=== block 1 ===
Figure 1. Clock network drawn from the DEF (block 1).
(3 px per um)
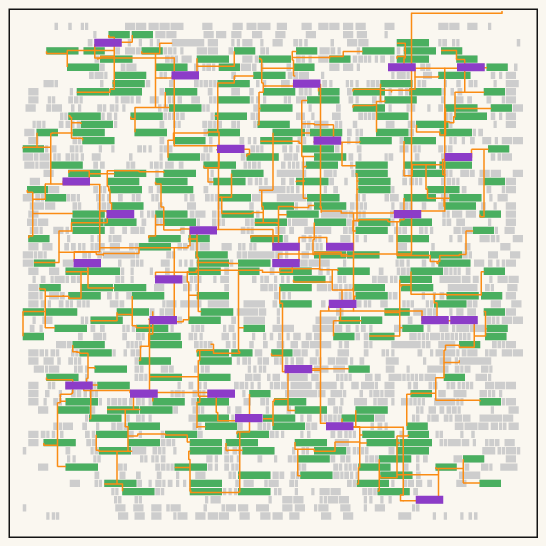
Figure 2. Placement by cell class (block 1).
(2 px per um) Fill, decap, tap and diode cells in grey.
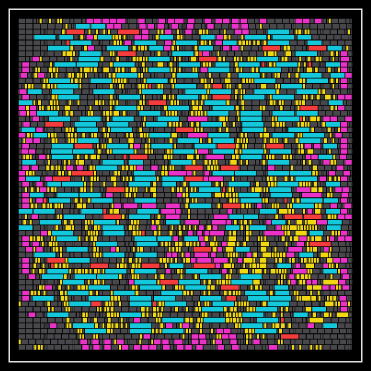
Figure 3. Nets reached from selected ports (block 1).
(2 px per um)
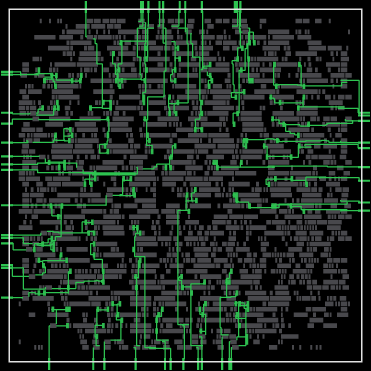
==> config.mk <==
export PLATFORM = sky130hd
export DESIGN_NAME = pager_miss_queue
export DESIGN_NICKNAME = d
export VERILOG_FILES = /design/src/rtl/pager_miss_queue.sv
export SDC_FILE = /design/constraint.sdc
export NUM_CORES = 1
export LEC_CHECK = 0
export ABC_AREA = 1
export CORE_MARGIN = 4
export CORE_UTILIZATION = 45
export DETAILED_ROUTE_END_ITERATION = 10
export PLACE_DENSITY_LB_ADDON = 0.05
export SLEW_MARGIN = 10
export SYNTH_ARGS = -nofsm -noshare
export SYNTH_HDL_FRONTEND = slang
export SYNTH_SLANG_ARGS = --single-unit
export TNS_END_PERCENT = 1
==> constraint.sdc <==
create_clock -name clk -period 3.08 [get_ports clk]
set_clock_uncertainty 0.15 [all_clocks]
set_input_delay 0.616 -clock clk [delete_from_list [all_inputs] [get_ports clk]]
set_output_delay 0.616 -clock clk [all_outputs]
set_load 0.005 [all_outputs]
==> src/rtl/pager_miss_queue.sv <==
// Circular queue of data/code TLB misses that issues one page-table walk at a time.
// Define PAGER_MISS_QUEUE_MERGE_EN to fold requests for an already queued page into that entry.
module pager_miss_queue #(
    parameter int DEPTH = 4
) (
    input  logic        clk,
    input  logic        rst,
    input  logic        dmiss_en,
    input  logic        dmiss_inv,
    input  logic [47:0] dmiss_addr,
    output logic        dmiss_rdy,
    input  logic        imiss_en,
    input  logic [47:0] imiss_addr,
    output logic        imiss_rdy,
    output logic        new_en,
    input  logic        new_can,
    output logic [47:0] new_addr,
    output logic        new_indir,
    output logic        new_inv,
    output logic        new_permReq,
    input  logic        walk_done,
    input  logic        except,
    output logic        done_en,
    output logic [33:0] done_addr,
    output logic        done_code,
    output logic [15:0] merge_cnt,
    output logic        busy
);
    localparam int PW = (DEPTH > 1) ? $clog2(DEPTH) : 1;
    localparam int CW = $clog2(DEPTH) + 1;
    localparam logic [CW-1:0] CNT_FULL = CW'(DEPTH);
    localparam logic [CW-1:0] CNT_LAST = CW'(DEPTH - 1);

    typedef enum logic {
        ST_IDLE,
        ST_WAIT
    } state_t;

    state_t        state_q, state_d;
    logic [PW-1:0] head_q, head_d;
    logic [PW-1:0] tail_q, tail_d;
    logic [CW-1:0] count_q, count_d;

    logic [DEPTH-1:0] valid_q, valid_d;
    logic [47:0]      addr_q [DEPTH];
    logic [DEPTH-1:0] inv_q;
    logic [DEPTH-1:0] code_q;

    logic [DEPTH-1:0] is_head;
    logic [DEPTH-1:0] live;
    logic [DEPTH-1:0] wr_i;
    logic [DEPTH-1:0] wr_d;

    logic        done_en_q;
    logic [33:0] done_addr_q;
    logic        done_code_q;

    logic        head_valid;
    logic [47:0] head_addr;
    logic        pop;
    logic        in_flight;
    logic        i_acc, d_acc;
    logic        i_merge, d_merge;
    logic        i_push, d_push;
    logic [PW-1:0] d_slot;

    assign head_valid = valid_q[head_q];
    assign head_addr  = addr_q[head_q];

    // The code side gets the last free slot when both sources compete for it.
    assign imiss_rdy = (count_q < CNT_FULL);
    assign dmiss_rdy = (count_q < CNT_LAST) || ((count_q == CNT_LAST) && !imiss_en);

    assign i_acc = imiss_en && imiss_rdy;
    assign d_acc = dmiss_en && dmiss_rdy;

    assign pop = (state_q == ST_WAIT) && walk_done;
    // A walk handed to the pager this cycle is already in flight and survives a flush.
    assign in_flight = (state_q == ST_WAIT) || new_en;

    assign i_push = i_acc && !except && !i_merge;
    assign d_push = d_acc && !except && !d_merge;
    assign d_slot = tail_q + PW'(i_push);

    genvar gi;
    generate
        for (gi = 0; gi < DEPTH; gi++) begin : g_entry
            assign is_head[gi] = (head_q == PW'(gi));
            assign live[gi]    = valid_q[gi] && !(pop && is_head[gi]);
            assign wr_i[gi]    = i_push && (tail_q == PW'(gi));
            assign wr_d[gi]    = d_push && (d_slot == PW'(gi));
            assign valid_d[gi] = except ? (valid_q[gi] && is_head[gi] && in_flight && !pop)
                                        : (live[gi] || wr_i[gi] || wr_d[gi]);
        end
    endgenerate

`ifdef PAGER_MISS_QUEUE_MERGE_EN
    logic [DEPTH-1:0] i_match;
    logic [DEPTH-1:0] d_match;
    logic [15:0]      merge_cnt_q, merge_cnt_d;
    logic [16:0]      merge_sum;

    generate
        for (gi = 0; gi < DEPTH; gi++) begin : g_match
            assign i_match[gi] = live[gi] && code_q[gi]
                               && (addr_q[gi][47:14] == imiss_addr[47:14]);
            assign d_match[gi] = live[gi] && !code_q[gi]
                               && (addr_q[gi][47:14] == dmiss_addr[47:14]);
        end
    endgenerate

    assign i_merge = i_acc && !except && (|i_match);
    assign d_merge = d_acc && !except && (|d_match);

    always_comb begin
        merge_sum   = {1'b0, merge_cnt_q} + 17'(i_merge) + 17'(d_merge);
        merge_cnt_d = merge_sum[16] ? 16'hFFFF : merge_sum[15:0];
    end

    always_ff @(posedge clk) begin
        if (rst) begin
            merge_cnt_q <= 16'h0000;
        end else begin
            merge_cnt_q <= merge_cnt_d;
        end
    end

    assign merge_cnt = merge_cnt_q;
`else
    assign i_merge   = 1'b0;
    assign d_merge   = 1'b0;
    assign merge_cnt = 16'h0000;
`endif

    always_comb begin
        state_d = state_q;
        new_en  = 1'b0;
        case (state_q)
            ST_IDLE: begin
                if (head_valid && new_can) begin
                    new_en  = 1'b1;
                    state_d = ST_WAIT;
                end
            end
            ST_WAIT: begin
                if (walk_done) begin
                    state_d = ST_IDLE;
                end
            end
            default: state_d = ST_IDLE;
        endcase
    end

    always_comb begin
        head_d  = head_q + PW'(pop);
        tail_d  = tail_q + PW'(i_push) + PW'(d_push);
        count_d = count_q + CW'(i_push) + CW'(d_push) - CW'(pop);
        if (except) begin
            if (in_flight) begin
                tail_d  = head_q + PW'(1);
                count_d = pop ? '0 : CW'(1);
            end else begin
                tail_d  = head_q;
                count_d = '0;
            end
        end
    end

    always_ff @(posedge clk) begin
        if (rst) begin
            state_q <= ST_IDLE;
            head_q  <= '0;
            tail_q  <= '0;
            count_q <= '0;
            valid_q <= '0;
        end else begin
            state_q <= state_d;
            head_q  <= head_d;
            tail_q  <= tail_d;
            count_q <= count_d;
            valid_q <= valid_d;
        end
    end

    // Payload needs no reset: every reader qualifies it with the valid bit.
    always_ff @(posedge clk) begin
        for (int i = 0; i < DEPTH; i++) begin
            if (wr_i[i]) begin
                addr_q[i] <= imiss_addr;
                inv_q[i]  <= 1'b0;
                code_q[i] <= 1'b1;
            end else if (wr_d[i]) begin
                addr_q[i] <= dmiss_addr;
                inv_q[i]  <= dmiss_inv;
                code_q[i] <= 1'b0;
            end
        end
    end

    always_ff @(posedge clk) begin
        if (rst) begin
            done_en_q   <= 1'b0;
            done_addr_q <= '0;
            done_code_q <= 1'b0;
        end else begin
            done_en_q <= pop;
            if (pop) begin
                done_addr_q <= head_addr[47:14];
                done_code_q <= code_q[head_q];
            end
        end
    end

    assign new_addr    = head_valid ? head_addr : '0;
    assign new_inv     = head_valid && inv_q[head_q];
    assign new_permReq = head_valid && code_q[head_q];
    assign new_indir   = 1'b0;

    assign done_en   = done_en_q;
    assign done_addr = done_addr_q;
    assign done_code = done_code_q;

    assign busy = (count_q != '0) || (state_q == ST_WAIT);

endmodule

==> ci_impl_report.md <==
### Yosys + OpenROAD results

| Metric | Value |
|---|---|
| Run status | complete, no violations |
| Final setup fails | 0 |
| Fmax | 326.2 MHz |
| Buf/Inv on CP | 3 |
| Die area | 0.03079 mm^2 |
| Clk latency late pin | 0.54 ns |
| Cells after DPL | 2020 |
| Mapped cell area | 0.01262 mm^2 |
| Class of the most critical setup path | register to output port |
| Sequential share of power | 0.452 |
| Setup TNS Final | 0 ns |
| Congestion Overflow GR | 0 |
| Yosys simple share | 0.2846 |
| CTS tree | built |
| CP Launch Type | register |
Notes on Figure 1 above:
[purple] clock-net drivers | count: 28
[orange] clock wires | length: 3300 um
[green] flip-flops | count: 248
flops lie: all over the die
clock power share: 0.411
Clk. pwr: 3.55 mW

Notes on Figure 2 above:
| colour | class | cells |
|---|---|---|
| yellow | remaining logic cells | 1143 |
| red | clock drivers and dummy loads | 52 |
| cyan | registers | 248 |
| magenta | remaining buffers and delay cells | 264 |
core area: 0.02771 mm^2
Finished Core Util: 0.5920
Design Area, Final: 0.01640 mm^2
sequential share of cell area: 0.4204
Rows: 61

Notes on Figure 3 above:
| colour | port | bits | direction | edge | end cells | buffers | wire |
|---|---|---|---|---|---|---|---|
| green | `imiss_addr` | 48 | input | 15 left, 12 bottom, 12 top, 9 right | 192 | 48 | 2880 um |

## flip-flops by register name (all words and copies together), names as in the netlist
register / cells
valid_q: 4
addr_q: 192
code_q: 4
done_en: 1
tail_q: 2
inv_q: 4
head_q: 2
state_q: 1
done_addr: 34
done_code: 1
count_q: 3
## placed cells by master, fill, tap and decap left out, types with 6 or more instances in the layout
cell type	instances
edfxtp_1	192
nand3_2	6
o21ai_0	127
inv_1	44
nand2_1	487
o22a_1	30
dfxtp_1	54
clkinv_2	11
clkbuf_16	32
conb_1	17
clkdlybuf4s50_1	188
o21ai_1	16
buf_12	16
nand3_1	207
o22ai_1	15
buf_4	44
nand2_2	6
ha_1	10
nor2_1	144
## worst paths after layout
kind | startpoint | endpoint | slack, ns | cells after the start
hold / removal | inv_q[2] | inv_q[2] | 0.30 | 2
setup / recovery | head_q[0] | new_addr[17] | 0.01 | 6
setup reg to reg | count_q[2] | addr_q[0][39] | 0.65 | 10
hold reg to reg | inv_q[2] | inv_q[2] | 0.30 | 2
## final cells by class
type	instances	area share
multi-input combinational	1090	0.3054
timing repair buffer	264	0.1719
clock buffer	35	0.04875
tap	378	0.02884
inverter	53	0.01366
sequential	248	0.4204
clock inverter	17	0.01114

=== block 2 ===
Figure 4. Placement by cell class (block 2).
(3 px per um) Fill, decap, tap and diode cells in grey.
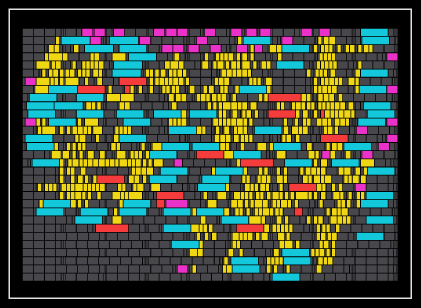
Figure 5. Clock nets (block 2).
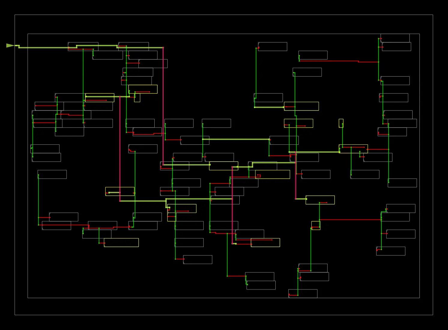
Figure 6. Clock network drawn from the DEF (block 2).
(4 px per um)
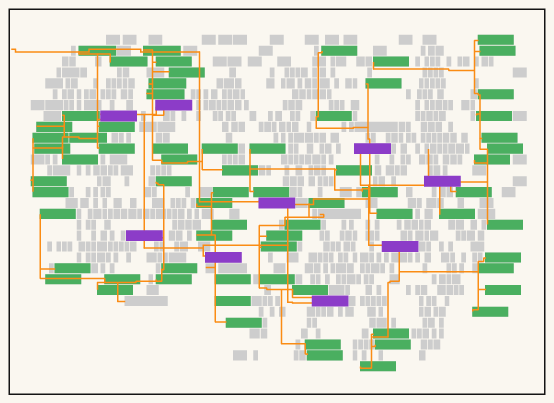
==> config.mk <==
export PLATFORM = sky130hd
export DESIGN_NAME = sevenseg_mux_counter
export DESIGN_NICKNAME = d
export VERILOG_FILES = /design/src/rtl/sevenseg_mux_counter.sv
export SDC_FILE = /design/constraint.sdc
export NUM_CORES = 1
export LEC_CHECK = 0
export ABC_AREA = 1
export CAP_MARGIN = 20
export CORE_ASPECT_RATIO = 0.7
export CORE_MARGIN = 4
export CORE_UTILIZATION = 40
export CTS_CLUSTER_SIZE = 24
export DETAILED_ROUTE_END_ITERATION = 16
export SYNTH_ARGS = -nofsm -noshare
export SYNTH_HDL_FRONTEND = slang
export SYNTH_SLANG_ARGS = --single-unit
==> constraint.sdc <==
create_clock -name clk -period 3.02 [get_ports clk]
set_clock_uncertainty 0.05 [all_clocks]
set_input_delay 0.453 -clock clk [delete_from_list [all_inputs] [get_ports clk]]
set_output_delay 0.453 -clock clk [all_outputs]
set_load 0.01 [all_outputs]
==> src/rtl/sevenseg_mux_counter.sv <==
// sevenseg_mux_counter
// Multiplexed seven-segment display driver with an integrated BCD up/down
// event counter. A refresh counter scans the digits one at a time. A tick
// prescaler advances a ripple-carry BCD count. Leading zeros can optionally
// be blanked.
//
// Parameters:
//   DIGITS        number of decimal digits (1..8)
//   REFRESH_DIV   clock cycles each digit stays selected (>=2)
//   COUNT_DIV     clock cycles per count tick (>=2)
//   BLANK_LEADING 1 blanks leading zeros, 0 shows every digit
//
// Ports:
//   clk          system clock
//   rst          asynchronous active-high reset
//   en           count enable; low freezes the prescaler and the count
//   up           count direction, sampled on the tick cycle only
//   clear        synchronous clear of count and prescaler (beats a tick)
//   display      segments {a..g}, bit 6 = a, active-low
//   digit_select one-hot digit enable, active-high, bit 0 = least significant
//   count_bcd    current count, nibble i is digit i
//   wrap         one-cycle pulse when the count wraps in either direction

module sevenseg_mux_counter #(
  parameter int DIGITS        = 4,
  parameter int REFRESH_DIV   = 135000,
  parameter int COUNT_DIV     = 2700000,
  parameter int BLANK_LEADING = 1
) (
  input  logic                  clk,
  input  logic                  rst,
  input  logic                  en,
  input  logic                  up,
  input  logic                  clear,
  output logic [6:0]            display,
  output logic [DIGITS-1:0]     digit_select,
  output logic [4*DIGITS-1:0]   count_bcd,
  output logic                  wrap
);

  localparam int PW = $clog2(COUNT_DIV);
  localparam int RW = $clog2(REFRESH_DIV);
  localparam int SW = (DIGITS > 1) ? $clog2(DIGITS) : 1;

  localparam logic [PW-1:0] PRESC_MAX = PW'(COUNT_DIV - 1);
  localparam logic [RW-1:0] REF_MAX   = RW'(REFRESH_DIV - 1);
  localparam logic [SW-1:0] SCAN_MAX  = SW'(DIGITS - 1);

  logic [PW-1:0]         prescCnt_q, prescCnt_d;
  logic [RW-1:0]         refCnt_q, refCnt_d;
  logic [SW-1:0]         scanIdx_q, scanIdx_d;
  logic [4*DIGITS-1:0]   count_q, count_d;
  logic                  wrap_q, wrap_d;
  logic [6:0]            display_q, display_d;
  logic [DIGITS-1:0]     digitSel_q, digitSel_d;

  logic                  tick;
  logic [4*DIGITS-1:0]   rippled;
  logic                  carry;
  logic [3:0]            digitCur, digitNxt;
  logic [DIGITS-1:0]     leadZero;
  logic                  allZero;
  logic [3:0]            selNibble;
  logic                  selBlank;

  // Active-low segment patterns; anything outside 0..9 is dark.
  function automatic logic [6:0] segDecode(input logic [3:0] v);
    logic [6:0] s;
    case (v)
      4'd0:    s = 7'b0000001;
      4'd1:    s = 7'b1001111;
      4'd2:    s = 7'b0010010;
      4'd3:    s = 7'b0000110;
      4'd4:    s = 7'b1001100;
      4'd5:    s = 7'b0100100;
      4'd6:    s = 7'b0100000;
      4'd7:    s = 7'b0001111;
      4'd8:    s = 7'b0000000;
      4'd9:    s = 7'b0000100;
      default: s = 7'b1111111;
    endcase
    return s;
  endfunction

  // Tick prescaler: the tick fires on the terminal value and the
  // prescaler returns to zero on that same edge. Clear wins over enable.
  always_comb begin
    tick       = en && (prescCnt_q == PRESC_MAX);
    prescCnt_d = prescCnt_q;
    if (clear) begin
      prescCnt_d = '0;
    end else if (en) begin
      prescCnt_d = tick ? '0 : prescCnt_q + PW'(1);
    end
  end

  // Ripple carry/borrow through the digits. The carry into digit 0 is
  // always 1, so a carry that survives past the top digit marks a wrap.
  always_comb begin
    rippled  = count_q;
    carry    = 1'b1;
    digitCur = 4'd0;
    digitNxt = 4'd0;
    for (int i = 0; i < DIGITS; i++) begin
      digitCur = count_q[4*i +: 4];
      digitNxt = digitCur;
      if (carry) begin
        if (up) begin
          if (digitCur == 4'd9) begin
            digitNxt = 4'd0;
          end else begin
            digitNxt = digitCur + 4'd1;
            carry    = 1'b0;
          end
        end else begin
          if (digitCur == 4'd0) begin
            digitNxt = 4'd9;
          end else begin
            digitNxt = digitCur - 4'd1;
            carry    = 1'b0;
          end
        end
      end
      rippled[4*i +: 4] = digitNxt;
    end

    count_d = count_q;
    wrap_d  = 1'b0;
    if (clear) begin
      count_d = '0;
    end else if (tick) begin
      count_d = rippled;
      wrap_d  = carry;
    end
  end

  // Free-running scan: the index moves on each refresh-counter wrap and
  // ignores en/clear so the display never freezes.
  always_comb begin
    refCnt_d  = refCnt_q + RW'(1);
    scanIdx_d = scanIdx_q;
    if (refCnt_q == REF_MAX) begin
      refCnt_d  = '0;
      scanIdx_d = (scanIdx_q == SCAN_MAX) ? '0 : scanIdx_q + SW'(1);
    end
  end

  // A digit above zero is a leading zero when it and every higher digit
  // are zero; digit 0 is never flagged.
  always_comb begin
    leadZero = '0;
    allZero  = 1'b1;
    for (int i = DIGITS - 1; i >= 1; i--) begin
      allZero     = allZero & (count_q[4*i +: 4] == 4'd0);
      leadZero[i] = allZero;
    end
  end

  // Pick the scanned digit and build the next segment/select pair from it,
  // so both output registers load from the same scan index.
  always_comb begin
    selNibble  = 4'd0;
    selBlank   = 1'b0;
    digitSel_d = '0;
    for (int i = 0; i < DIGITS; i++) begin
      if (scanIdx_q == SW'(i)) begin
        selNibble     = count_q[4*i +: 4];
        selBlank      = leadZero[i];
        digitSel_d[i] = 1'b1;
      end
    end
    display_d = ((BLANK_LEADING != 0) && selBlank) ? 7'b1111111
                                                   : segDecode(selNibble);
  end

  // State and output registers.
  always_ff @(posedge clk or posedge rst) begin
    if (rst) begin
      prescCnt_q <= '0;
      refCnt_q   <= '0;
      scanIdx_q  <= '0;
      count_q    <= '0;
      wrap_q     <= 1'b0;
      display_q  <= 7'b1111111;
      digitSel_q <= '0;
    end else begin
      prescCnt_q <= prescCnt_d;
      refCnt_q   <= refCnt_d;
      scanIdx_q  <= scanIdx_d;
      count_q    <= count_d;
      wrap_q     <= wrap_d;
      display_q  <= display_d;
      digitSel_q <= digitSel_d;
    end
  end

  assign display      = display_q;
  assign digit_select = digitSel_q;
  assign count_bcd    = count_q;
  assign wrap         = wrap_q;

endmodule

==> ci_impl_report.md <==
### Yosys + OpenROAD results

| Metric | Value |
|---|---|
| Run status | complete, no violations |
| Mapped cell area | 0.004410 mm^2 |
| Final setup fails | 0 |
| Synthesized Nets | 659 |
| Init Core Util | 0.4181 |
| Largest cell class | multi-input combinational cells |
| Clock Tree Buf Depth | 2 |
| Worst flop-to-flop path startpoint | scanIdx_q[1] |
| Min Hold Slack | 0.4736 ns |
| Critical R2R Capture | display[3] |
| Top area cell types | dfrtp_1 36%, nand2_1 15%, nor2_1 7.8%, nand3_1 7.6%, inv_1 6.9% |
| Worst reg2reg path depth | 12 |
| GPL Wtd Cong | 0.8968 |
| Adder Area Share | 0.03121 |
| Ant diodes | 0 |
| Initial antenna violation count | 0 |
| Complex Gates by Area | 0.07007 |
| First-pass GRT wire length | 18950 um |
| Clk tree area frac | 0.06460 |
| H-tree Lvls | 3 |
| Total Wirelength | 11200 um |
| Top non-seq family | simple AND/OR/NAND/NOR gates |
| Synth cell count leaders | 173 x nand2_1, 92 x nor2_1, 81 x inv_1 |
| Vias in the first global route | 3935 |
| Largest net degree at the start of global routing | 32 |
| Sequential share of power | 0.411 |
| XORs/XNORs by Area | 0.02383 |
Notes on Figure 4 above:
| colour | class | cells |
|---|---|---|
| yellow | remaining logic cells | 563 |
| magenta | remaining buffers and delay cells | 36 |
| red | clock drivers and dummy loads | 16 |
| cyan | registers | 70 |

Notes on Figure 5 above:
# clock sinks: 70
clk latency late pin: 0.33 ns
flip-flop and latch count: 70
Clk. pwr: 1.21 mW

Notes on Figure 6 above:
[green] flip-flops | count: 70
[orange] clock wires | length: 1000 um
[purple] clock-net drivers | count: 9
flops lie: all over the die
routed clock nets: 10
clock power share: 0.504

## critical path, cell delays in order (launching register included)
cell and delay [ns]:
dfrtp_1 0.40, inv_1 0.11, ha_1 0.31, inv_1 0.13
nand3_1 0.10, nand2_1 0.06, a22oi_1 0.42, inv_1 0.15
ha_1 0.29, inv_1 0.05, nand2_1 0.07, nand3_1 0.09
nand3_1 0.09
## sequential cells by signal, indices dropped and copies added (netlist names)
register      cells
digit_select      4
prescCnt_q       22
count_bcd        16
wrap              1
refCnt_q         18
display           7
scanIdx_q         2
## per-layer routing
metal  routed length, um  up-vias
met5                   0        -
met4                 129        0
met3                 832       15
met2                4628      140
met1                5609     1965
li1                    -     2150
## metrics by stage
step	setup slack [ns]	cells	power, mW	area [um^2]	util
after global placement	0.6337	817	1.205	4910	0.4654
after CTS	0.5955	833	2.423	5249	0.4975
after global routing	0.3940	833	2.502	5249	0.4975
after floorplan	0.7604	643	1.126	4410	-
after detailed placement	0.6299	817	1.206	4910	0.4654
final	0.6085	833	2.396	5249	0.4975

=== block 3 ===
==> src/rtl/cpu_run_ctrl_if.sv <==
// Board/CPU-facing signal bundle of the run/step sequencer.
// master = sequencer side (drives CPU_Tick and status), slave = board/CPU side.
interface cpu_run_ctrl_if #(
  parameter int CNT_W = 32
);
  logic             Go_btn;
  logic             Step_btn;
  logic             Halt;
  logic [31:0]      PC;
  logic [31:0]      BP_Addr;
  logic             CPU_Tick;
  logic             Running;
  logic             HaltedFlag;
  logic [CNT_W-1:0] CycleCount;

  modport master (
    input  Go_btn, Step_btn, Halt, PC, BP_Addr,
    output CPU_Tick, Running, HaltedFlag, CycleCount
  );

  modport slave (
    output Go_btn, Step_btn, Halt, PC, BP_Addr,
    input  CPU_Tick, Running, HaltedFlag, CycleCount
  );
endinterface

==> src/rtl/cpu_run_ctrl.sv <==
// Run/step sequencer: debounced Go/Step buttons, IDLE/RUN/HALTED FSM, divided CPU_Tick, tick counter.
// Optional PC breakpoint enabled by defining CPU_CTRL_BREAK_EN.
module cpu_run_ctrl #(
  parameter int TICK_DIV     = 1500000,
  parameter int DEBOUNCE_CYC = 20000,
  parameter int CNT_W        = 32
) (
  input  logic           FPGA_GlobalClock,
  input  logic           RST_n,
  cpu_run_ctrl_if.master bus
);

  localparam int DIV_W = $clog2(TICK_DIV);
  localparam int DEB_W = $clog2(DEBOUNCE_CYC + 1);
  localparam logic [DIV_W-1:0] DIV_LAST = DIV_W'(TICK_DIV - 1);
  localparam logic [DEB_W-1:0] DEB_MAX  = DEB_W'(DEBOUNCE_CYC);
  localparam logic [DEB_W-1:0] DEB_LAST = DEB_W'(DEBOUNCE_CYC - 1);

  typedef enum logic [1:0] {
    ST_IDLE   = 2'd0,
    ST_RUN    = 2'd1,
    ST_HALTED = 2'd2
  } state_t;

  state_t           r_state;
  state_t           w_state_nxt;
  logic [1:0]       w_raw;
  logic [1:0]       r_sync1;
  logic [1:0]       r_sync2;
  logic [DEB_W-1:0] r_deb_cnt [2];
  logic [1:0]       r_press;
  logic             w_go_p;
  logic             w_step_p;
  logic [DIV_W-1:0] r_div;
  logic [DIV_W-1:0] w_div_nxt;
  logic             r_tick;
  logic             w_tick_nxt;
  logic             r_running;
  logic             r_halted;
  logic [CNT_W-1:0] r_cnt;
`ifdef CPU_CTRL_BREAK_EN
  logic             r_bp_skip;
  logic             w_skip_nxt;
`else
  logic             w_unused;
  assign w_unused = &{1'b0, bus.PC, bus.BP_Addr};
`endif

  // Index 0 = Go, index 1 = Step.
  assign w_raw    = {bus.Step_btn, bus.Go_btn};
  assign w_go_p   = r_press[0];
  assign w_step_p = r_press[1];

  // Button synchronizers and debounce; the counter saturates so a held button pulses only once.
  always_ff @(posedge FPGA_GlobalClock or negedge RST_n) begin
    if (!RST_n) begin
      r_sync1 <= 2'b00;
      r_sync2 <= 2'b00;
      r_press <= 2'b00;
      for (int i = 0; i < 2; i++) begin
        r_deb_cnt[i] <= {DEB_W{1'b0}};
      end
    end else begin
      r_sync1 <= w_raw;
      r_sync2 <= r_sync1;
      for (int i = 0; i < 2; i++) begin
        if (!r_sync2[i]) begin
          r_deb_cnt[i] <= {DEB_W{1'b0}};
          r_press[i]   <= 1'b0;
        end else if (r_deb_cnt[i] < DEB_MAX) begin
          r_deb_cnt[i] <= r_deb_cnt[i] + DEB_W'(1);
          r_press[i]   <= (r_deb_cnt[i] == DEB_LAST);
        end else begin
          r_press[i]   <= 1'b0;
        end
      end
    end
  end

  // Next-state, divider and tick decision; Halt outranks a due tick, go_p outranks step_p.
  always_comb begin
    w_state_nxt = r_state;
    w_tick_nxt  = 1'b0;
    w_div_nxt   = r_div;
`ifdef CPU_CTRL_BREAK_EN
    w_skip_nxt  = r_bp_skip;
`endif
    case (r_state)
      ST_IDLE: begin
        if (w_go_p) begin
          w_state_nxt = ST_RUN;
          w_div_nxt   = {DIV_W{1'b0}};
        end else if (w_step_p) begin
          w_tick_nxt  = 1'b1;
        end else begin
          w_tick_nxt  = 1'b0;
        end
      end
      ST_RUN: begin
        if (bus.Halt) begin
          w_state_nxt = ST_HALTED;
          w_div_nxt   = {DIV_W{1'b0}};
        end else if (r_div == DIV_LAST) begin
          w_div_nxt   = {DIV_W{1'b0}};
`ifdef CPU_CTRL_BREAK_EN
          // The first tick after a resume executes the breakpoint instruction itself.
          if (r_bp_skip || (bus.PC != bus.BP_Addr)) begin
            w_tick_nxt  = 1'b1;
            w_skip_nxt  = 1'b0;
          end else begin
            w_state_nxt = ST_HALTED;
          end
`else
          w_tick_nxt  = 1'b1;
`endif
        end else begin
          w_div_nxt   = r_div + DIV_W'(1);
        end
      end
      ST_HALTED: begin
        if (w_go_p) begin
          if (!bus.Halt) begin
            w_state_nxt = ST_RUN;
            w_div_nxt   = {DIV_W{1'b0}};
`ifdef CPU_CTRL_BREAK_EN
            w_skip_nxt  = 1'b1;
`endif
          end else begin
            w_state_nxt = ST_HALTED;
          end
        end else if (w_step_p) begin
          w_tick_nxt  = 1'b1;
        end else begin
          w_tick_nxt  = 1'b0;
        end
      end
      default: begin
        w_state_nxt = ST_IDLE;
        w_div_nxt   = {DIV_W{1'b0}};
      end
    endcase
  end

  // State, registered outputs and retired-tick counter.
  always_ff @(posedge FPGA_GlobalClock or negedge RST_n) begin
    if (!RST_n) begin
      r_state   <= ST_IDLE;
      r_div     <= {DIV_W{1'b0}};
      r_tick    <= 1'b0;
      r_running <= 1'b0;
      r_halted  <= 1'b0;
      r_cnt     <= {CNT_W{1'b0}};
`ifdef CPU_CTRL_BREAK_EN
      r_bp_skip <= 1'b0;
`endif
    end else begin
      r_state   <= w_state_nxt;
      r_div     <= w_div_nxt;
      r_tick    <= w_tick_nxt;
      r_running <= (w_state_nxt == ST_RUN);
      r_halted  <= (w_state_nxt == ST_HALTED);
      r_cnt     <= r_cnt + CNT_W'(r_tick);
`ifdef CPU_CTRL_BREAK_EN
      r_bp_skip <= w_skip_nxt;
`endif
    end
  end

  assign bus.CPU_Tick   = r_tick;
  assign bus.Running    = r_running;
  assign bus.HaltedFlag = r_halted;
  assign bus.CycleCount = r_cnt;

endmodule

==> src/flat_wrapper.sv <==
// flat-port wrapper written by rule: the top's interface ports become plain ports
module cpu_run_ctrl_flat 
#(
  parameter int TICK_DIV     = 1500000,
  parameter int DEBOUNCE_CYC = 20000,
  parameter int CNT_W        = 32
)
  (FPGA_GlobalClock, RST_n, bus_Go_btn, bus_Step_btn, bus_Halt, bus_PC, bus_BP_Addr, bus_CPU_Tick, bus_Running, bus_HaltedFlag, bus_CycleCount);
  cpu_run_ctrl_if #(.CNT_W(CNT_W)) bus_i ();
  input  logic FPGA_GlobalClock;
  input  logic RST_n;
  input wire logic [$bits(bus_i.Go_btn)-1:0] bus_Go_btn;
  input wire logic [$bits(bus_i.Step_btn)-1:0] bus_Step_btn;
  input wire logic [$bits(bus_i.Halt)-1:0] bus_Halt;
  input wire logic [$bits(bus_i.PC)-1:0] bus_PC;
  input wire logic [$bits(bus_i.BP_Addr)-1:0] bus_BP_Addr;
  output wire logic [$bits(bus_i.CPU_Tick)-1:0] bus_CPU_Tick;
  output wire logic [$bits(bus_i.Running)-1:0] bus_Running;
  output wire logic [$bits(bus_i.HaltedFlag)-1:0] bus_HaltedFlag;
  output wire logic [$bits(bus_i.CycleCount)-1:0] bus_CycleCount;
  assign bus_i.Go_btn = bus_Go_btn;
  assign bus_i.Step_btn = bus_Step_btn;
  assign bus_i.Halt = bus_Halt;
  assign bus_i.PC = bus_PC;
  assign bus_i.BP_Addr = bus_BP_Addr;
  assign bus_CPU_Tick = bus_i.CPU_Tick;
  assign bus_Running = bus_i.Running;
  assign bus_HaltedFlag = bus_i.HaltedFlag;
  assign bus_CycleCount = bus_i.CycleCount;
  cpu_run_ctrl #(.TICK_DIV(TICK_DIV), .DEBOUNCE_CYC(DEBOUNCE_CYC), .CNT_W(CNT_W)) u_core (.FPGA_GlobalClock(FPGA_GlobalClock), .RST_n(RST_n), .bus(bus_i));
endmodule
==> config.mk <==
export PLATFORM = sky130hd
export DESIGN_NAME = cpu_run_ctrl_flat
export DESIGN_NICKNAME = d
export VERILOG_FILES = /design/src/rtl/cpu_run_ctrl_if.sv /design/src/rtl/cpu_run_ctrl.sv /design/src/flat_wrapper.sv
export SDC_FILE = /design/constraint.sdc
export NUM_CORES = 1
export LEC_CHECK = 0
export ABC_AREA = 0
export CORE_MARGIN = 1
export CORE_UTILIZATION = 52
export CTS_BUF_LIST = sky130_fd_sc_hd__clkbuf_2
export CTS_CLUSTER_DIAMETER = 50
export CTS_CLUSTER_SIZE = 8
export DETAILED_ROUTE_END_ITERATION = 7
export PLACE_DENSITY_LB_ADDON = 0.3
export SKIP_LAST_GASP = 1
export SYNTH_ARGS = -nofsm -noshare
export SYNTH_HDL_FRONTEND = slang
export SYNTH_SLANG_ARGS = --single-unit
==> constraint.sdc <==
create_clock -name FPGA_GlobalClock -period 2.8 [get_ports FPGA_GlobalClock]
set_clock_uncertainty 0.2 [all_clocks]
set_input_delay 0.56 -clock FPGA_GlobalClock [delete_from_list [all_inputs] [get_ports FPGA_GlobalClock]]
set_output_delay 0.56 -clock FPGA_GlobalClock [all_outputs]
set_load 0.005 [all_outputs]
Figure 7. Clock nets (block 3).
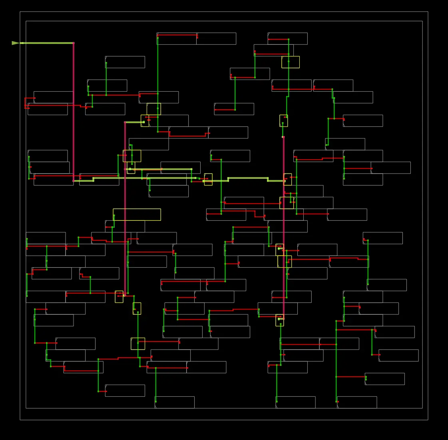
flip-flop and latch count: 94
Num CTS Buffers: 9
Layout clock buffers: 9

-- area by class of cell --
type,instances,area share
timing repair buffer,49,0.09272
tap,105,0.02549
inverter,5,0.003641
clock inverter,7,0.01699
multi-input combinational,318,0.3961
sequential,94,0.4563
clock buffer,9,0.008738
-- metal layers --
metal,up-vias,routed length (um),GRT usage
li1,1644,-,-
met1,1638,3836,0.2582
met2,75,3874,0.3183
met3,11,315,0.02979
met4,0,125,0.06692
met5,-,0,0
-- flip-flops by register name, indices dropped and copies added (netlist names) --
name	count
u_core.r_sync2	2
u_core.r_press	2
u_core.r_div	21
u_core.bus.CycleCount	32
u_core.r_sync1	2
u_core.r_deb_cnt	30
u_core.bus.CPU_Tick	1
u_core.bus.HaltedFlag	1
u_core.r_state	2
u_core.bus.Running	1
-- stage by stage --
stage	hold slack, ns	util	area (um^2)	worst slack (ns)
floorplan	0.06441	-	4466	0.3937
global placement	0.1340	0.6070	5012	0.2564
detailed placement	0.1403	0.6070	5012	0.1653
CTS	0.1853	0.6242	5155	0.3495
global route	0.1651	0.6242	5155	0.2625
finish	0.1895	0.6242	5155	0.3634
==> ci_impl_report.md <==
### Yosys + OpenROAD results

| Metric | Value |
|---|---|
| Rows | 33 |
| Vias in the first global route | 3030 |
| Post-Syn Instances | 430 |
| Run status | complete, no violations |
| Most instantiated logic cells after routing | 94 x dfrtp_1, 46 x nand2_1, 38 x nand3_1, 38 x clkdlybuf4s50_1, 33 x xnor2_1 |
| Top cell type's share of synthesized area | 0.5268 |
| Complex Gates by Area | 0.1082 |
| Clock power share | 0.337 |
| Total sequential power | 1.38 mW |
| Via count | 3368 |
| Worst EP arrival | 2.70 ns |
| Antenna Violating Nets Remaining | 0 |
| Chip Area, Yosys | 0.004466 mm^2 |
| Mapped cell area | 0.004466 mm^2 |
| Req. time, crit path | 3.06 ns |
| First-pass DRT Iterations | 5 |
| Worst reg2reg path depth | 5 |
| Congestion Overflow GR | 0 |
| CTS tree | built |
| Crit-path cells | or4_4 > a211o_1 > a211o_4 > or3_1 > a21boi_1 |
| Synthesized Nets | 504 |
| Ys async rst share | 1.000 |
| Die area | 0.008962 mm^2 |
| Slew Viols, Final | 0 |
| Die H | 94.67 um |

=== block 4 ===
===== src/rtl/light_safety_monitor_if.sv =====
// Signal bundle between the traffic light controller, the safety monitor
// and the lamp drivers. The controller side (master) drives the raw light
// vectors and the operator clear; the monitor side (slave) drives the lamp
// vectors and the fault status.
interface light_safety_monitor_if;
    logic [2:0] light_M1;
    logic [2:0] light_M2;
    logic [2:0] light_MT;
    logic [2:0] light_S;
    logic       fault_clr;
    logic [2:0] safe_M1;
    logic [2:0] safe_M2;
    logic [2:0] safe_MT;
    logic [2:0] safe_S;
    logic       fault;
    logic [2:0] fault_code;
    logic [1:0] fault_road;

    modport master (
        output light_M1, light_M2, light_MT, light_S, fault_clr,
        input  safe_M1, safe_M2, safe_MT, safe_S, fault, fault_code, fault_road
    );

    modport slave (
        input  light_M1, light_M2, light_MT, light_S, fault_clr,
        output safe_M1, safe_M2, safe_MT, safe_S, fault, fault_code, fault_road
    );
endinterface


===== src/rtl/light_safety_monitor.sv =====
// Safety monitor sitting between the traffic light controller and the lamp
// drivers. While the controller behaves, its light vectors are passed to the
// lamps with one cycle of latency. The monitor checks each vector for a legal
// one-hot encoding, for conflicting green/yellow roads, for legal colour
// transitions and for a minimum yellow time. The first violation is latched
// and all lamps go to flashing red until an operator clear is accepted with
// every controller output red, followed by a short all-red recovery hold.
//
// Light encoding: bit2 = red, bit1 = yellow, bit0 = green.
// Road indices: M1 = 0, M2 = 1, MT = 2, S = 3.
// Fault codes: 1 bad encoding, 2 conflict, 3 illegal transition, 4 short yellow.
module light_safety_monitor #(
    parameter int MIN_YELLOW  = 3,
    parameter int FLASH_HALF  = 1,
    parameter int RECOVER_CYC = 2
) (
    input  logic                   clk,
    input  logic                   rst,
    light_safety_monitor_if.slave  bus
);

    typedef enum logic [1:0] {
        RUN,
        FAULT,
        RECOVER
    } state_t;

    localparam logic [2:0] LT_RED = 3'b100;
    localparam logic [2:0] LT_YEL = 3'b010;
    localparam logic [2:0] LT_GRN = 3'b001;
    localparam logic [2:0] LT_OFF = 3'b000;

    localparam int YW = $clog2(MIN_YELLOW + 1);
    localparam int FW = $clog2(2 * FLASH_HALF);
    localparam int RW = $clog2(RECOVER_CYC + 1);

    localparam logic [YW-1:0] YEL_MAX    = YW'(MIN_YELLOW);
    localparam logic [FW-1:0] FLASH_LAST = FW'(2 * FLASH_HALF - 1);
    localparam logic [FW-1:0] FLASH_HALF_V = FW'(FLASH_HALF);
    localparam logic [RW-1:0] REC_LAST   = RW'(RECOVER_CYC);

    localparam logic [2:0] CODE_ENC   = 3'd1;
    localparam logic [2:0] CODE_CONF  = 3'd2;
    localparam logic [2:0] CODE_TRANS = 3'd3;
    localparam logic [2:0] CODE_SHORT = 3'd4;

    state_t        state_q, state_n;
    logic [2:0]    safe_q [4];
    logic [2:0]    safe_n [4];
    logic [2:0]    prev_q [4];
    logic [2:0]    prev_n [4];
    logic [YW-1:0] ycnt_q [4];
    logic [YW-1:0] ycnt_n [4];
    logic [FW-1:0] flash_q, flash_n;
    logic [RW-1:0] rec_q, rec_n;
    logic [2:0]    code_q, code_n;
    logic [1:0]    road_q, road_n;

    logic [2:0]    cur [4];
    logic [3:0]    bad_enc;
    logic [3:0]    bad_trans;
    logic [3:0]    short_yel;
    logic [3:0]    non_red;
    logic          all_red;
    logic          conflict_mt_m2;
    logic          conflict_s;
    logic          viol;
    logic [2:0]    viol_code;
    logic [1:0]    viol_road;

    assign cur[0] = bus.light_M1;
    assign cur[1] = bus.light_M2;
    assign cur[2] = bus.light_MT;
    assign cur[3] = bus.light_S;

    // A road is "active" (may move traffic) when it shows green or yellow.
    function automatic logic is_active(input logic [2:0] v);
        return (v == LT_YEL) || (v == LT_GRN);
    endfunction

    // Only R->R, R->G, G->G, G->Y, Y->Y and Y->R are allowed.
    function automatic logic legal_move(input logic [2:0] p, input logic [2:0] c);
        logic ok;
        ok = 1'b0;
        case (p)
            LT_RED:  ok = (c == LT_RED) || (c == LT_GRN);
            LT_GRN:  ok = (c == LT_GRN) || (c == LT_YEL);
            LT_YEL:  ok = (c == LT_YEL) || (c == LT_RED);
            default: ok = 1'b0;
        endcase
        return ok;
    endfunction

    // Lowest set road index in a per-road flag vector.
    function automatic logic [1:0] lowest_road(input logic [3:0] f);
        logic [1:0] r;
        r = 2'd0;
        for (int i = 3; i >= 0; i--) begin
            if (f[i]) begin
                r = 2'(i);
            end
        end
        return r;
    endfunction

    // Evaluate every check on the current inputs and pick the winning violation.
    always_comb begin
        bad_enc   = '0;
        bad_trans = '0;
        short_yel = '0;
        non_red   = '0;
        for (int i = 0; i < 4; i++) begin
            bad_enc[i]   = !((cur[i] == LT_RED) || (cur[i] == LT_YEL) || (cur[i] == LT_GRN));
            bad_trans[i] = !legal_move(prev_q[i], cur[i]);
            short_yel[i] = (prev_q[i] == LT_YEL) && (cur[i] == LT_RED) && (ycnt_q[i] < YEL_MAX);
            non_red[i]   = (cur[i] != LT_RED);
        end
        all_red        = ~|non_red;
        conflict_mt_m2 = is_active(cur[2]) && is_active(cur[1]);
        conflict_s     = is_active(cur[3]) &&
                         (is_active(cur[0]) || is_active(cur[1]) || is_active(cur[2]));

        viol      = 1'b0;
        viol_code = 3'd0;
        viol_road = 2'd0;
        if (|bad_enc) begin
            viol      = 1'b1;
            viol_code = CODE_ENC;
            viol_road = lowest_road(bad_enc);
        end else if (conflict_mt_m2) begin
            viol      = 1'b1;
            viol_code = CODE_CONF;
            viol_road = 2'd2;
        end else if (conflict_s) begin
            viol      = 1'b1;
            viol_code = CODE_CONF;
            viol_road = 2'd3;
        end else if (|bad_trans) begin
            viol      = 1'b1;
            viol_code = CODE_TRANS;
            viol_road = lowest_road(bad_trans);
        end else if (|short_yel) begin
            viol      = 1'b1;
            viol_code = CODE_SHORT;
            viol_road = lowest_road(short_yel);
        end
    end

    // Next-state and next-register values for the RUN/FAULT/RECOVER machine.
    always_comb begin
        state_n = state_q;
        safe_n  = safe_q;
        prev_n  = prev_q;
        ycnt_n  = ycnt_q;
        flash_n = flash_q;
        rec_n   = rec_q;
        code_n  = code_q;
        road_n  = road_q;

        case (state_q)
            RUN: begin
                if (viol) begin
                    state_n = FAULT;
                    code_n  = viol_code;
                    road_n  = viol_road;
                    flash_n = '0;
                    for (int i = 0; i < 4; i++) begin
                        safe_n[i] = LT_RED;
                    end
                end else begin
                    for (int i = 0; i < 4; i++) begin
                        safe_n[i] = cur[i];
                        prev_n[i] = cur[i];
                        if (cur[i] == LT_YEL) begin
                            ycnt_n[i] = (ycnt_q[i] == YEL_MAX) ? YEL_MAX : ycnt_q[i] + YW'(1);
                        end else begin
                            ycnt_n[i] = '0;
                        end
                    end
                end
            end

            FAULT: begin
                if (bus.fault_clr && all_red) begin
                    state_n = RECOVER;
                    rec_n   = '0;
                    for (int i = 0; i < 4; i++) begin
                        safe_n[i] = LT_RED;
                    end
                end else begin
                    flash_n = (flash_q == FLASH_LAST) ? '0 : flash_q + FW'(1);
                    for (int i = 0; i < 4; i++) begin
                        safe_n[i] = (flash_n < FLASH_HALF_V) ? LT_RED : LT_OFF;
                    end
                end
            end

            RECOVER: begin
                for (int i = 0; i < 4; i++) begin
                    safe_n[i] = LT_RED;
                end
                if (all_red) begin
                    if (rec_q + RW'(1) == REC_LAST) begin
                        state_n = RUN;
                        code_n  = 3'd0;
                        road_n  = 2'd0;
                        rec_n   = '0;
                        for (int i = 0; i < 4; i++) begin
                            prev_n[i] = LT_RED;
                            ycnt_n[i] = '0;
                        end
                    end else begin
                        rec_n = rec_q + RW'(1);
                    end
                end else begin
                    state_n = FAULT;
                    code_n  = CODE_TRANS;
                    road_n  = lowest_road(non_red);
                    flash_n = '0;
                end
            end

            default: begin
                state_n = RUN;
            end
        endcase
    end

    // State register; reset always lands in RUN.
    always_ff @(posedge clk or negedge rst) begin
        if (!rst) begin
            state_q <= RUN;
        end else begin
            state_q <= state_n;
        end
    end

    // Lamp, history, counter and fault-record registers.
    always_ff @(posedge clk or negedge rst) begin
        if (!rst) begin
            for (int i = 0; i < 4; i++) begin
                safe_q[i] <= LT_RED;
                prev_q[i] <= LT_RED;
                ycnt_q[i] <= '0;
            end
            flash_q <= '0;
            rec_q   <= '0;
            code_q  <= 3'd0;
            road_q  <= 2'd0;
        end else begin
            for (int i = 0; i < 4; i++) begin
                safe_q[i] <= safe_n[i];
                prev_q[i] <= prev_n[i];
                ycnt_q[i] <= ycnt_n[i];
            end
            flash_q <= flash_n;
            rec_q   <= rec_n;
            code_q  <= code_n;
            road_q  <= road_n;
        end
    end

    assign bus.safe_M1    = safe_q[0];
    assign bus.safe_M2    = safe_q[1];
    assign bus.safe_MT    = safe_q[2];
    assign bus.safe_S     = safe_q[3];
    assign bus.fault      = (state_q != RUN);
    assign bus.fault_code = code_q;
    assign bus.fault_road = road_q;

endmodule


===== src/flat_wrapper.sv =====
// flat-port wrapper written by rule: the top's interface ports become plain ports
module light_safety_monitor_flat 
#(
    parameter int MIN_YELLOW  = 3,
    parameter int FLASH_HALF  = 1,
    parameter int RECOVER_CYC = 2
)
  (clk, rst, bus_light_M1, bus_light_M2, bus_light_MT, bus_light_S, bus_fault_clr, bus_safe_M1, bus_safe_M2, bus_safe_MT, bus_safe_S, bus_fault, bus_fault_code, bus_fault_road);
  light_safety_monitor_if bus_i ();
  input  logic clk;
  input  logic rst;
  input wire logic [$bits(bus_i.light_M1)-1:0] bus_light_M1;
  input wire logic [$bits(bus_i.light_M2)-1:0] bus_light_M2;
  input wire logic [$bits(bus_i.light_MT)-1:0] bus_light_MT;
  input wire logic [$bits(bus_i.light_S)-1:0] bus_light_S;
  input wire logic [$bits(bus_i.fault_clr)-1:0] bus_fault_clr;
  output wire logic [$bits(bus_i.safe_M1)-1:0] bus_safe_M1;
  output wire logic [$bits(bus_i.safe_M2)-1:0] bus_safe_M2;
  output wire logic [$bits(bus_i.safe_MT)-1:0] bus_safe_MT;
  output wire logic [$bits(bus_i.safe_S)-1:0] bus_safe_S;
  output wire logic [$bits(bus_i.fault)-1:0] bus_fault;
  output wire logic [$bits(bus_i.fault_code)-1:0] bus_fault_code;
  output wire logic [$bits(bus_i.fault_road)-1:0] bus_fault_road;
  assign bus_i.light_M1 = bus_light_M1;
  assign bus_i.light_M2 = bus_light_M2;
  assign bus_i.light_MT = bus_light_MT;
  assign bus_i.light_S = bus_light_S;
  assign bus_i.fault_clr = bus_fault_clr;
  assign bus_safe_M1 = bus_i.safe_M1;
  assign bus_safe_M2 = bus_i.safe_M2;
  assign bus_safe_MT = bus_i.safe_MT;
  assign bus_safe_S = bus_i.safe_S;
  assign bus_fault = bus_i.fault;
  assign bus_fault_code = bus_i.fault_code;
  assign bus_fault_road = bus_i.fault_road;
  light_safety_monitor #(.MIN_YELLOW(MIN_YELLOW), .FLASH_HALF(FLASH_HALF), .RECOVER_CYC(RECOVER_CYC)) u_core (.clk(clk), .rst(rst), .bus(bus_i));
endmodule

===== config.mk =====
export PLATFORM = sky130hd
export DESIGN_NAME = light_safety_monitor_flat
export DESIGN_NICKNAME = d
export VERILOG_FILES = /design/src/rtl/light_safety_monitor_if.sv /design/src/rtl/light_safety_monitor.sv /design/src/flat_wrapper.sv
export SDC_FILE = /design/constraint.sdc
export NUM_CORES = 1
export LEC_CHECK = 0
export CORE_ASPECT_RATIO = 0.9
export CORE_MARGIN = 1
export CORE_UTILIZATION = 50
export DETAILED_ROUTE_END_ITERATION = 8
export PLACE_DENSITY = 0.77
export REMOVE_ABC_BUFFERS = 1
export SKIP_CTS_REPAIR_TIMING = 1
export SLEW_MARGIN = 0
export SYNTH_ARGS = -nofsm -noshare
export SYNTH_HDL_FRONTEND = slang
export SYNTH_SLANG_ARGS = --single-unit

===== constraint.sdc =====
create_clock -name clk -period 3.12 [get_ports clk]
set_input_delay 0.312 -clock clk [delete_from_list [all_inputs] [get_ports clk]]
set_output_delay 0.312 -clock clk [all_outputs]
set_load 0.01 [all_outputs]

==> ci_impl_report.md <==
### Yosys + OpenROAD results

| Metric | Value |
|---|---|
| Clock root buffer | clkbuf_8 |
| Run status | complete, no violations |
| Total Wirelength | 6652 um |
| Cycle use final | 0.9117 |
| Fillers | 425 |
| Cells in synth_stat.txt | 310 |
| Critical Path End | u_core.ycnt_q[0] |
| WL met1 | 3182 um |
| Port-buffer cells | 32 |
| Top non-seq family | simple AND/OR/NAND/NOR gates |
| Adder Area Share | 0.02219 |
| Count leader, synth | dfrtp_1 |
| Slowest stage delay, CP | 0.60 ns |
| Seq share, synth | 0.3764 |
| GR Layer Usage met1 | 0.3326 |
## layout make-up
cell class	instances	share of cell area
clock buffers	7	0.02557
clock inverters	1	0.001482
inverters	22	0.02445
multi-input cells	228	0.4724
flip-flops and latches	42	0.3142
well taps	67	0.02482
repair buffers	50	0.1371
## power by group through the flow
stage          clock [mW]  sequential [mW]  combinational [mW]
2_1_floorplan           0            0.924               0.614
3_3_place_gp            0            0.934               0.930
3_5_place_dp            0            0.945               0.956
4_1_cts             0.382            0.935               0.962
5_1_grt             0.397            0.967                1.07
6_report            0.371            0.935               0.959
## kinds of logic after synthesis
logic type,count (synthesis)
buffers and inverters,40
multiplexers,8
XOR/XNOR,14
adder cells (fa/ha/maj),5
AND-OR/OR-AND,90
AND/OR/NAND/NOR,111
flip-flops,42
## metrics by stage
step                power [mW]  hold WS (ns)  setup TNS (ns)  instance area, um^2  setup WS, ns
finish                   2.265        0.1569               0                 3377        0.2755
global route             2.437        0.2401               0                 3377       0.02870
CTS                      2.278        0.1915               0                 3377        0.3377
detailed placement       1.901        0.4900               0                 3286       0.01995
global placement         1.864        0.4871               0                 3286       0.07830
floorplan                1.538       0.01641         -0.8933                 2733       -0.2011
Figure 8. Placement by cell class (block 4).
(4 px per um) Fill, decap, tap and diode cells in grey.
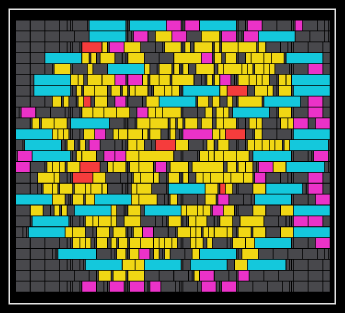
| colour | class | cells |
|---|---|---|
| cyan | registers | 42 |
| magenta | remaining buffers and delay cells | 50 |
| yellow | remaining logic cells | 250 |
| red | clock drivers and dummy loads | 8 |
Finished Core Util: 0.6313
Design Area, Final: 0.003377 mm^2
core area: 0.005349 mm^2
sequential share of cell area: 0.3142
Rows: 25


=== block 5 ===
==> config.mk <==
export PLATFORM = sky130hd
export DESIGN_NAME = usb_bit_stuffer
export DESIGN_NICKNAME = d
export VERILOG_FILES = /design/src/rtl/usb_pkg.sv /design/src/rtl/usb_bit_stuffer_nrzi.sv /design/src/rtl/usb_bit_stuffer.sv
export SDC_FILE = /design/constraint.sdc
export NUM_CORES = 1
export LEC_CHECK = 0
export ABC_AREA = 1
export CAP_MARGIN = 25
export CORE_AREA = 2 2 39 41
export DETAILED_ROUTE_END_ITERATION = 16
export DIE_AREA = 0 0 41 43
export PLACE_DENSITY = 0.49
export SLEW_MARGIN = 15
export SYNTH_ARGS = -nofsm -noshare
export SYNTH_HDL_FRONTEND = slang
export SYNTH_SLANG_ARGS = --single-unit
==> constraint.sdc <==
create_clock -name clock -period 3.03 [get_ports clock]
set_clock_uncertainty 0.05 [all_clocks]
set_input_delay 0.4545 -clock clock [delete_from_list [all_inputs] [get_ports clock]]
set_output_delay 0.4545 -clock clock [all_outputs]
set_load 0.02 [all_outputs]
==> src/rtl/usb_pkg.sv <==
// Shared types and constants for the USB transmit bit-stuffing path.
package usb_pkg;

    typedef enum logic {
        PASS  = 1'b0,
        STUFF = 1'b1
    } stuff_state_t;

    localparam int USB_STUFF_RUN_LEN = 6;

    // One line beat as it will appear on the output registers next cycle.
    typedef struct packed {
        logic valid;
        logic data;
        logic last;
    } line_beat_t;

endpackage

==> src/rtl/usb_bit_stuffer_nrzi.sv <==
// NRZI line encoder: a 0 toggles the line level, a 1 holds it.
// Level idles at 1 (J) and snaps back to 1 the cycle after a packet's last beat.
module nrzi_encoder (
    input  logic clock,
    input  logic reset_n,
    input  logic valid,
    input  logic last,
    input  logic raw_bit,
    output logic level
);

    logic last_q;
    logic base;

    // The level that precedes this beat: idle J once the previous packet ended.
    assign base = last_q ? 1'b1 : level;

    always_ff @(posedge clock or negedge reset_n) begin
        if (!reset_n) begin
            level  <= 1'b1;
            last_q <= 1'b0;
        end else begin
            level  <= (valid && !raw_bit) ? ~base : base;
            last_q <= valid && last;
        end
    end

endmodule

==> src/rtl/usb_bit_stuffer.sv <==
// USB transmit bit stuffer: inserts a 0 after RUN_LEN consecutive 1s, stalling upstream one cycle.
// Define USB_BIT_STUFF_NRZI_EN to NRZI-encode out_bit; otherwise out_bit is the raw stuffed stream.
module usb_bit_stuffer
    import usb_pkg::*;
#(
    parameter int RUN_LEN = USB_STUFF_RUN_LEN
) (
    input  logic clock,
    input  logic reset_n,
    input  logic in_valid,
    input  logic in_bit,
    input  logic in_last,
    output logic in_ready,
    output logic out_valid,
    output logic out_bit,
    output logic out_last
);

    stuff_state_t state, state_nxt;
    logic [2:0]   ones_cnt, cnt_nxt;
    logic         pend_last, pend_nxt;
    logic         accept;
    line_beat_t   beat_nxt;

    assign in_ready = (state == PASS);
    assign accept   = in_valid && in_ready;

    always_comb begin
        state_nxt = state;
        cnt_nxt   = ones_cnt;
        pend_nxt  = pend_last;
        beat_nxt  = '{valid: 1'b0, data: 1'b1, last: 1'b0};
        case (state)
            PASS: begin
                if (accept) begin
                    beat_nxt.valid = 1'b1;
                    beat_nxt.data  = in_bit;
                    if (in_bit && ones_cnt == 3'(RUN_LEN - 1)) begin
                        // Run complete: the packet's end marker moves to the stuffed 0.
                        state_nxt = STUFF;
                        pend_nxt  = in_last;
                        cnt_nxt   = ones_cnt + 3'd1;
                    end else begin
                        beat_nxt.last = in_last;
                        cnt_nxt       = (in_bit && !in_last) ? ones_cnt + 3'd1 : 3'd0;
                    end
                end
            end
            STUFF: begin
                beat_nxt  = '{valid: 1'b1, data: 1'b0, last: pend_last};
                cnt_nxt   = 3'd0;
                pend_nxt  = 1'b0;
                state_nxt = PASS;
            end
            default: state_nxt = PASS;
        endcase
    end

    always_ff @(posedge clock or negedge reset_n) begin
        if (!reset_n) begin
            state     <= PASS;
            ones_cnt  <= 3'd0;
            pend_last <= 1'b0;
            out_valid <= 1'b0;
            out_last  <= 1'b0;
        end else begin
            state     <= state_nxt;
            ones_cnt  <= cnt_nxt;
            pend_last <= pend_nxt;
            out_valid <= beat_nxt.valid;
            out_last  <= beat_nxt.last;
        end
    end

`ifdef USB_BIT_STUFF_NRZI_EN
    logic level;

    nrzi_encoder u_nrzi (
        .clock   (clock),
        .reset_n (reset_n),
        .valid   (beat_nxt.valid),
        .last    (beat_nxt.last),
        .raw_bit (beat_nxt.data),
        .level   (level)
    );

    assign out_bit = level;
`else
    logic raw_q;

    always_ff @(posedge clock or negedge reset_n) begin
        if (!reset_n) raw_q <= 1'b1;
        else          raw_q <= beat_nxt.data;
    end

    assign out_bit = raw_q;
`endif

endmodule

Figure 9. Clock network drawn from the DEF (block 5).
(12 px per um)
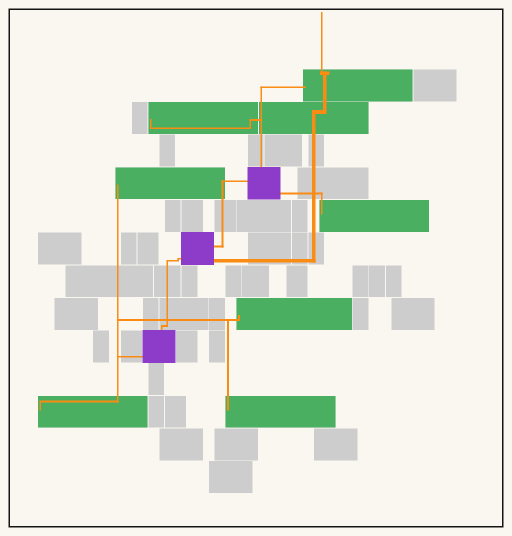
[green] flip-flops | count: 8
[purple] clock-net drivers | count: 3
[orange] clock wires | length: 127 um
routed clock nets: 4
clock power share: 0.382
clk latency late pin: 0.25 ns
Clk. pwr: 0.0882 mW

Figure 10. Clock nets (block 5).
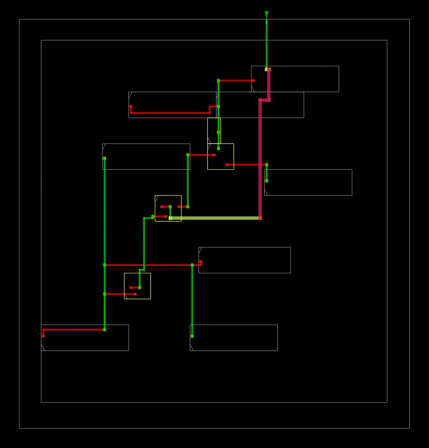
# clock sinks: 8
flip-flop and latch count: 8
Num CTS Buffers: 3
Layout clock buffers: 4

Figure 11. Signal wires on met2 (block 5).
(12 px per um)
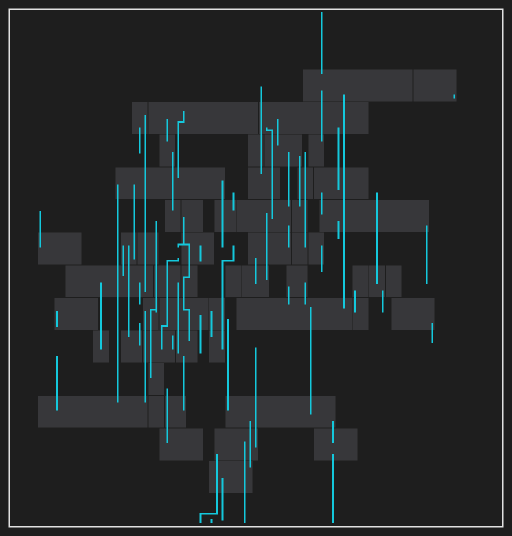
share of all routed wire: 47%
main direction: vertical
wire length on this layer: 313 um
longest straight run: 18.0 um

## cells by family after synthesis
family,after synthesis,synth area share
AND/OR/NAND/NOR,24,0.3172
adder cells (fa/ha/maj),2,0.06041
flip-flops,8,0.4864
buffers and inverters,8,0.09064
AND-OR/OR-AND,3,0.04532
## cells in the final DEF (no fill, tap or decap), types with 2 or more instances in the layout
cell / n
nor2_1: 5
inv_2: 2
clkbuf_4: 3
nand2_1: 9
ha_1: 2
nor3_1: 3
o21ai_1: 2
dfrtp_1: 7
inv_1: 5
nand3_1: 2
clkdlybuf4s50_1: 8
## path summary, 6_finish.rpt
check,end,slack [ns],cells after the start
setup / recovery,in_ready,1.09,2
setup reg to reg,ones_cnt[1],1.85,4
min in group clock,out_last,0.46,2
max in group asynchronous,out_bit,2.20,1
hold reg to reg,out_last,0.46,2
hold / removal,out_last,0.43,1
## metal layers
| layer | up-vias | GRT usage |
|---|---|---|
| li1 | 168 | - |
| met1 | 136 | 0.1217 |
| met2 | 6 | 0.1219 |
| met3 | 2 | 0.03141 |
| met4 | 0 | 0.08000 |
| met5 | - | 0 |
## where the power goes
group          internal [mW]  switching, mW
sequential             0.111        0.00241
clock                 0.0505         0.0377
combinational         0.0131         0.0157
total                  0.175         0.0558
==> ci_impl_report.md <==
### Yosys + OpenROAD results

| Metric | Value |
|---|---|
| Run status | complete, no violations |
| Crit. Startpoint | state |
| Buf/Inv on CP | 2 |
| Final min period | 1.944 ns |
| Slew Viols, Final | 0 |
| DRT iter0 DRCs | 4 |
| Worst flop-to-flop path startpoint | ones_cnt[0] |
| Mapped cell area | 414.1 um^2 |
| DIE WIDTH | 41 um |
| Core area | 0.001384 mm^2 |
| Delay-heaviest family, CP | buffers and inverters |
| Die H | 43 um |
| Clk tree area frac | 0.04965 |
| Synth unique cells | 17 |
| Power Density | 436.2 mW/mm^2 |
| First-pass DRT Iterations | 2 |
| Initial antenna violation count | 0 |
| Ys flops | 8 |
| Share of cells above drive strength 1 | 0.2143 |
| Die area | 0.001763 mm^2 |
| Post-DP Area | 503.0 um^2 |
| Port-buffer cells | 8 |

=== block 6 ===
Figure 12. Clock nets (block 6).
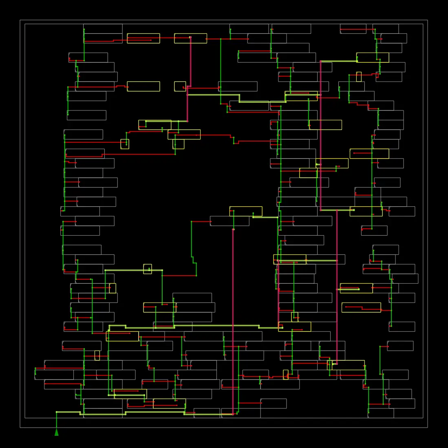
Figure 13. Signal wires on met2 (block 6).
(4 px per um)
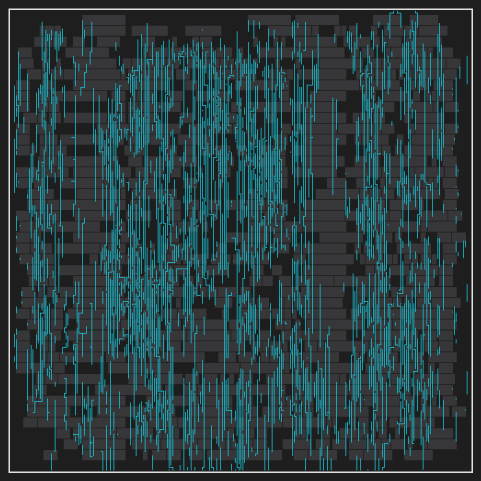
## config.mk

```make
export PLATFORM = sky130hd
export DESIGN_NAME = vx_tcu_tfr_normalize_flat
export DESIGN_NICKNAME = d
export VERILOG_FILES = /design/src/rtl/vx_tcu_tfr_normalize_pkg.sv /design/src/rtl/vx_tcu_tfr_normalize_if.sv /design/src/rtl/vx_tcu_tfr_normalize_round.sv /design/src/rtl/vx_tcu_tfr_normalize.sv /design/src/flat_wrapper.sv
export SDC_FILE = /design/constraint.sdc
export NUM_CORES = 1
export LEC_CHECK = 0
export ABC_CLOCK_PERIOD_IN_PS = 11390
export CAP_MARGIN = 0
export CORE_MARGIN = 1
export CORE_UTILIZATION = 60
export DETAILED_ROUTE_END_ITERATION = 10
export PLACE_DENSITY = 0.85
export SLEW_MARGIN = 20
export SYNTH_ARGS = -nofsm -noshare
export SYNTH_HDL_FRONTEND = slang
export SYNTH_SLANG_ARGS = --single-unit
```

## constraint.sdc

```tcl
create_clock -name clk -period 11.39 [get_ports clk]
set_input_delay 1.7085 -clock clk [delete_from_list [all_inputs] [get_ports clk]]
set_output_delay 1.7085 -clock clk [all_outputs]
set_load 0.02 [all_outputs]
```

## src/rtl/vx_tcu_tfr_normalize_pkg.sv

```systemverilog
// Shared widths, flag indices, result layout and leading-one helper for the TFR normaliser.
package vx_tcu_tfr_normalize_pkg;

   localparam int EXP_W  = 8;
   localparam int MAN_W  = 23;
   localparam int FRAC_W = 23;
   localparam int SUM_W  = 28;
   localparam int TAG_W  = 8;
   localparam int EW     = EXP_W + 2;
   localparam int LZC_W  = $clog2(SUM_W);

   localparam int TFR_FLAG_ZERO = 2;
   localparam int TFR_FLAG_OVF  = 1;
   localparam int TFR_FLAG_UF   = 0;

   typedef struct packed {
      logic             sign;
      logic [EXP_W-1:0] exp;
      logic [MAN_W-1:0] man;
   } tfr_result_t;

   // Highest set bit index; returns 0 for an all-zero vector.
   function automatic logic [LZC_W-1:0] lead_one(input logic [SUM_W-1:0] v);
      logic [LZC_W-1:0] idx;
      idx = '0;
      for (int i = 0; i < SUM_W; i++) begin
         if (v[i]) idx = LZC_W'(i);
      end
      return idx;
   endfunction

endpackage

```

## src/rtl/vx_tcu_tfr_normalize_if.sv

```systemverilog
// Input/output stream bundle of the TFR normaliser; slave is the block's view.
interface vx_tcu_tfr_normalize_if;
   import vx_tcu_tfr_normalize_pkg::*;

   logic             valid_in;
   logic             ready_in;
   logic [SUM_W-1:0] sum_in;
   logic [EXP_W-1:0] max_exp_in;
   logic [TAG_W-1:0] tag_in;
   logic             valid_out;
   logic             ready_out;
   tfr_result_t      result_out;
   logic [2:0]       flags_out;
   logic [TAG_W-1:0] tag_out;

   modport master (
      output valid_in, sum_in, max_exp_in, tag_in, ready_out,
      input  ready_in, valid_out, result_out, flags_out, tag_out
   );

   modport slave (
      input  valid_in, sum_in, max_exp_in, tag_in, ready_out,
      output ready_in, valid_out, result_out, flags_out, tag_out
   );

endinterface

```

## src/rtl/vx_tcu_tfr_normalize_round.sv

```systemverilog
// Combinational RNE rounding, exponent adjust and packing of a normalised magnitude.
// The leading bit of norm is the hidden one; a clear leading bit means the sum was zero.
module vx_tcu_tfr_normalize_round
   import vx_tcu_tfr_normalize_pkg::*;
(
   input  logic                 sign,
   input  logic [SUM_W-1:0]     norm,
   input  logic signed [EW-1:0] exp,
   output tfr_result_t          result,
   output logic [2:0]           flags
);

   localparam int GRD = SUM_W - 2 - MAN_W;
   localparam logic signed [EW-1:0] E_MAX  = EW'((1 << EXP_W) - 1);
   localparam logic signed [EW-1:0] E_ZERO = '0;

   logic                 zero;
   logic [MAN_W-1:0]     man;
   logic                 guard;
   logic                 sticky;
   logic                 rnd;
   logic [MAN_W:0]       man_rnd;
   logic signed [EW-1:0] e_adj;

   assign zero    = ~norm[SUM_W-1];
   assign man     = norm[SUM_W-2 -: MAN_W];
   assign guard   = norm[GRD];
   assign sticky  = |norm[GRD-1:0];
   assign rnd     = guard & (sticky | man[0]);
   assign man_rnd = {1'b0, man} + {{MAN_W{1'b0}}, rnd};
   // A carry out leaves the low MAN_W bits at zero, so only the exponent moves.
   assign e_adj   = exp + $signed({{(EW-1){1'b0}}, man_rnd[MAN_W]});

   always_comb begin
      result = '0;
      flags  = '0;
      if (zero) begin
         flags[TFR_FLAG_ZERO] = 1'b1;
      end else if (e_adj >= E_MAX) begin
         result.sign         = sign;
         result.exp          = '1;
         flags[TFR_FLAG_OVF] = 1'b1;
      end else if (e_adj <= E_ZERO) begin
         result.sign        = sign;
         flags[TFR_FLAG_UF] = 1'b1;
      end else begin
         result.sign = sign;
         result.exp  = e_adj[EXP_W-1:0];
         result.man  = man_rnd[MAN_W-1:0];
      end
   end

endmodule

```

## src/rtl/vx_tcu_tfr_normalize.sv

```systemverilog
// Fixed-point dot-product sum to packed float: 3-stage bubble-collapsing valid/ready pipeline,
// 1 beat/cycle; outputs hold while valid_out & ~ready_out.
module vx_tcu_tfr_normalize
   import vx_tcu_tfr_normalize_pkg::*;
(
   input logic                    clk,
   input logic                    reset,
   vx_tcu_tfr_normalize_if.slave  bus
);

   logic                 load1, load2, load3, adv1, adv2;

   logic                 v1, sign1;
   logic [SUM_W-1:0]     mag1;
   logic [EXP_W-1:0]     exp1;
   logic [TAG_W-1:0]     tag1;

   logic                 v2, sign2;
   logic [SUM_W-1:0]     norm2;
   logic signed [EW-1:0] e2;
   logic [TAG_W-1:0]     tag2;

   logic [SUM_W-1:0]     mag_in;
   logic [LZC_W-1:0]     p;
   logic [LZC_W-1:0]     shamt;
   logic [SUM_W-1:0]     norm_s2;
   logic signed [EW-1:0] e_s2;
   tfr_result_t          res_s3;
   logic [2:0]           flg_s3;

   assign load3        = ~bus.valid_out | bus.ready_out;
   assign adv2         = v2 & load3;
   assign load2        = ~v2 | adv2;
   assign adv1         = v1 & load2;
   assign load1        = ~v1 | adv1;
   assign bus.ready_in = load1;

   // Negating the most negative sum yields 2^(SUM_W-1), which is the correct unsigned magnitude.
   assign mag_in  = bus.sum_in[SUM_W-1] ? (~bus.sum_in + SUM_W'(1)) : bus.sum_in;

   assign p       = lead_one(mag1);
   assign shamt   = LZC_W'(SUM_W - 1) - p;
   assign norm_s2 = mag1 << shamt;
   assign e_s2    = $signed(EW'(exp1)) + $signed(EW'(p)) - $signed(EW'(FRAC_W));

   vx_tcu_tfr_normalize_round u_round (
      .sign   (sign2),
      .norm   (norm2),
      .exp    (e2),
      .result (res_s3),
      .flags  (flg_s3)
   );

   always_ff @(posedge clk) begin
      if (reset) begin
         v1             <= 1'b0;
         v2             <= 1'b0;
         bus.valid_out  <= 1'b0;
         bus.result_out <= '0;
         bus.flags_out  <= '0;
         bus.tag_out    <= '0;
      end else begin
         if (load1) begin
            v1 <= bus.valid_in;
            if (bus.valid_in) begin
               sign1 <= bus.sum_in[SUM_W-1];
               mag1  <= mag_in;
               exp1  <= bus.max_exp_in;
               tag1  <= bus.tag_in;
            end
         end
         if (load2) begin
            v2 <= v1;
            if (adv1) begin
               sign2 <= sign1;
               norm2 <= norm_s2;
               e2    <= e_s2;
               tag2  <= tag1;
            end
         end
         if (load3) begin
            bus.valid_out <= v2;
            if (adv2) begin
               bus.result_out <= res_s3;
               bus.flags_out  <= flg_s3;
               bus.tag_out    <= tag2;
            end
         end
      end
   end

endmodule

```

## src/flat_wrapper.sv

```systemverilog
// flat-port wrapper written by rule: the top's interface ports become plain ports
module vx_tcu_tfr_normalize_flat import vx_tcu_tfr_normalize_pkg::*;
  (clk, reset, bus_valid_in, bus_sum_in, bus_max_exp_in, bus_tag_in, bus_ready_out, bus_ready_in, bus_valid_out, bus_result_out, bus_flags_out, bus_tag_out);
  vx_tcu_tfr_normalize_if bus_i ();
  input logic clk;
  input logic reset;
  input wire logic [$bits(bus_i.valid_in)-1:0] bus_valid_in;
  input wire logic [$bits(bus_i.sum_in)-1:0] bus_sum_in;
  input wire logic [$bits(bus_i.max_exp_in)-1:0] bus_max_exp_in;
  input wire logic [$bits(bus_i.tag_in)-1:0] bus_tag_in;
  input wire logic [$bits(bus_i.ready_out)-1:0] bus_ready_out;
  output wire logic [$bits(bus_i.ready_in)-1:0] bus_ready_in;
  output wire logic [$bits(bus_i.valid_out)-1:0] bus_valid_out;
  output wire logic [$bits(bus_i.result_out)-1:0] bus_result_out;
  output wire logic [$bits(bus_i.flags_out)-1:0] bus_flags_out;
  output wire logic [$bits(bus_i.tag_out)-1:0] bus_tag_out;
  assign bus_i.valid_in = bus_valid_in;
  assign bus_i.sum_in = bus_sum_in;
  assign bus_i.max_exp_in = bus_max_exp_in;
  assign bus_i.tag_in = bus_tag_in;
  assign bus_i.ready_out = bus_ready_out;
  assign bus_ready_in = bus_i.ready_in;
  assign bus_valid_out = bus_i.valid_out;
  assign bus_result_out = bus_i.result_out;
  assign bus_flags_out = bus_i.flags_out;
  assign bus_tag_out = bus_i.tag_out;
  vx_tcu_tfr_normalize u_core (.clk(clk), .reset(reset), .bus(bus_i));
endmodule
```

==> ci_impl_report.md <==
### Yosys + OpenROAD results

| Metric | Value |
|---|---|
| Worst reg2reg path depth | 12 |
| Top non-seq family | AND-OR/OR-AND gates |
| Yosys simple share | 0.1546 |
| Largest cell class | multi-input combinational cells |
| Worst flop-to-flop path startpoint | u_core.mag1[22] |
| Run status | complete, no violations |
| Post-synth EDFFs | 92 |
| Crit. Startpoint | bus_ready_out |
| Synth unique cells | 71 |
| Count leader, synth | edfxtp_1 |
| First-pass GRT wire length | 27950 um |
| Clk tree area frac | 0.06468 |
| Post-CTS setup buffers | 0 |
| Power, Total | 1.349 mW |
| Met2 wire len | 8854 um |
| Core area | 0.01257 mm^2 |
| Residual DRC count | 0 |
| Buffer share of cell area | 0.1050 |
| Adder Area Share | 0.02044 |
| Congestion Overflow GR | 0 |
| Clk latency late pin | 0.43 ns |
| Die area | 0.01331 mm^2 |
| Slew HR | 0.3584 |
| Initial antenna violation count | 0 |
| RSZ-0062 raised after global routing | false |
| Rows | 41 |
| H-tree Lvls | 4 |
| Fillers | 851 |
| First-pass DRT Iterations | 5 |
Notes on Figure 12 above:
Layout clock buffers: 22
# clock sinks: 138

Notes on Figure 13 above:
nets with wire on the layer: 776
share of all routed wire: 51%
longest straight run: 56.1 um
wire length on this layer: 8850 um
Total Wirelength: 17500 um
via count: 6101
GRT met2 Usage: 0.4782

placed cells by master, fill, tap and decap left out, types with 10 or more instances in the layout:
cell,n
xnor2_1,48
ha_1,11
a21oi_1,41
o31ai_1,12
nand4_1,11
clkdlybuf4s50_1,92
nor4_1,10
mux2i_1,38
a211oi_1,13
xor2_1,17
nand3_1,19
edfxtp_1,92
nor2b_1,10
nor3_1,12
inv_1,25
o21ai_0,35
nor2_1,53
dfxtp_1,46
clkbuf_16,19
nand2_1,85
stage by stage:
stage | hold WS (ns) | cells
2_1_floorplan | 0.4003 | 758
3_3_place_gp | 0.4022 | 994
3_5_place_dp | 0.4045 | 994
4_1_cts | 0.4183 | 1026
5_1_grt | 0.4211 | 1026
6_report | 0.4178 | 1026
sequential cells by signal, indices dropped and copies added, names as in the netlist, 8 cells and up:
name,flops
u_core.tag2,8
u_core.e2,10
u_core.exp1,8
u_core.norm2,28
u_core.mag1,28
u_core.bus.tag_out,8
u_core.bus.result_out,32
u_core.tag1,8
report_power, final:
part / switching, mW / internal [mW] / total [mW]
sequential: 0.0212 / 0.567 / 0.588
clock: 0.204 / 0.353 / 0.558
combinational: 0.115 / 0.0886 / 0.203
total: 0.340 / 1.01 / 1.35

=== block 7 ===
Figure 14. Clock nets (block 7).
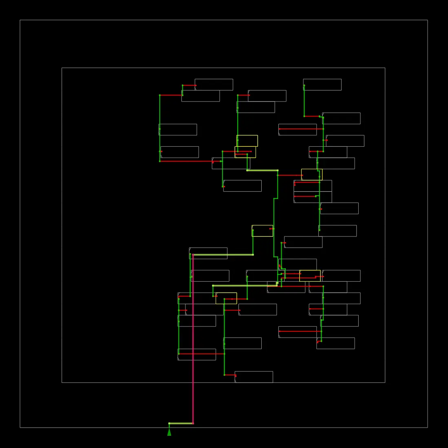
Figure 15. Nets reached from selected ports (block 7).
(4 px per um)
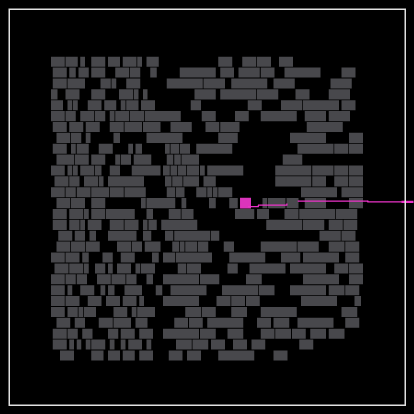
## src/rtl/dmem_arbiter_if.sv

```systemverilog
// Bus bundle between the arbiter, its two requesters (CPU and DMA) and data_memory.
// The slave modport is the arbiter's view; master is the environment's view.
interface dmem_arbiter_if #(
  parameter int ADDR_W = 16,
  parameter int DATA_W = 16
);
  logic              cpu_req;
  logic              cpu_we;
  logic [ADDR_W-1:0] cpu_addr;
  logic [DATA_W-1:0] cpu_wdata;
  logic              cpu_ack;
  logic [DATA_W-1:0] cpu_rdata;
  logic              cpu_stall;

  logic              dma_req;
  logic              dma_we;
  logic [ADDR_W-1:0] dma_addr;
  logic [DATA_W-1:0] dma_wdata;
  logic              dma_ack;
  logic [DATA_W-1:0] dma_rdata;

  logic [ADDR_W-1:0] mem_address;
  logic [DATA_W-1:0] mem_write_data;
  logic              mem_read;
  logic              mem_write;
  logic [DATA_W-1:0] read_data;

  modport slave (
    input  cpu_req, cpu_we, cpu_addr, cpu_wdata,
    output cpu_ack, cpu_rdata, cpu_stall,
    input  dma_req, dma_we, dma_addr, dma_wdata,
    output dma_ack, dma_rdata,
    output mem_address, mem_write_data, mem_read, mem_write,
    input  read_data
  );

  modport master (
    output cpu_req, cpu_we, cpu_addr, cpu_wdata,
    input  cpu_ack, cpu_rdata, cpu_stall,
    output dma_req, dma_we, dma_addr, dma_wdata,
    input  dma_ack, dma_rdata,
    input  mem_address, mem_write_data, mem_read, mem_write,
    output read_data
  );
endinterface

```

## src/rtl/dmem_arbiter.sv

```systemverilog
// Shares one synchronous-read data_memory port between the CPU and a DMA loader:
// CPU priority, starvation guard for DMA. Define ARB_STATS_EN to add grant/conflict counters.
module dmem_arbiter #(
  parameter int ADDR_W       = 16,
  parameter int DATA_W       = 16,
  parameter int STARVE_LIMIT = 3
) (
  input  logic        clk,
  input  logic        pc_reset_n,
  dmem_arbiter_if.slave bus
`ifdef ARB_STATS_EN
  ,
  output logic [15:0] stat_cpu_grants,
  output logic [15:0] stat_dma_grants,
  output logic [15:0] stat_conflicts
`endif
);

  typedef enum logic [1:0] {IDLE, CPU_RD, DMA_RD} state_e;
  typedef enum logic [1:0] {WIN_NONE, WIN_CPU, WIN_DMA} winner_e;

  localparam logic [3:0] STARVE_MAX = 4'(STARVE_LIMIT);

  state_e            state_q, state_d;
  logic [3:0]        starve_cnt_q, starve_cnt_d;
  logic [DATA_W-1:0] cpu_hold_q, cpu_hold_d;
  logic [DATA_W-1:0] dma_hold_q, dma_hold_d;
  winner_e           winner;

  // Arbitration only while the bus is free; reset suppresses any grant.
  always_comb begin
    winner = WIN_NONE;
    if (state_q == IDLE && pc_reset_n) begin
      if (bus.dma_req && starve_cnt_q == STARVE_MAX) winner = WIN_DMA;
      else if (bus.cpu_req)                          winner = WIN_CPU;
      else if (bus.dma_req)                          winner = WIN_DMA;
    end
  end

  // NOTE: every signal driven here gets a default first so no latch is inferred.
  always_comb begin
    bus.mem_address    = '0;
    bus.mem_write_data = '0;
    bus.mem_read       = 1'b0;
    bus.mem_write      = 1'b0;
    bus.cpu_ack        = 1'b0;
    bus.dma_ack        = 1'b0;
    bus.cpu_rdata      = cpu_hold_q;
    bus.dma_rdata      = dma_hold_q;

    unique case (winner)
      WIN_CPU: begin
        bus.mem_address    = bus.cpu_addr;
        bus.mem_write_data = bus.cpu_wdata;
        bus.mem_write      = bus.cpu_we;
        bus.mem_read       = ~bus.cpu_we;
        bus.cpu_ack        = bus.cpu_we;
      end
      WIN_DMA: begin
        bus.mem_address    = bus.dma_addr;
        bus.mem_write_data = bus.dma_wdata;
        bus.mem_write      = bus.dma_we;
        bus.mem_read       = ~bus.dma_we;
        bus.dma_ack        = bus.dma_we;
      end
      default: ;
    endcase

    // Read data phase: memory output goes straight to the owner alongside the ack.
    if (state_q == CPU_RD) begin
      bus.cpu_ack   = 1'b1;
      bus.cpu_rdata = bus.read_data;
    end
    if (state_q == DMA_RD) begin
      bus.dma_ack   = 1'b1;
      bus.dma_rdata = bus.read_data;
    end

    bus.cpu_stall = bus.cpu_req & ~bus.cpu_ack;
  end

  always_comb begin
    state_d      = state_q;
    starve_cnt_d = starve_cnt_q;
    cpu_hold_d   = cpu_hold_q;
    dma_hold_d   = dma_hold_q;

    unique case (state_q)
      IDLE: begin
        if (winner == WIN_CPU && !bus.cpu_we) state_d = CPU_RD;
        if (winner == WIN_DMA && !bus.dma_we) state_d = DMA_RD;
      end
      CPU_RD: begin
        cpu_hold_d = bus.read_data;
        state_d    = IDLE;
      end
      DMA_RD: begin
        dma_hold_d = bus.read_data;
        state_d    = IDLE;
      end
      default: state_d = IDLE;
    endcase

    // Losses are counted only in IDLE; the count is kept across the CPU's read phase.
    if (!bus.dma_req || winner == WIN_DMA) begin
      starve_cnt_d = 4'd0;
    end else if (winner == WIN_CPU && starve_cnt_q != STARVE_MAX) begin
      starve_cnt_d = starve_cnt_q + 4'd1;
    end
  end

  // NOTE: sequential state uses non-blocking assignments so every flop samples pre-edge values.
  always_ff @(posedge clk or negedge pc_reset_n) begin
    if (!pc_reset_n) begin
      state_q      <= IDLE;
      starve_cnt_q <= 4'd0;
      // NOTE: the read-data hold registers are plain flops, so they are reset to give defined rdata.
      cpu_hold_q   <= '0;
      dma_hold_q   <= '0;
    end else begin
      state_q      <= state_d;
      starve_cnt_q <= starve_cnt_d;
      cpu_hold_q   <= cpu_hold_d;
      dma_hold_q   <= dma_hold_d;
    end
  end

`ifdef ARB_STATS_EN
  logic [15:0] stat_cpu_q, stat_cpu_d;
  logic [15:0] stat_dma_q, stat_dma_d;
  logic [15:0] stat_conf_q, stat_conf_d;

  // Counters wrap naturally at 16 bits.
  always_comb begin
    stat_cpu_d  = stat_cpu_q;
    stat_dma_d  = stat_dma_q;
    stat_conf_d = stat_conf_q;
    if (winner == WIN_CPU) stat_cpu_d = stat_cpu_q + 16'd1;
    if (winner == WIN_DMA) stat_dma_d = stat_dma_q + 16'd1;
    if (state_q == IDLE && bus.cpu_req && bus.dma_req) stat_conf_d = stat_conf_q + 16'd1;
  end

  always_ff @(posedge clk or negedge pc_reset_n) begin
    if (!pc_reset_n) begin
      stat_cpu_q  <= 16'd0;
      stat_dma_q  <= 16'd0;
      stat_conf_q <= 16'd0;
    end else begin
      stat_cpu_q  <= stat_cpu_d;
      stat_dma_q  <= stat_dma_d;
      stat_conf_q <= stat_conf_d;
    end
  end

  assign stat_cpu_grants = stat_cpu_q;
  assign stat_dma_grants = stat_dma_q;
  assign stat_conflicts  = stat_conf_q;
`endif

endmodule
```

## src/flat_wrapper.sv

```systemverilog
// flat-port wrapper written by rule: the top's interface ports become plain ports
module dmem_arbiter_flat 
#(
  parameter int ADDR_W       = 16,
  parameter int DATA_W       = 16,
  parameter int STARVE_LIMIT = 3
)
  (clk, pc_reset_n, bus_cpu_req, bus_cpu_we, bus_cpu_addr, bus_cpu_wdata, bus_cpu_ack, bus_cpu_rdata, bus_cpu_stall, bus_dma_req, bus_dma_we, bus_dma_addr, bus_dma_wdata, bus_dma_ack, bus_dma_rdata, bus_mem_address, bus_mem_write_data, bus_mem_read, bus_mem_write, bus_read_data);
  dmem_arbiter_if #(.ADDR_W(ADDR_W), .DATA_W(DATA_W)) bus_i ();
  input  logic clk;
  input  logic pc_reset_n;
  input wire logic [$bits(bus_i.cpu_req)-1:0] bus_cpu_req;
  input wire logic [$bits(bus_i.cpu_we)-1:0] bus_cpu_we;
  input wire logic [$bits(bus_i.cpu_addr)-1:0] bus_cpu_addr;
  input wire logic [$bits(bus_i.cpu_wdata)-1:0] bus_cpu_wdata;
  output wire logic [$bits(bus_i.cpu_ack)-1:0] bus_cpu_ack;
  output wire logic [$bits(bus_i.cpu_rdata)-1:0] bus_cpu_rdata;
  output wire logic [$bits(bus_i.cpu_stall)-1:0] bus_cpu_stall;
  input wire logic [$bits(bus_i.dma_req)-1:0] bus_dma_req;
  input wire logic [$bits(bus_i.dma_we)-1:0] bus_dma_we;
  input wire logic [$bits(bus_i.dma_addr)-1:0] bus_dma_addr;
  input wire logic [$bits(bus_i.dma_wdata)-1:0] bus_dma_wdata;
  output wire logic [$bits(bus_i.dma_ack)-1:0] bus_dma_ack;
  output wire logic [$bits(bus_i.dma_rdata)-1:0] bus_dma_rdata;
  output wire logic [$bits(bus_i.mem_address)-1:0] bus_mem_address;
  output wire logic [$bits(bus_i.mem_write_data)-1:0] bus_mem_write_data;
  output wire logic [$bits(bus_i.mem_read)-1:0] bus_mem_read;
  output wire logic [$bits(bus_i.mem_write)-1:0] bus_mem_write;
  input wire logic [$bits(bus_i.read_data)-1:0] bus_read_data;
  assign bus_i.cpu_req = bus_cpu_req;
  assign bus_i.cpu_we = bus_cpu_we;
  assign bus_i.cpu_addr = bus_cpu_addr;
  assign bus_i.cpu_wdata = bus_cpu_wdata;
  assign bus_cpu_ack = bus_i.cpu_ack;
  assign bus_cpu_rdata = bus_i.cpu_rdata;
  assign bus_cpu_stall = bus_i.cpu_stall;
  assign bus_i.dma_req = bus_dma_req;
  assign bus_i.dma_we = bus_dma_we;
  assign bus_i.dma_addr = bus_dma_addr;
  assign bus_i.dma_wdata = bus_dma_wdata;
  assign bus_dma_ack = bus_i.dma_ack;
  assign bus_dma_rdata = bus_i.dma_rdata;
  assign bus_mem_address = bus_i.mem_address;
  assign bus_mem_write_data = bus_i.mem_write_data;
  assign bus_mem_read = bus_i.mem_read;
  assign bus_mem_write = bus_i.mem_write;
  assign bus_i.read_data = bus_read_data;
  dmem_arbiter #(.ADDR_W(ADDR_W), .DATA_W(DATA_W), .STARVE_LIMIT(STARVE_LIMIT)) u_core (.clk(clk), .pc_reset_n(pc_reset_n), .bus(bus_i));
endmodule
```

## config.mk

```make
export PLATFORM = sky130hd
export DESIGN_NAME = dmem_arbiter_flat
export DESIGN_NICKNAME = d
export VERILOG_FILES = /design/src/rtl/dmem_arbiter_if.sv /design/src/rtl/dmem_arbiter.sv /design/src/flat_wrapper.sv
export SDC_FILE = /design/constraint.sdc
export NUM_CORES = 1
export LEC_CHECK = 0
export CORE_MARGIN = 10
export CORE_UTILIZATION = 34
export CTS_CLUSTER_SIZE = 12
export DETAILED_ROUTE_END_ITERATION = 8
export PLACE_DENSITY = 0.8
export SLEW_MARGIN = 20
export SYNTH_ARGS = -nofsm -noshare
export SYNTH_HDL_FRONTEND = slang
export SYNTH_SLANG_ARGS = --single-unit
```

## constraint.sdc

```tcl
create_clock -name clk -period 2.7 [get_ports clk]
set_input_delay 0.27 -clock clk [delete_from_list [all_inputs] [get_ports clk]]
set_output_delay 0.27 -clock clk [all_outputs]
set_load 0.01 [all_outputs]
```

==> ci_impl_report.md <==
### Yosys + OpenROAD results

| Metric | Value |
|---|---|
| Run status | complete, no violations |
| Init Core Util | 0.3527 |
| Sequential share of cell area | 0.2449 |
| Total Wirelength | 8045 um |
| Crit-path max FO | 20 |
| Clock power share | 0.180 |
| Antenna Violating Nets Remaining | 0 |
| Top Usage Layer GRT | met2 |
| Slew Viols, Final | 0 |
| Tap Cells | 75 |
| Port-buffer cells | 154 |
| NumNets Final | 438 |
| Worst path slowest cell | or3b_4 |
| # Max-Cap Violations | 0 |
| Clk tree area frac | 0.02127 |
Notes on Figure 14 above:
Layout clock buffers: 6
flip-flop and latch count: 38
clk latency late pin: 0.27 ns
Clock Skew: 0.003245 ns
Num CTS Buffers: 5

Notes on Figure 15 above:
| colour | port | bits | direction | edge | end cells | buffers | wire |
|---|---|---|---|---|---|---|---|
| magenta | `bus_cpu_stall` | 1 | output | right | 1 | 1 | 36.5 um |

[what timing repair did]
action / 4_1_cts / 5_1_grt
setup buffers: 0 / 1
setup endpoints to repair: 36 / 36
cloned: 0 / 1
hold buffers: 1 / 0
resized: 40 / 53
hold endpoints to repair: 10 / 0
pin swaps: 0 / 1
[sequential cells by signal, summed over array words and instances (netlist names)]
| signal | flops |
|---|---|
| u_core.cpu_hold_q | 16 |
| u_core.dma_hold_q | 16 |
| u_core.starve_cnt_q | 4 |
| u_core.state_q | 2 |
[Yosys cell counts, types with 2 or more instances]
cell type / instances / share of area
buf_12: 2 / 0.019
dfrtp_1: 38 / 0.45
buf_6: 2 / 0.011
nand2_1: 7 / 0.013
mux2_4: 17 / 0.12
nand2b_1: 5 / 0.015
o21ai_0: 2 / 0.0048
and4_1: 2 / 0.0083
a21oi_1: 5 / 0.012
nor2_1: 34 / 0.061
mux2_2: 15 / 0.080
ha_1: 3 / 0.018
buf_2: 6 / 0.014
clkbuf_1: 6 / 0.011
nand4_1: 3 / 0.0089
a22oi_1: 32 / 0.11
[metal layers]
metal	up-vias	wire length, um
li1	1003	-
met1	976	2843
met2	112	3913
met3	10	1131
met4	0	157
met5	-	0

=== block 8 ===
--- src/rtl/stopwatch_ctrl_pkg.sv ---
// Shared definitions for the stopwatch controller: state encoding,
// BCD digit limits and small helpers.
package stopwatch_ctrl_pkg;

  typedef enum logic [1:0] {
    ST_IDLE  = 2'd0,
    ST_RUN   = 2'd1,
    ST_PAUSE = 2'd2,
    ST_LAP   = 2'd3
  } sw_state_e;

  localparam logic [7:0] CS_LIMIT    = 8'h99;
  localparam logic [7:0] SEC_LIMIT   = 8'h59;
  localparam int         MAX_MIN_DEF = 59;

  typedef struct packed {
    logic [7:0] min;
    logic [7:0] sec;
    logic [7:0] cs;
  } sw_time_t;

  function automatic logic [7:0] to_bcd8(input int v);
    to_bcd8 = {4'(v / 10), 4'(v % 10)};
  endfunction

endpackage

--- src/rtl/stopwatch_ctrl_bcd2_counter.sv ---
// Two-digit BCD counter with synchronous clear and wrap at LIMIT; co pulses
// on the enabled increment that wraps.
module bcd2_counter #(
  parameter logic [7:0] LIMIT = 8'h99
) (
  input  logic       clk,
  input  logic       rst,
  input  logic       clr,
  input  logic       en,
  output logic [7:0] q,
  output logic       co
);

  logic [7:0] q_q, q_d;

  always_comb begin
    q_d = q_q;
    if (clr) begin
      q_d = 8'h00;
    end else if (en) begin
      if (q_q == LIMIT)           q_d = 8'h00;
      else if (q_q[3:0] == 4'd9)  q_d = {q_q[7:4] + 4'd1, 4'd0};
      else                        q_d = {q_q[7:4], q_q[3:0] + 4'd1};
    end
  end

  always_ff @(posedge clk) begin
    if (rst) q_q <= 8'h00;
    else     q_q <= q_d;
  end

  assign q  = q_q;
  assign co = en && (q_q == LIMIT);

endmodule

--- src/rtl/stopwatch_ctrl.sv ---
// Stopwatch controller: start/stop/lap/clear FSM over a cs/sec/min BCD
// cascade, with a lap snapshot that freezes the display while in LAP.
module stopwatch_ctrl
  import stopwatch_ctrl_pkg::*;
#(
  parameter int MAX_MIN = MAX_MIN_DEF
) (
  input  logic       clock_in,
  input  logic       reset,
  input  logic       tick_in,
  input  logic       btn_start,
  input  logic       btn_lap,
  input  logic       btn_clear,
  output logic       run_out,
  output logic [1:0] state_out,
  output logic [7:0] disp_cs,
  output logic [7:0] disp_sec,
  output logic [7:0] disp_min,
  output logic       overflow
);

  localparam logic [7:0] MIN_LIMIT = to_bcd8(MAX_MIN);

  sw_state_e state_q, state_d;
  logic      run_q, run_d;
  logic      ovf_q, ovf_d;
  sw_time_t  snap_q, snap_d;
  sw_time_t  live, disp;
  logic      clr_cnt, cnt_en, cs_co, sec_co, min_co;

  // Ticks are judged against the pre-edge state, so a stop press still counts.
  assign cnt_en = tick_in && (state_q == ST_RUN || state_q == ST_LAP);

  bcd2_counter #(.LIMIT(CS_LIMIT)) u_cs (
    .clk(clock_in), .rst(reset), .clr(clr_cnt), .en(cnt_en), .q(live.cs),  .co(cs_co));
  bcd2_counter #(.LIMIT(SEC_LIMIT)) u_sec (
    .clk(clock_in), .rst(reset), .clr(clr_cnt), .en(cs_co),  .q(live.sec), .co(sec_co));
  bcd2_counter #(.LIMIT(MIN_LIMIT)) u_min (
    .clk(clock_in), .rst(reset), .clr(clr_cnt), .en(sec_co), .q(live.min), .co(min_co));

  always_ff @(posedge clock_in) begin
    if (reset) begin
      state_q <= ST_IDLE;
      run_q   <= 1'b0;
      ovf_q   <= 1'b0;
      snap_q  <= '0;
    end else begin
      state_q <= state_d;
      run_q   <= run_d;
      ovf_q   <= ovf_d;
      snap_q  <= snap_d;
    end
  end

  always_comb begin
    state_d = state_q;
    clr_cnt = 1'b0;
    case (state_q)
      ST_IDLE: begin
        if (btn_clear)      clr_cnt = 1'b1;
        else if (btn_start) state_d = ST_RUN;
      end
      ST_RUN: begin
        if (btn_start)      state_d = ST_PAUSE;
        else if (btn_lap)   state_d = ST_LAP;
      end
      ST_LAP: begin
        if (btn_start)      state_d = ST_PAUSE;
        else if (btn_lap)   state_d = ST_RUN;
      end
      ST_PAUSE: begin
        if (btn_clear) begin
          state_d = ST_IDLE;
          clr_cnt = 1'b1;
        end else if (btn_start) begin
          state_d = ST_RUN;
        end
      end
      default: state_d = ST_IDLE;
    endcase
  end

  always_comb begin
    run_d  = (state_d == ST_RUN) || (state_d == ST_LAP);
    ovf_d  = clr_cnt ? 1'b0 : (ovf_q | min_co);
    snap_d = (state_q == ST_RUN && state_d == ST_LAP) ? live : snap_q;
    disp   = (state_q == ST_LAP) ? snap_q : live;
  end

  assign run_out   = run_q;
  assign state_out = state_q;
  assign overflow  = ovf_q;
  assign disp_cs   = disp.cs;
  assign disp_sec  = disp.sec;
  assign disp_min  = disp.min;

endmodule

--- config.mk ---
export PLATFORM = sky130hd
export DESIGN_NAME = stopwatch_ctrl
export DESIGN_NICKNAME = d
export VERILOG_FILES = /design/src/rtl/stopwatch_ctrl_pkg.sv /design/src/rtl/stopwatch_ctrl_bcd2_counter.sv /design/src/rtl/stopwatch_ctrl.sv
export SDC_FILE = /design/constraint.sdc
export NUM_CORES = 1
export LEC_CHECK = 0
export CORE_MARGIN = 5
export CORE_UTILIZATION = 39
export CTS_CLUSTER_SIZE = 8
export DETAILED_ROUTE_END_ITERATION = 12
export PLACE_DENSITY = 0.58
export SLEW_MARGIN = 15
export SYNTH_ARGS = -nofsm -noshare
export SYNTH_HDL_FRONTEND = slang
export SYNTH_SLANG_ARGS = --single-unit
--- constraint.sdc ---
create_clock -name clock_in -period 4 [get_ports clock_in]
set_input_delay 0.4 -clock clock_in [delete_from_list [all_inputs] [get_ports clock_in]]
set_output_delay 0.4 -clock clock_in [all_outputs]
set_load 0.02 [all_outputs]
Figure 16. Nets reached from selected ports (block 8).
(4 px per um)
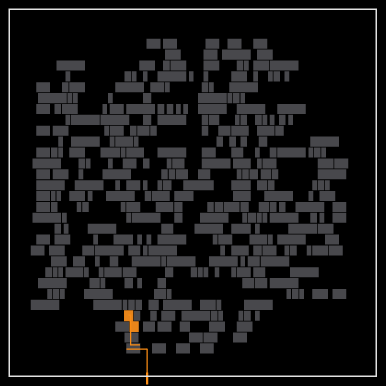
| colour | port | bits | direction | edge | end cells | buffers | wire |
|---|---|---|---|---|---|---|---|
| orange | `btn_lap` | 1 | input | bottom | 2 | 1 | 21.6 um |

Figure 17. Signal wires on met2 (block 8).
(4 px per um)
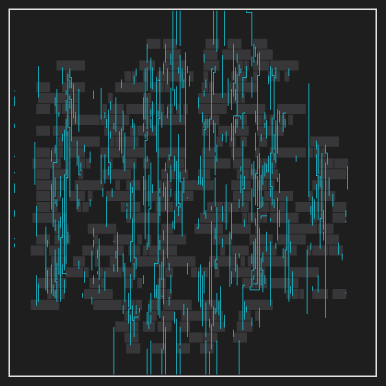
main direction: vertical
wire length on this layer: 2430 um
longest straight run: 38.8 um
share of all routed wire: 46%
nets with wire on the layer: 243

==> ci_impl_report.md <==
### Yosys + OpenROAD results

| Metric | Value |
|---|---|
| Clock root buffer | clkbuf_8 |
| Cell leakage power | 1.126 nW |
| Run status | complete, no violations |
| Ys async rst share | 0 |
| Initial antenna violation count | 0 |
| Vias in the first global route | 1973 |
| Ys flops | 52 |
| Power, Total | 0.8432 mW |
| Post-synth EDFFs | 0 |
| Slowest stage delay, CP | 0.67 ns |
| HPWL Detailed | 3501 um |
| Share of cells above drive strength 1 | 0.1094 |
| Area Overhead vs Synth | 15.84% |
| Top cell type's share of synthesized area | 0.4029 |
| Total sequential power | 0.523 mW |
| Hold EP | snap_q[23] |
| Slew HR | 0.3077 |
| Biggest consumer | registers |
| Core area | 0.006386 mm^2 |
| # Max-Cap Violations | 0 |
| Synth Flop Type | dfxtp_1 |
| Count leader, synth | nand2_1 |
| Comb power | 0.0401 mW |
how the worst max path moves through the flow:
stage	from	end	slack (ns)	depth (start not counted)
5_1_grt	state_out[0]	disp_sec[6]	0.87	3
3_3_place_gp	state_out[0]	disp_sec[6]	1.35	3
2_1_floorplan	state_out[0]	disp_cs[3]	2.12	4
6_report	state_out[0]	disp_sec[2]	1.04	3
4_1_cts	state_out[0]	disp_sec[2]	0.99	3
3_5_place_dp	state_out[0]	disp_sec[2]	1.33	3
state kept, by name, summed over array words and instances (netlist names):
| register | cells |
|---|---|
| state_out | 2 |
| snap_q | 24 |
| u_cs.q | 8 |
| run_out | 1 |
| u_sec.q | 8 |
| overflow | 1 |
| u_min.q | 8 |
cells by family (layout without fill, tap and decap cells):
kind of cell / Yosys count / in the layout / synth area share
compound gates: 51 / 51 / 0.1109
xor+xnor: 4 / 4 / 0.01356
fa+ha+maj: 12 / 12 / 0.05811
buf+inv: 27 / 47 / 0.04842
flops: 52 / 52 / 0.4029
mux: 32 / 32 / 0.1356
simple gates: 122 / 122 / 0.2305

=== block 9 ===
`config.mk`:
```
export PLATFORM = sky130hd
export DESIGN_NAME = maze_solver_param
export DESIGN_NICKNAME = d
export VERILOG_FILES = /design/src/rtl/maze_solver_param.sv
export SDC_FILE = /design/constraint.sdc
export NUM_CORES = 2
export LEC_CHECK = 0
export CAP_MARGIN = 0
export CORE_AREA = 2 2 652 654
export CTS_CLUSTER_DIAMETER = 40
export DETAILED_ROUTE_END_ITERATION = 8
export DIE_AREA = 0 0 654 656
export GPL_ROUTABILITY_DRIVEN = 1
export SLEW_MARGIN = 0
export SYNTH_ARGS = -nofsm -noshare
export SYNTH_HDL_FRONTEND = slang
export SYNTH_SLANG_ARGS = --single-unit
```
`constraint.sdc`:
```
create_clock -name clk -period 22 [get_ports clk]
set_input_delay 4.4 -clock clk [delete_from_list [all_inputs] [get_ports clk]]
set_output_delay 4.4 -clock clk [all_outputs]
set_load 0.02 [all_outputs]
```
`src/rtl/maze_solver_param.sv`:
```
// Depth-first maze search over a 2^ROW_BITS x 2^COL_BITS grid with a path stack,
// followed by optional playback of the found path one cell per cycle.
module maze_solver_param #(
    parameter int ROW_BITS  = 4,
    parameter int COL_BITS  = 4,
    parameter int MAX_STEPS = 4096
) (
    input  logic                         clk,
    input  logic                         rst,
    input  logic                         Start,
    input  logic                         Run,
    input  logic [ROW_BITS+COL_BITS-1:0] src_addr,
    input  logic [ROW_BITS+COL_BITS-1:0] dst_addr,
    output logic [ROW_BITS+COL_BITS-1:0] mem_addr,
    input  logic                         mem_rdata,
    output logic                         Busy,
    output logic                         Done,
    output logic                         Fail,
    output logic                         Timeout,
    output logic [ROW_BITS+COL_BITS-1:0] Move,
    output logic                         Move_valid,
    output logic                         The_End,
    output logic [2:0]                   dbg_state
);

    localparam int AW = ROW_BITS + COL_BITS;
    localparam int N  = 1 << AW;
    localparam int SW = (MAX_STEPS > 0) ? $clog2(MAX_STEPS + 1) : 1;
    localparam logic [SW-1:0] STEP_LIMIT = SW'(MAX_STEPS);

    localparam logic [2:0] S_IDLE = 3'd0;
    localparam logic [2:0] S_INIT = 3'd1;
    localparam logic [2:0] S_SCAN = 3'd2;
    localparam logic [2:0] S_BACK = 3'd3;
    localparam logic [2:0] S_DONE = 3'd4;
    localparam logic [2:0] S_FAIL = 3'd5;
    localparam logic [2:0] S_PLAY = 3'd6;
    localparam logic [2:0] S_END  = 3'd7;

    logic [2:0]          state;
    logic [AW-1:0]       src_q;
    logic [AW-1:0]       dst_q;
    logic [AW-1:0]       cur;
    logic [N-1:0]        visited;
    logic [AW-1:0]       stack [N];
    logic [AW:0]         sp;
    logic [1:0]          d;
    logic [AW-1:0]       idx;
    logic [SW-1:0]       scan_cnt;
    logic                timeout_q;

    logic [ROW_BITS-1:0] row;
    logic [ROW_BITS-1:0] nrow;
    logic [COL_BITS-1:0] col;
    logic [COL_BITS-1:0] ncol;
    logic                in_grid;
    logic [AW-1:0]       nbr;
    logic [SW-1:0]       scan_nxt;
    logic                step_out;
    logic                accept;
    logic                start_ok;
    logic                push_en;
    logic [AW-1:0]       push_data;
    logic [AW:0]         sp_back;
    logic [AW:0]         sp_last;

    // Neighbour of the current cell in direction d; edges do not wrap.
    always_comb begin
        row     = cur[AW-1:COL_BITS];
        col     = cur[COL_BITS-1:0];
        nrow    = row;
        ncol    = col;
        in_grid = 1'b0;
        case (d)
            2'd0: begin
                in_grid = (row != '0);
                nrow    = row - ROW_BITS'(1);
            end
            2'd1: begin
                in_grid = (col != {COL_BITS{1'b1}});
                ncol    = col + COL_BITS'(1);
            end
            2'd2: begin
                in_grid = (row != {ROW_BITS{1'b1}});
                nrow    = row + ROW_BITS'(1);
            end
            default: begin
                in_grid = (col != '0);
                ncol    = col - COL_BITS'(1);
            end
        endcase
        nbr = {nrow, ncol};
    end

    always_comb begin
        scan_nxt  = scan_cnt + SW'(1);
        step_out  = (MAX_STEPS != 0) && (scan_nxt == STEP_LIMIT);
        accept    = (state == S_SCAN) && in_grid && !visited[nbr] && !mem_rdata;
        start_ok  = Start && ((state == S_IDLE) || (state == S_DONE) ||
                              (state == S_FAIL) || (state == S_END));
        push_en   = !rst && (((state == S_INIT) && !mem_rdata) || (accept && !step_out));
        push_data = (state == S_INIT) ? src_q : nbr;
        sp_back   = sp - (AW+1)'(2);
        sp_last   = sp - (AW+1)'(1);
    end

    always_comb begin
        mem_addr = '0;
        case (state)
            S_INIT:  mem_addr = src_q;
            S_SCAN:  mem_addr = in_grid ? nbr : cur;
            default: mem_addr = '0;
        endcase
    end

    always_ff @(posedge clk) begin
        if (rst) begin
            state     <= S_IDLE;
            src_q     <= '0;
            dst_q     <= '0;
            cur       <= '0;
            visited   <= '0;
            sp        <= '0;
            d         <= '0;
            idx       <= '0;
            scan_cnt  <= '0;
            timeout_q <= 1'b0;
        end else if (start_ok) begin
            // Start wins over Run in DONE and restarts from every resting state.
            state     <= S_INIT;
            src_q     <= src_addr;
            dst_q     <= dst_addr;
            visited   <= '0;
            sp        <= '0;
            d         <= '0;
            scan_cnt  <= '0;
            timeout_q <= 1'b0;
        end else begin
            case (state)
                S_INIT: begin
                    if (mem_rdata) begin
                        state <= S_FAIL;
                    end else begin
                        visited[src_q] <= 1'b1;
                        sp             <= (AW+1)'(1);
                        cur            <= src_q;
                        d              <= '0;
                        state          <= (src_q == dst_q) ? S_DONE : S_SCAN;
                    end
                end
                S_SCAN: begin
                    scan_cnt <= scan_nxt;
                    if (step_out) begin
                        state     <= S_FAIL;
                        timeout_q <= 1'b1;
                    end else if (accept) begin
                        visited[nbr] <= 1'b1;
                        sp           <= sp + (AW+1)'(1);
                        cur          <= nbr;
                        d            <= '0;
                        if (nbr == dst_q) state <= S_DONE;
                    end else if (d == 2'd3) begin
                        state <= S_BACK;
                    end else begin
                        d <= d + 2'd1;
                    end
                end
                S_BACK: begin
                    if (sp == (AW+1)'(1)) begin
                        state <= S_FAIL;
                    end else begin
                        sp    <= sp_last;
                        cur   <= stack[sp_back[AW-1:0]];
                        d     <= '0;
                        state <= S_SCAN;
                    end
                end
                S_DONE: begin
                    if (Run) begin
                        idx   <= '0;
                        state <= S_PLAY;
                    end
                end
                S_PLAY: begin
                    idx <= idx + AW'(1);
                    if ({1'b0, idx} == sp_last) state <= S_END;
                end
                S_IDLE, S_FAIL, S_END: state <= state;
                default: state <= S_IDLE;
            endcase
        end
    end

    // Path stack is plain storage; sp alone says which entries are live.
    always_ff @(posedge clk) begin
        if (push_en) stack[sp[AW-1:0]] <= push_data;
    end

    // Move/Move_valid is a valid-only stream: no ready exists, so the consumer
    // must take one cell on every cycle Move_valid is high; Move is 0 otherwise.
    always_comb begin
        Busy       = (state == S_INIT) || (state == S_SCAN) ||
                     (state == S_BACK) || (state == S_PLAY);
        Done       = (state == S_DONE);
        Fail       = (state == S_FAIL);
        Timeout    = (state == S_FAIL) && timeout_q;
        The_End    = (state == S_END);
        Move_valid = (state == S_PLAY);
        Move       = (state == S_PLAY) ? stack[idx] : '0;
        dbg_state  = state;
    end

endmodule

```
Figure 18. Signal wires on met2 (block 9).
(1 px per um)
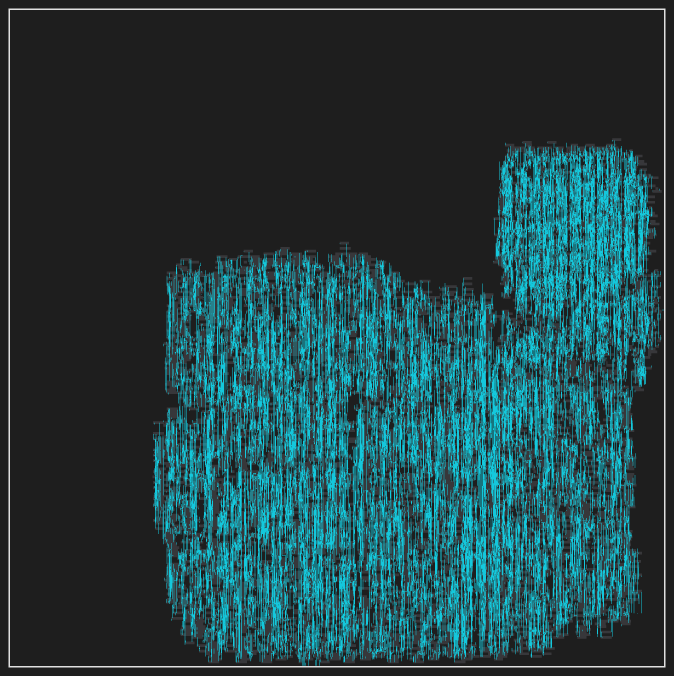
longest straight run: 212 um
share of all routed wire: 46%
main direction: vertical
wire length on this layer: 166 mm
nets with wire on the layer: 5897
Total Wirelength: 358500 um
GRT met2 Usage: 0.2502

==> ci_impl_report.md <==
### Yosys + OpenROAD results

| Metric | Value |
|---|---|
| Chip Area, Yosys | 0.1135 mm^2 |
| Biggest consumer | registers |
| WP depth | 10 |
| Max reg flops | 2048 |
| Initial antenna violation count | 13 |
| OpenROAD warning count | 72 |
| # Max-Cap Violations | 0 |
| Final setup fails | 0 |
| Slowest stage delay, CP | 0.86 ns |
| Clock root buffer | clkbuf_16 |
| Req. time, crit path | 17.60 ns |
| Clock Tree Buf Depth | 4 |
| Failing checks | max-slew violations |
| Ys flops | 2372 |
| Setup TNS Final | 0 ns |
| HP Class | register to register |
| GPL Wtd Cong | 0.8609 |
| Worst path slowest cell | buf_4 |
| Power, Total | 14.90 mW |
| GRT Resource Usage Total | 0.1614 |
| Run status | complete, but fails checks |
| Clk latency late pin | 0.93 ns |
| Residual DRC count | 0 |
| Slew Viols, Final | 111 |
## final cells by class
| class | instances | area (um^2) |
|---|---|---|
| Fill cell | 40245 | 288400 |
| Sequential cell | 2372 | 68010 |
| Clock buffer | 424 | 9699 |
| Inverter | 19 | 71.32 |
| Clock inverter | 274 | 2954 |
| Timing Repair Buffer | 262 | 2237 |
| Multi-Input combinational cell | 3329 | 43800 |
| Tap cell | 5663 | 7086 |
| Antenna cell | 3 | 7.507 |
## per-stage QoR
stage	setup slack, ns	instances	hold slack [ns]	cell area, um^2
2_1_floorplan	7.964	6297	0.4168	113500
3_3_place_gp	10.19	11645	0.4292	121200
3_5_place_dp	10.18	11645	0.4339	121200
4_1_cts	9.212	12343	0.4447	133900
5_1_grt	8.879	12344	0.4704	133900
6_report	9.517	12346	0.4430	133900
## cell families after synthesis
family / synth area share
xor+xnor: 0.004709
mux: 0.2729
compound gates: 0.05014
flops: 0.5992
simple gates: 0.04838
fa+ha+maj: 0.002338
buf+inv: 0.02237
## tightest hold or removal path, stage by stage, from the launching register on
cell	delay, ns
dfxtp_1	0.31
nand2_1	0.04
o21ai_0	0.05

=== block 10 ===
**src/rtl/dm_pkg.sv**
```systemverilog
// Shared definitions for the data-memory arbiter: DM access modes and
// the size of the data memory behind the shared port.
package dm_pkg;

  // DM access modes as seen on the DMMode input of the memory.
  typedef enum logic [3:0] {
    DM_W  = 4'd0,  // word
    DM_B  = 4'd1,  // byte, sign-extended
    DM_H  = 4'd2,  // half, sign-extended
    DM_BU = 4'd3,  // byte, zero-extended
    DM_HU = 4'd4   // half, zero-extended
  } dm_mode_e;

  localparam int unsigned DM_WORDS      = 3072;
  localparam logic [31:0] DM_ADDR_LIMIT = 32'(DM_WORDS * 4);
  localparam logic [31:0] DM_EXT_PC     = 32'hFFFF_FFFC;

endpackage

```
**src/rtl/dm_legal_chk.sv**
```systemverilog
// Combinational legality check for one requester's DM access: range,
// mode encoding, store width and natural alignment.
module dm_legal_chk
  import dm_pkg::*;
#(
  parameter logic [31:0] ADDR_LIMIT = DM_ADDR_LIMIT
) (
  input  logic [3:0]  mode_i,
  input  logic        we_i,
  input  logic [31:0] addr_i,
  output logic        legal_o
);

  // Start from legal and knock out each illegal case.
  always_comb begin
    // NOTE: assigning a default first keeps every path driven, so no latch is inferred.
    legal_o = 1'b1;
    if (addr_i >= ADDR_LIMIT)                             legal_o = 1'b0;
    if (mode_i > 4'(DM_HU))                               legal_o = 1'b0;
    // Stores only exist as word, byte and half; the unsigned modes are load-only.
    if (we_i && (mode_i > 4'(DM_H)))                      legal_o = 1'b0;
    if ((mode_i == DM_W) && (addr_i[1:0] != 2'b00))       legal_o = 1'b0;
    if (((mode_i == DM_H) || (mode_i == DM_HU)) && addr_i[0]) legal_o = 1'b0;
  end

endmodule

```
**src/rtl/dm_arbiter.sv**
```systemverilog
// Shares the single data-memory port between the pipeline MEM stage (P,
// fixed priority) and the external loader/debug port (E). E is protected
// against starvation by a wait counter and may hold the port for bounded
// locked bursts. Illegal accesses are consumed without writing the DM.
module dm_arbiter
  import dm_pkg::*;
#(
  parameter int unsigned WAIT_MAX   = 4,
  parameter int unsigned LOCK_MAX   = 8,
  parameter logic [31:0] ADDR_LIMIT = DM_ADDR_LIMIT,
  parameter logic [31:0] EXT_PC     = DM_EXT_PC
) (
  input  logic        clk,
  input  logic        reset,
  // pipeline MEM stage
  input  logic        p_req,
  input  logic        p_we,
  input  logic [3:0]  p_mode,
  input  logic [31:0] p_addr,
  input  logic [31:0] p_wdata,
  input  logic [31:0] p_pc,
  output logic [31:0] p_rdata,
  output logic        p_stall,
  output logic        p_err,
  // external loader / debug port
  input  logic        e_req,
  input  logic        e_we,
  input  logic [3:0]  e_mode,
  input  logic [31:0] e_addr,
  input  logic [31:0] e_wdata,
  input  logic        e_lock,
  output logic        e_gnt,
  output logic        e_rvalid,
  output logic [31:0] e_rdata,
  output logic        e_err,
  // data memory
  output logic        dm_we,
  output logic [3:0]  dm_mode,
  output logic [31:0] dm_addr,
  output logic [31:0] dm_wdata,
  output logic [31:0] dm_pc,
  input  logic [31:0] dm_rdata
);

  localparam int WW = $clog2(WAIT_MAX + 1);
  localparam int LW = $clog2(LOCK_MAX + 1);

  logic [WW-1:0] wait_cnt_q, wait_cnt_d;
  logic [LW-1:0] lock_cnt_q, lock_cnt_d;
  logic          lock_q, lock_d;
  logic          e_rvalid_q, e_rvalid_d;
  logic          e_err_q, e_err_d;
  logic [31:0]   e_rdata_q, e_rdata_d;

  logic legal_p, legal_e;
  logic starve, lock_ok, own_e, own_p;

  dm_legal_chk #(.ADDR_LIMIT(ADDR_LIMIT)) u_chk_p (
    .mode_i (p_mode),
    .we_i   (p_we),
    .addr_i (p_addr),
    .legal_o(legal_p)
  );

  dm_legal_chk #(.ADDR_LIMIT(ADDR_LIMIT)) u_chk_e (
    .mode_i (e_mode),
    .we_i   (e_we),
    .addr_i (e_addr),
    .legal_o(legal_e)
  );

  // Ownership: P wins ties unless E is starved or inside an unexpired lock.
  always_comb begin
    starve  = (wait_cnt_q == WW'(WAIT_MAX));
    lock_ok = lock_q && (lock_cnt_q < LW'(LOCK_MAX));
    own_e   = !reset && e_req && (!p_req || starve || lock_ok);
    own_p   = !reset && p_req && !own_e;
  end

  // Handshakes and the DM port mux; writes are gated by legality of the owner.
  always_comb begin
    e_gnt   = own_e;
    p_stall = p_req && own_e;
    p_err   = own_p && !legal_p;
    p_rdata = dm_rdata;
    dm_we   = (own_e && e_we && legal_e) || (own_p && p_we && legal_p);
    if (own_e) begin
      dm_mode  = e_mode;
      dm_addr  = e_addr;
      dm_wdata = e_wdata;
      dm_pc    = EXT_PC;
    end else begin
      dm_mode  = p_mode;
      dm_addr  = p_addr;
      dm_wdata = p_wdata;
      dm_pc    = p_pc;
    end
  end

  // Next state of the starvation/lock counters and the E response.
  always_comb begin
    wait_cnt_d = wait_cnt_q;
    lock_cnt_d = lock_cnt_q;
    lock_d     = lock_q;

    if (own_e || !e_req) begin
      wait_cnt_d = '0;
    end else if (!starve) begin
      wait_cnt_d = wait_cnt_q + 1'b1;
    end

    if (own_e) begin
      lock_d = e_lock;
      if (lock_cnt_q != LW'(LOCK_MAX)) lock_cnt_d = lock_cnt_q + 1'b1;
    end else if (!e_req) begin
      lock_d     = 1'b0;
      lock_cnt_d = '0;
    end else if ((lock_cnt_q == LW'(LOCK_MAX)) && p_req) begin
      // P has taken its one cycle; the lock survives for the next window.
      lock_cnt_d = '0;
    end

    // Reads report data; writes report only when they were refused.
    e_rvalid_d = own_e && (!e_we || !legal_e);
    e_err_d    = own_e && !legal_e;
    e_rdata_d  = (own_e && !e_we && legal_e) ? dm_rdata : '0;
  end

  // State registers with synchronous reset; reset also discards a pending response.
  always_ff @(posedge clk) begin
    // NOTE: non-blocking assignments so every register samples pre-edge values.
    if (reset) begin
      wait_cnt_q <= '0;
      lock_cnt_q <= '0;
      lock_q     <= 1'b0;
      e_rvalid_q <= 1'b0;
      e_err_q    <= 1'b0;
      e_rdata_q  <= '0;
    end else begin
      wait_cnt_q <= wait_cnt_d;
      lock_cnt_q <= lock_cnt_d;
      lock_q     <= lock_d;
      e_rvalid_q <= e_rvalid_d;
      e_err_q    <= e_err_d;
      e_rdata_q  <= e_rdata_d;
    end
  end

  assign e_rvalid = e_rvalid_q;
  assign e_err    = e_err_q;
  assign e_rdata  = e_rdata_q;

endmodule

```
**config.mk**
```make
export PLATFORM = sky130hd
export DESIGN_NAME = dm_arbiter
export DESIGN_NICKNAME = d
export VERILOG_FILES = /design/src/rtl/dm_pkg.sv /design/src/rtl/dm_legal_chk.sv /design/src/rtl/dm_arbiter.sv
export SDC_FILE = /design/constraint.sdc
export NUM_CORES = 1
export LEC_CHECK = 0
export CORE_AREA = 4 4 142 144
export DETAILED_ROUTE_END_ITERATION = 8
export DIE_AREA = 0 0 146 148
export PLACE_DENSITY = 0.54
export SYNTH_ARGS = -nofsm -noshare
export SYNTH_HDL_FRONTEND = slang
export SYNTH_SLANG_ARGS = --single-unit
```
**constraint.sdc**
```tcl
create_clock -name clk -period 2.45 [get_ports clk]
set_clock_uncertainty 0.05 [all_clocks]
set_input_delay 0.245 -clock clk [delete_from_list [all_inputs] [get_ports clk]]
set_output_delay 0.245 -clock clk [all_outputs]
set_load 0.02 [all_outputs]
```
Figure 19. Clock network drawn from the DEF (block 10).
(3 px per um)
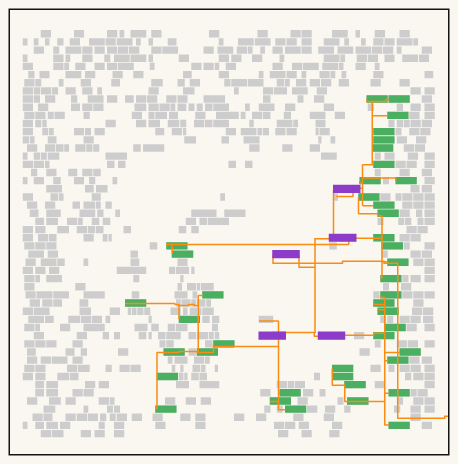
[purple] clock-net drivers | count: 5
[orange] clock wires | length: 647 um
[green] flip-flops | count: 42
routed clock nets: 6

==> ci_impl_report.md <==
### Yosys + OpenROAD results

| Metric | Value |
|---|---|
| Run status | complete, no violations |
| # clock sinks | 42 |
| HPWL Detailed | 14960 um |
| Layout clock buffers | 6 |
| Top area cell types | dfxtp_1 27%, mux2_4 22%, mux2_2 8.2%, buf_4 7.9%, and2_1 6.4% |
| Switch share | 0.2935 |
| Combinational Power Share | 0.444 |
| Mi-comb count | 206 |
| H-tree Lvls | 2 |
| Top Usage Layer GRT | met2 |
| Clock transition at path regs | 0.07 ns |
| Cycle use final | 0.9831 |
| Clock power share | 0.273 |
| Post-CTS Hold Buffers | 0 |
| Synth unique cells | 43 |
| Vias in the first global route | 3969 |
| Port-buffer cells | 376 |
| Non-CTS buffers | 423 |
| CP Launch Type | register |
| Clock root buffer | clkbuf_16 |
| Critical Path End | dm_wdata[31] |
| Worst flop-to-flop path startpoint | wait_cnt_q[0] |
| Synth Flop Type | dfxtp_1 |
| Crit end category | output port |
Figure 20. Signal wires on met2 (block 10).
(3 px per um)
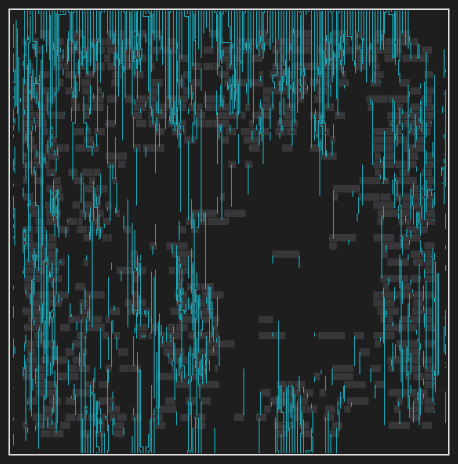
longest straight run: 94.5 um
main direction: vertical
share of all routed wire: 52%
wire length on this layer: 8750 um
GRT met2 Usage: 0.2642
via count: 3678
Total Wirelength: 16940 um

[worst max-delay path, cell delays in order (launching register included)]
cell           delay [ns]
dfxtp_1              0.31
inv_1                0.05
ha_1                 0.21
a21boi_4             0.08
nand2_4              0.07
nand2b_4             0.08
inv_8                0.15
buf_12               0.19
mux2_2               0.34
dlygate4sd2_1        0.33
[layout by cell type, fill, tap and decap left out, drive strengths merged, types with 2 or more instances in the layout]
cell / n
clkdlybuf4s50: 274
mux2: 69
buf: 55
clkbuf: 52
dfxtp: 42
and2: 32
or2: 30
dlygate4sd2: 25
clkdlybuf4s15: 23
nor3: 10
nand2: 8
nor4: 8
inv: 7
nand2b: 6
nand3: 4
a21oi: 4
ha: 4
nor2b: 3
o21ai: 3
a211oi: 3
nor2: 2
nand4: 2
nand3b: 2
a21bo: 2
or4b: 2
[state kept, by name (all words and copies together) (netlist names)]
register    cells
lock_q          1
wait_cnt_q      3
e_err           1
e_rvalid        1
lock_cnt_q      4
e_rdata        32
[through the flow]
stage	setup TNS, ns	power (mW)
finish	0	2.435
global route	-0.2026	2.559
CTS	-0.005682	2.497
detailed placement	-15.56	1.883
global placement	-14.90	1.885
floorplan	0	1.183


==> screenshots <==
Clock nets.
picture 1
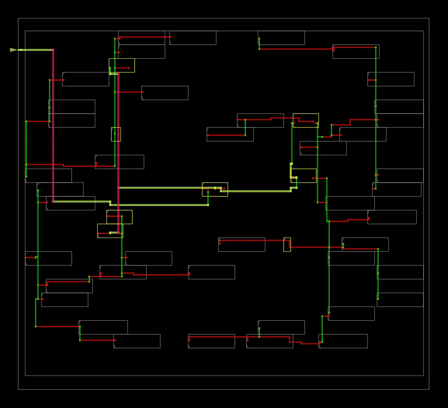
picture 2
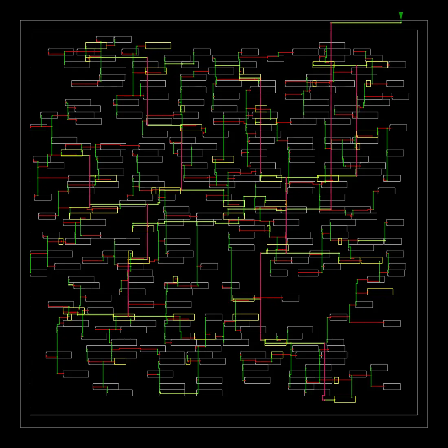
picture 3
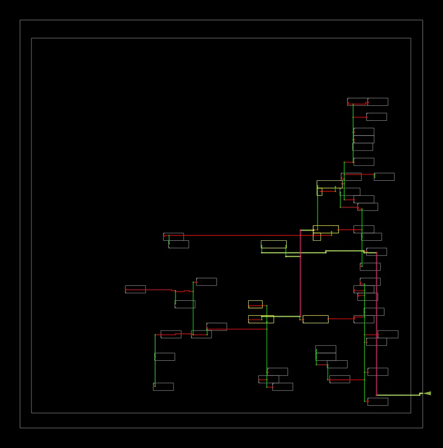
picture 4
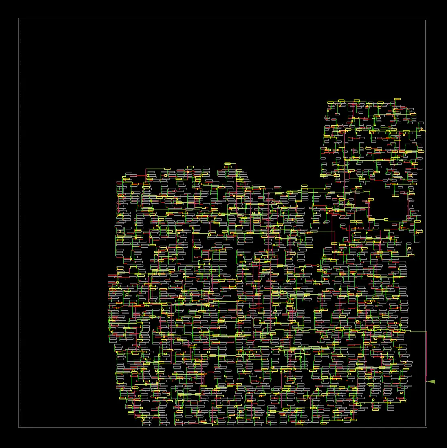
picture 5
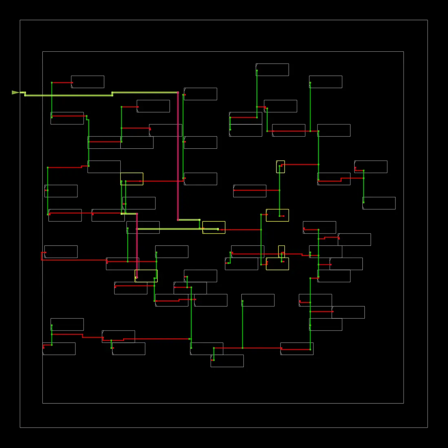
picture 4: block 9
picture 5: block 8
picture 1: block 4
picture 2: block 1
picture 3: block 10
The one with the most sequential cells is picture 4.
The one with the most clock buffers is picture 4.


==> screenshots <==
Clock network drawn from the DEF.
shot_01.png
(4 px per um)
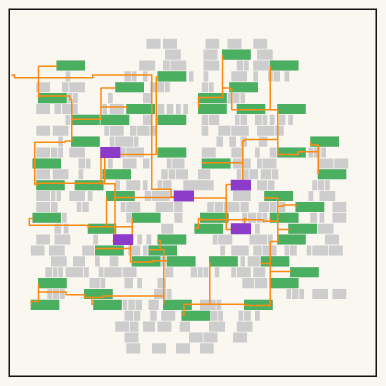
shot_02.png
(1 px per um)
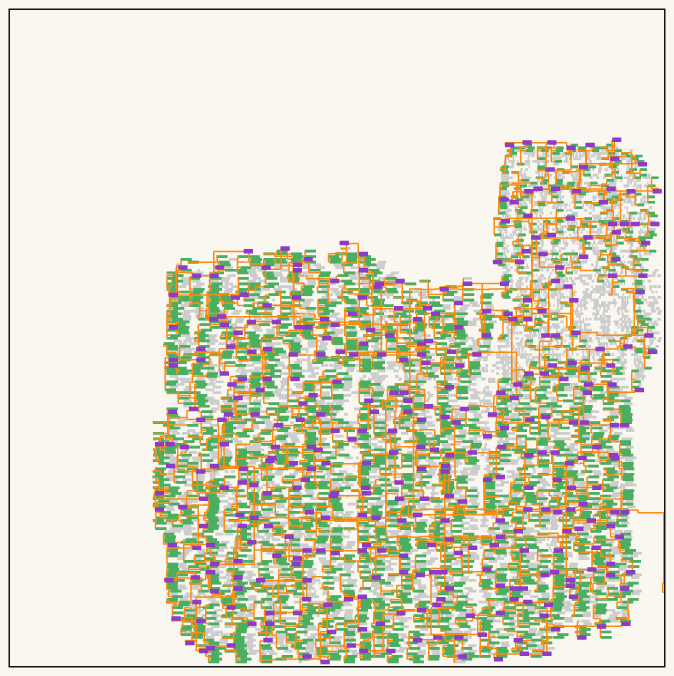
shot_03.png
(4 px per um)
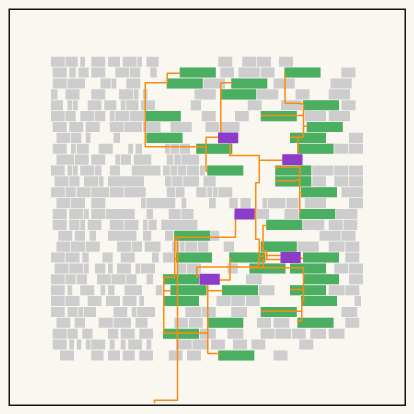
shot_04.png
(6 px per um)
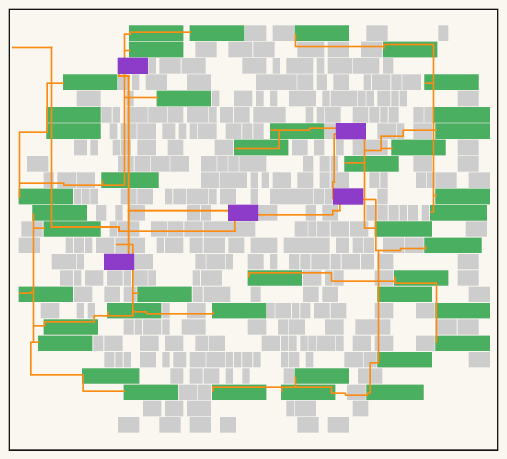
shot_05.png
(4 px per um)
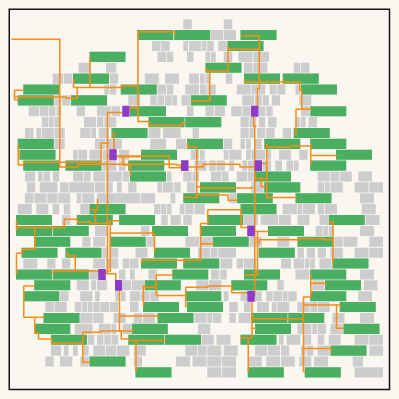
shot_06.png
(4 px per um)
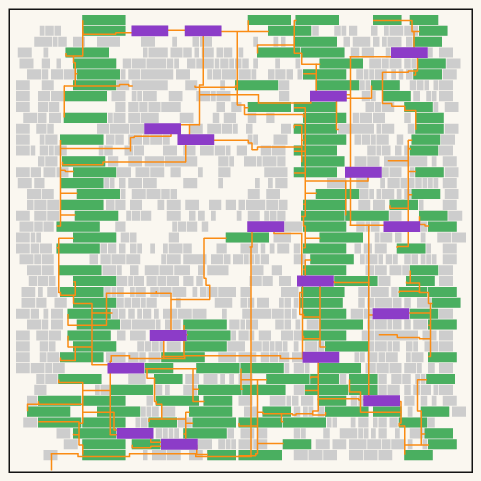
- smallest die: shot_04.png
- most sequential cells: shot_02.png
shot_02.png is block 9.
shot_05.png is block 3.
shot_01.png is block 8.
shot_06.png is block 6.
shot_04.png is block 4.
shot_03.png is block 7.

Key to shot_02.png:
[green] flip-flops | count: 2372
[orange] clock wires | length: 31.1 mm
[purple] clock-net drivers | count: 372
routed clock nets: 373

No activity file was given, so power comes from the tool's default toggle rates.
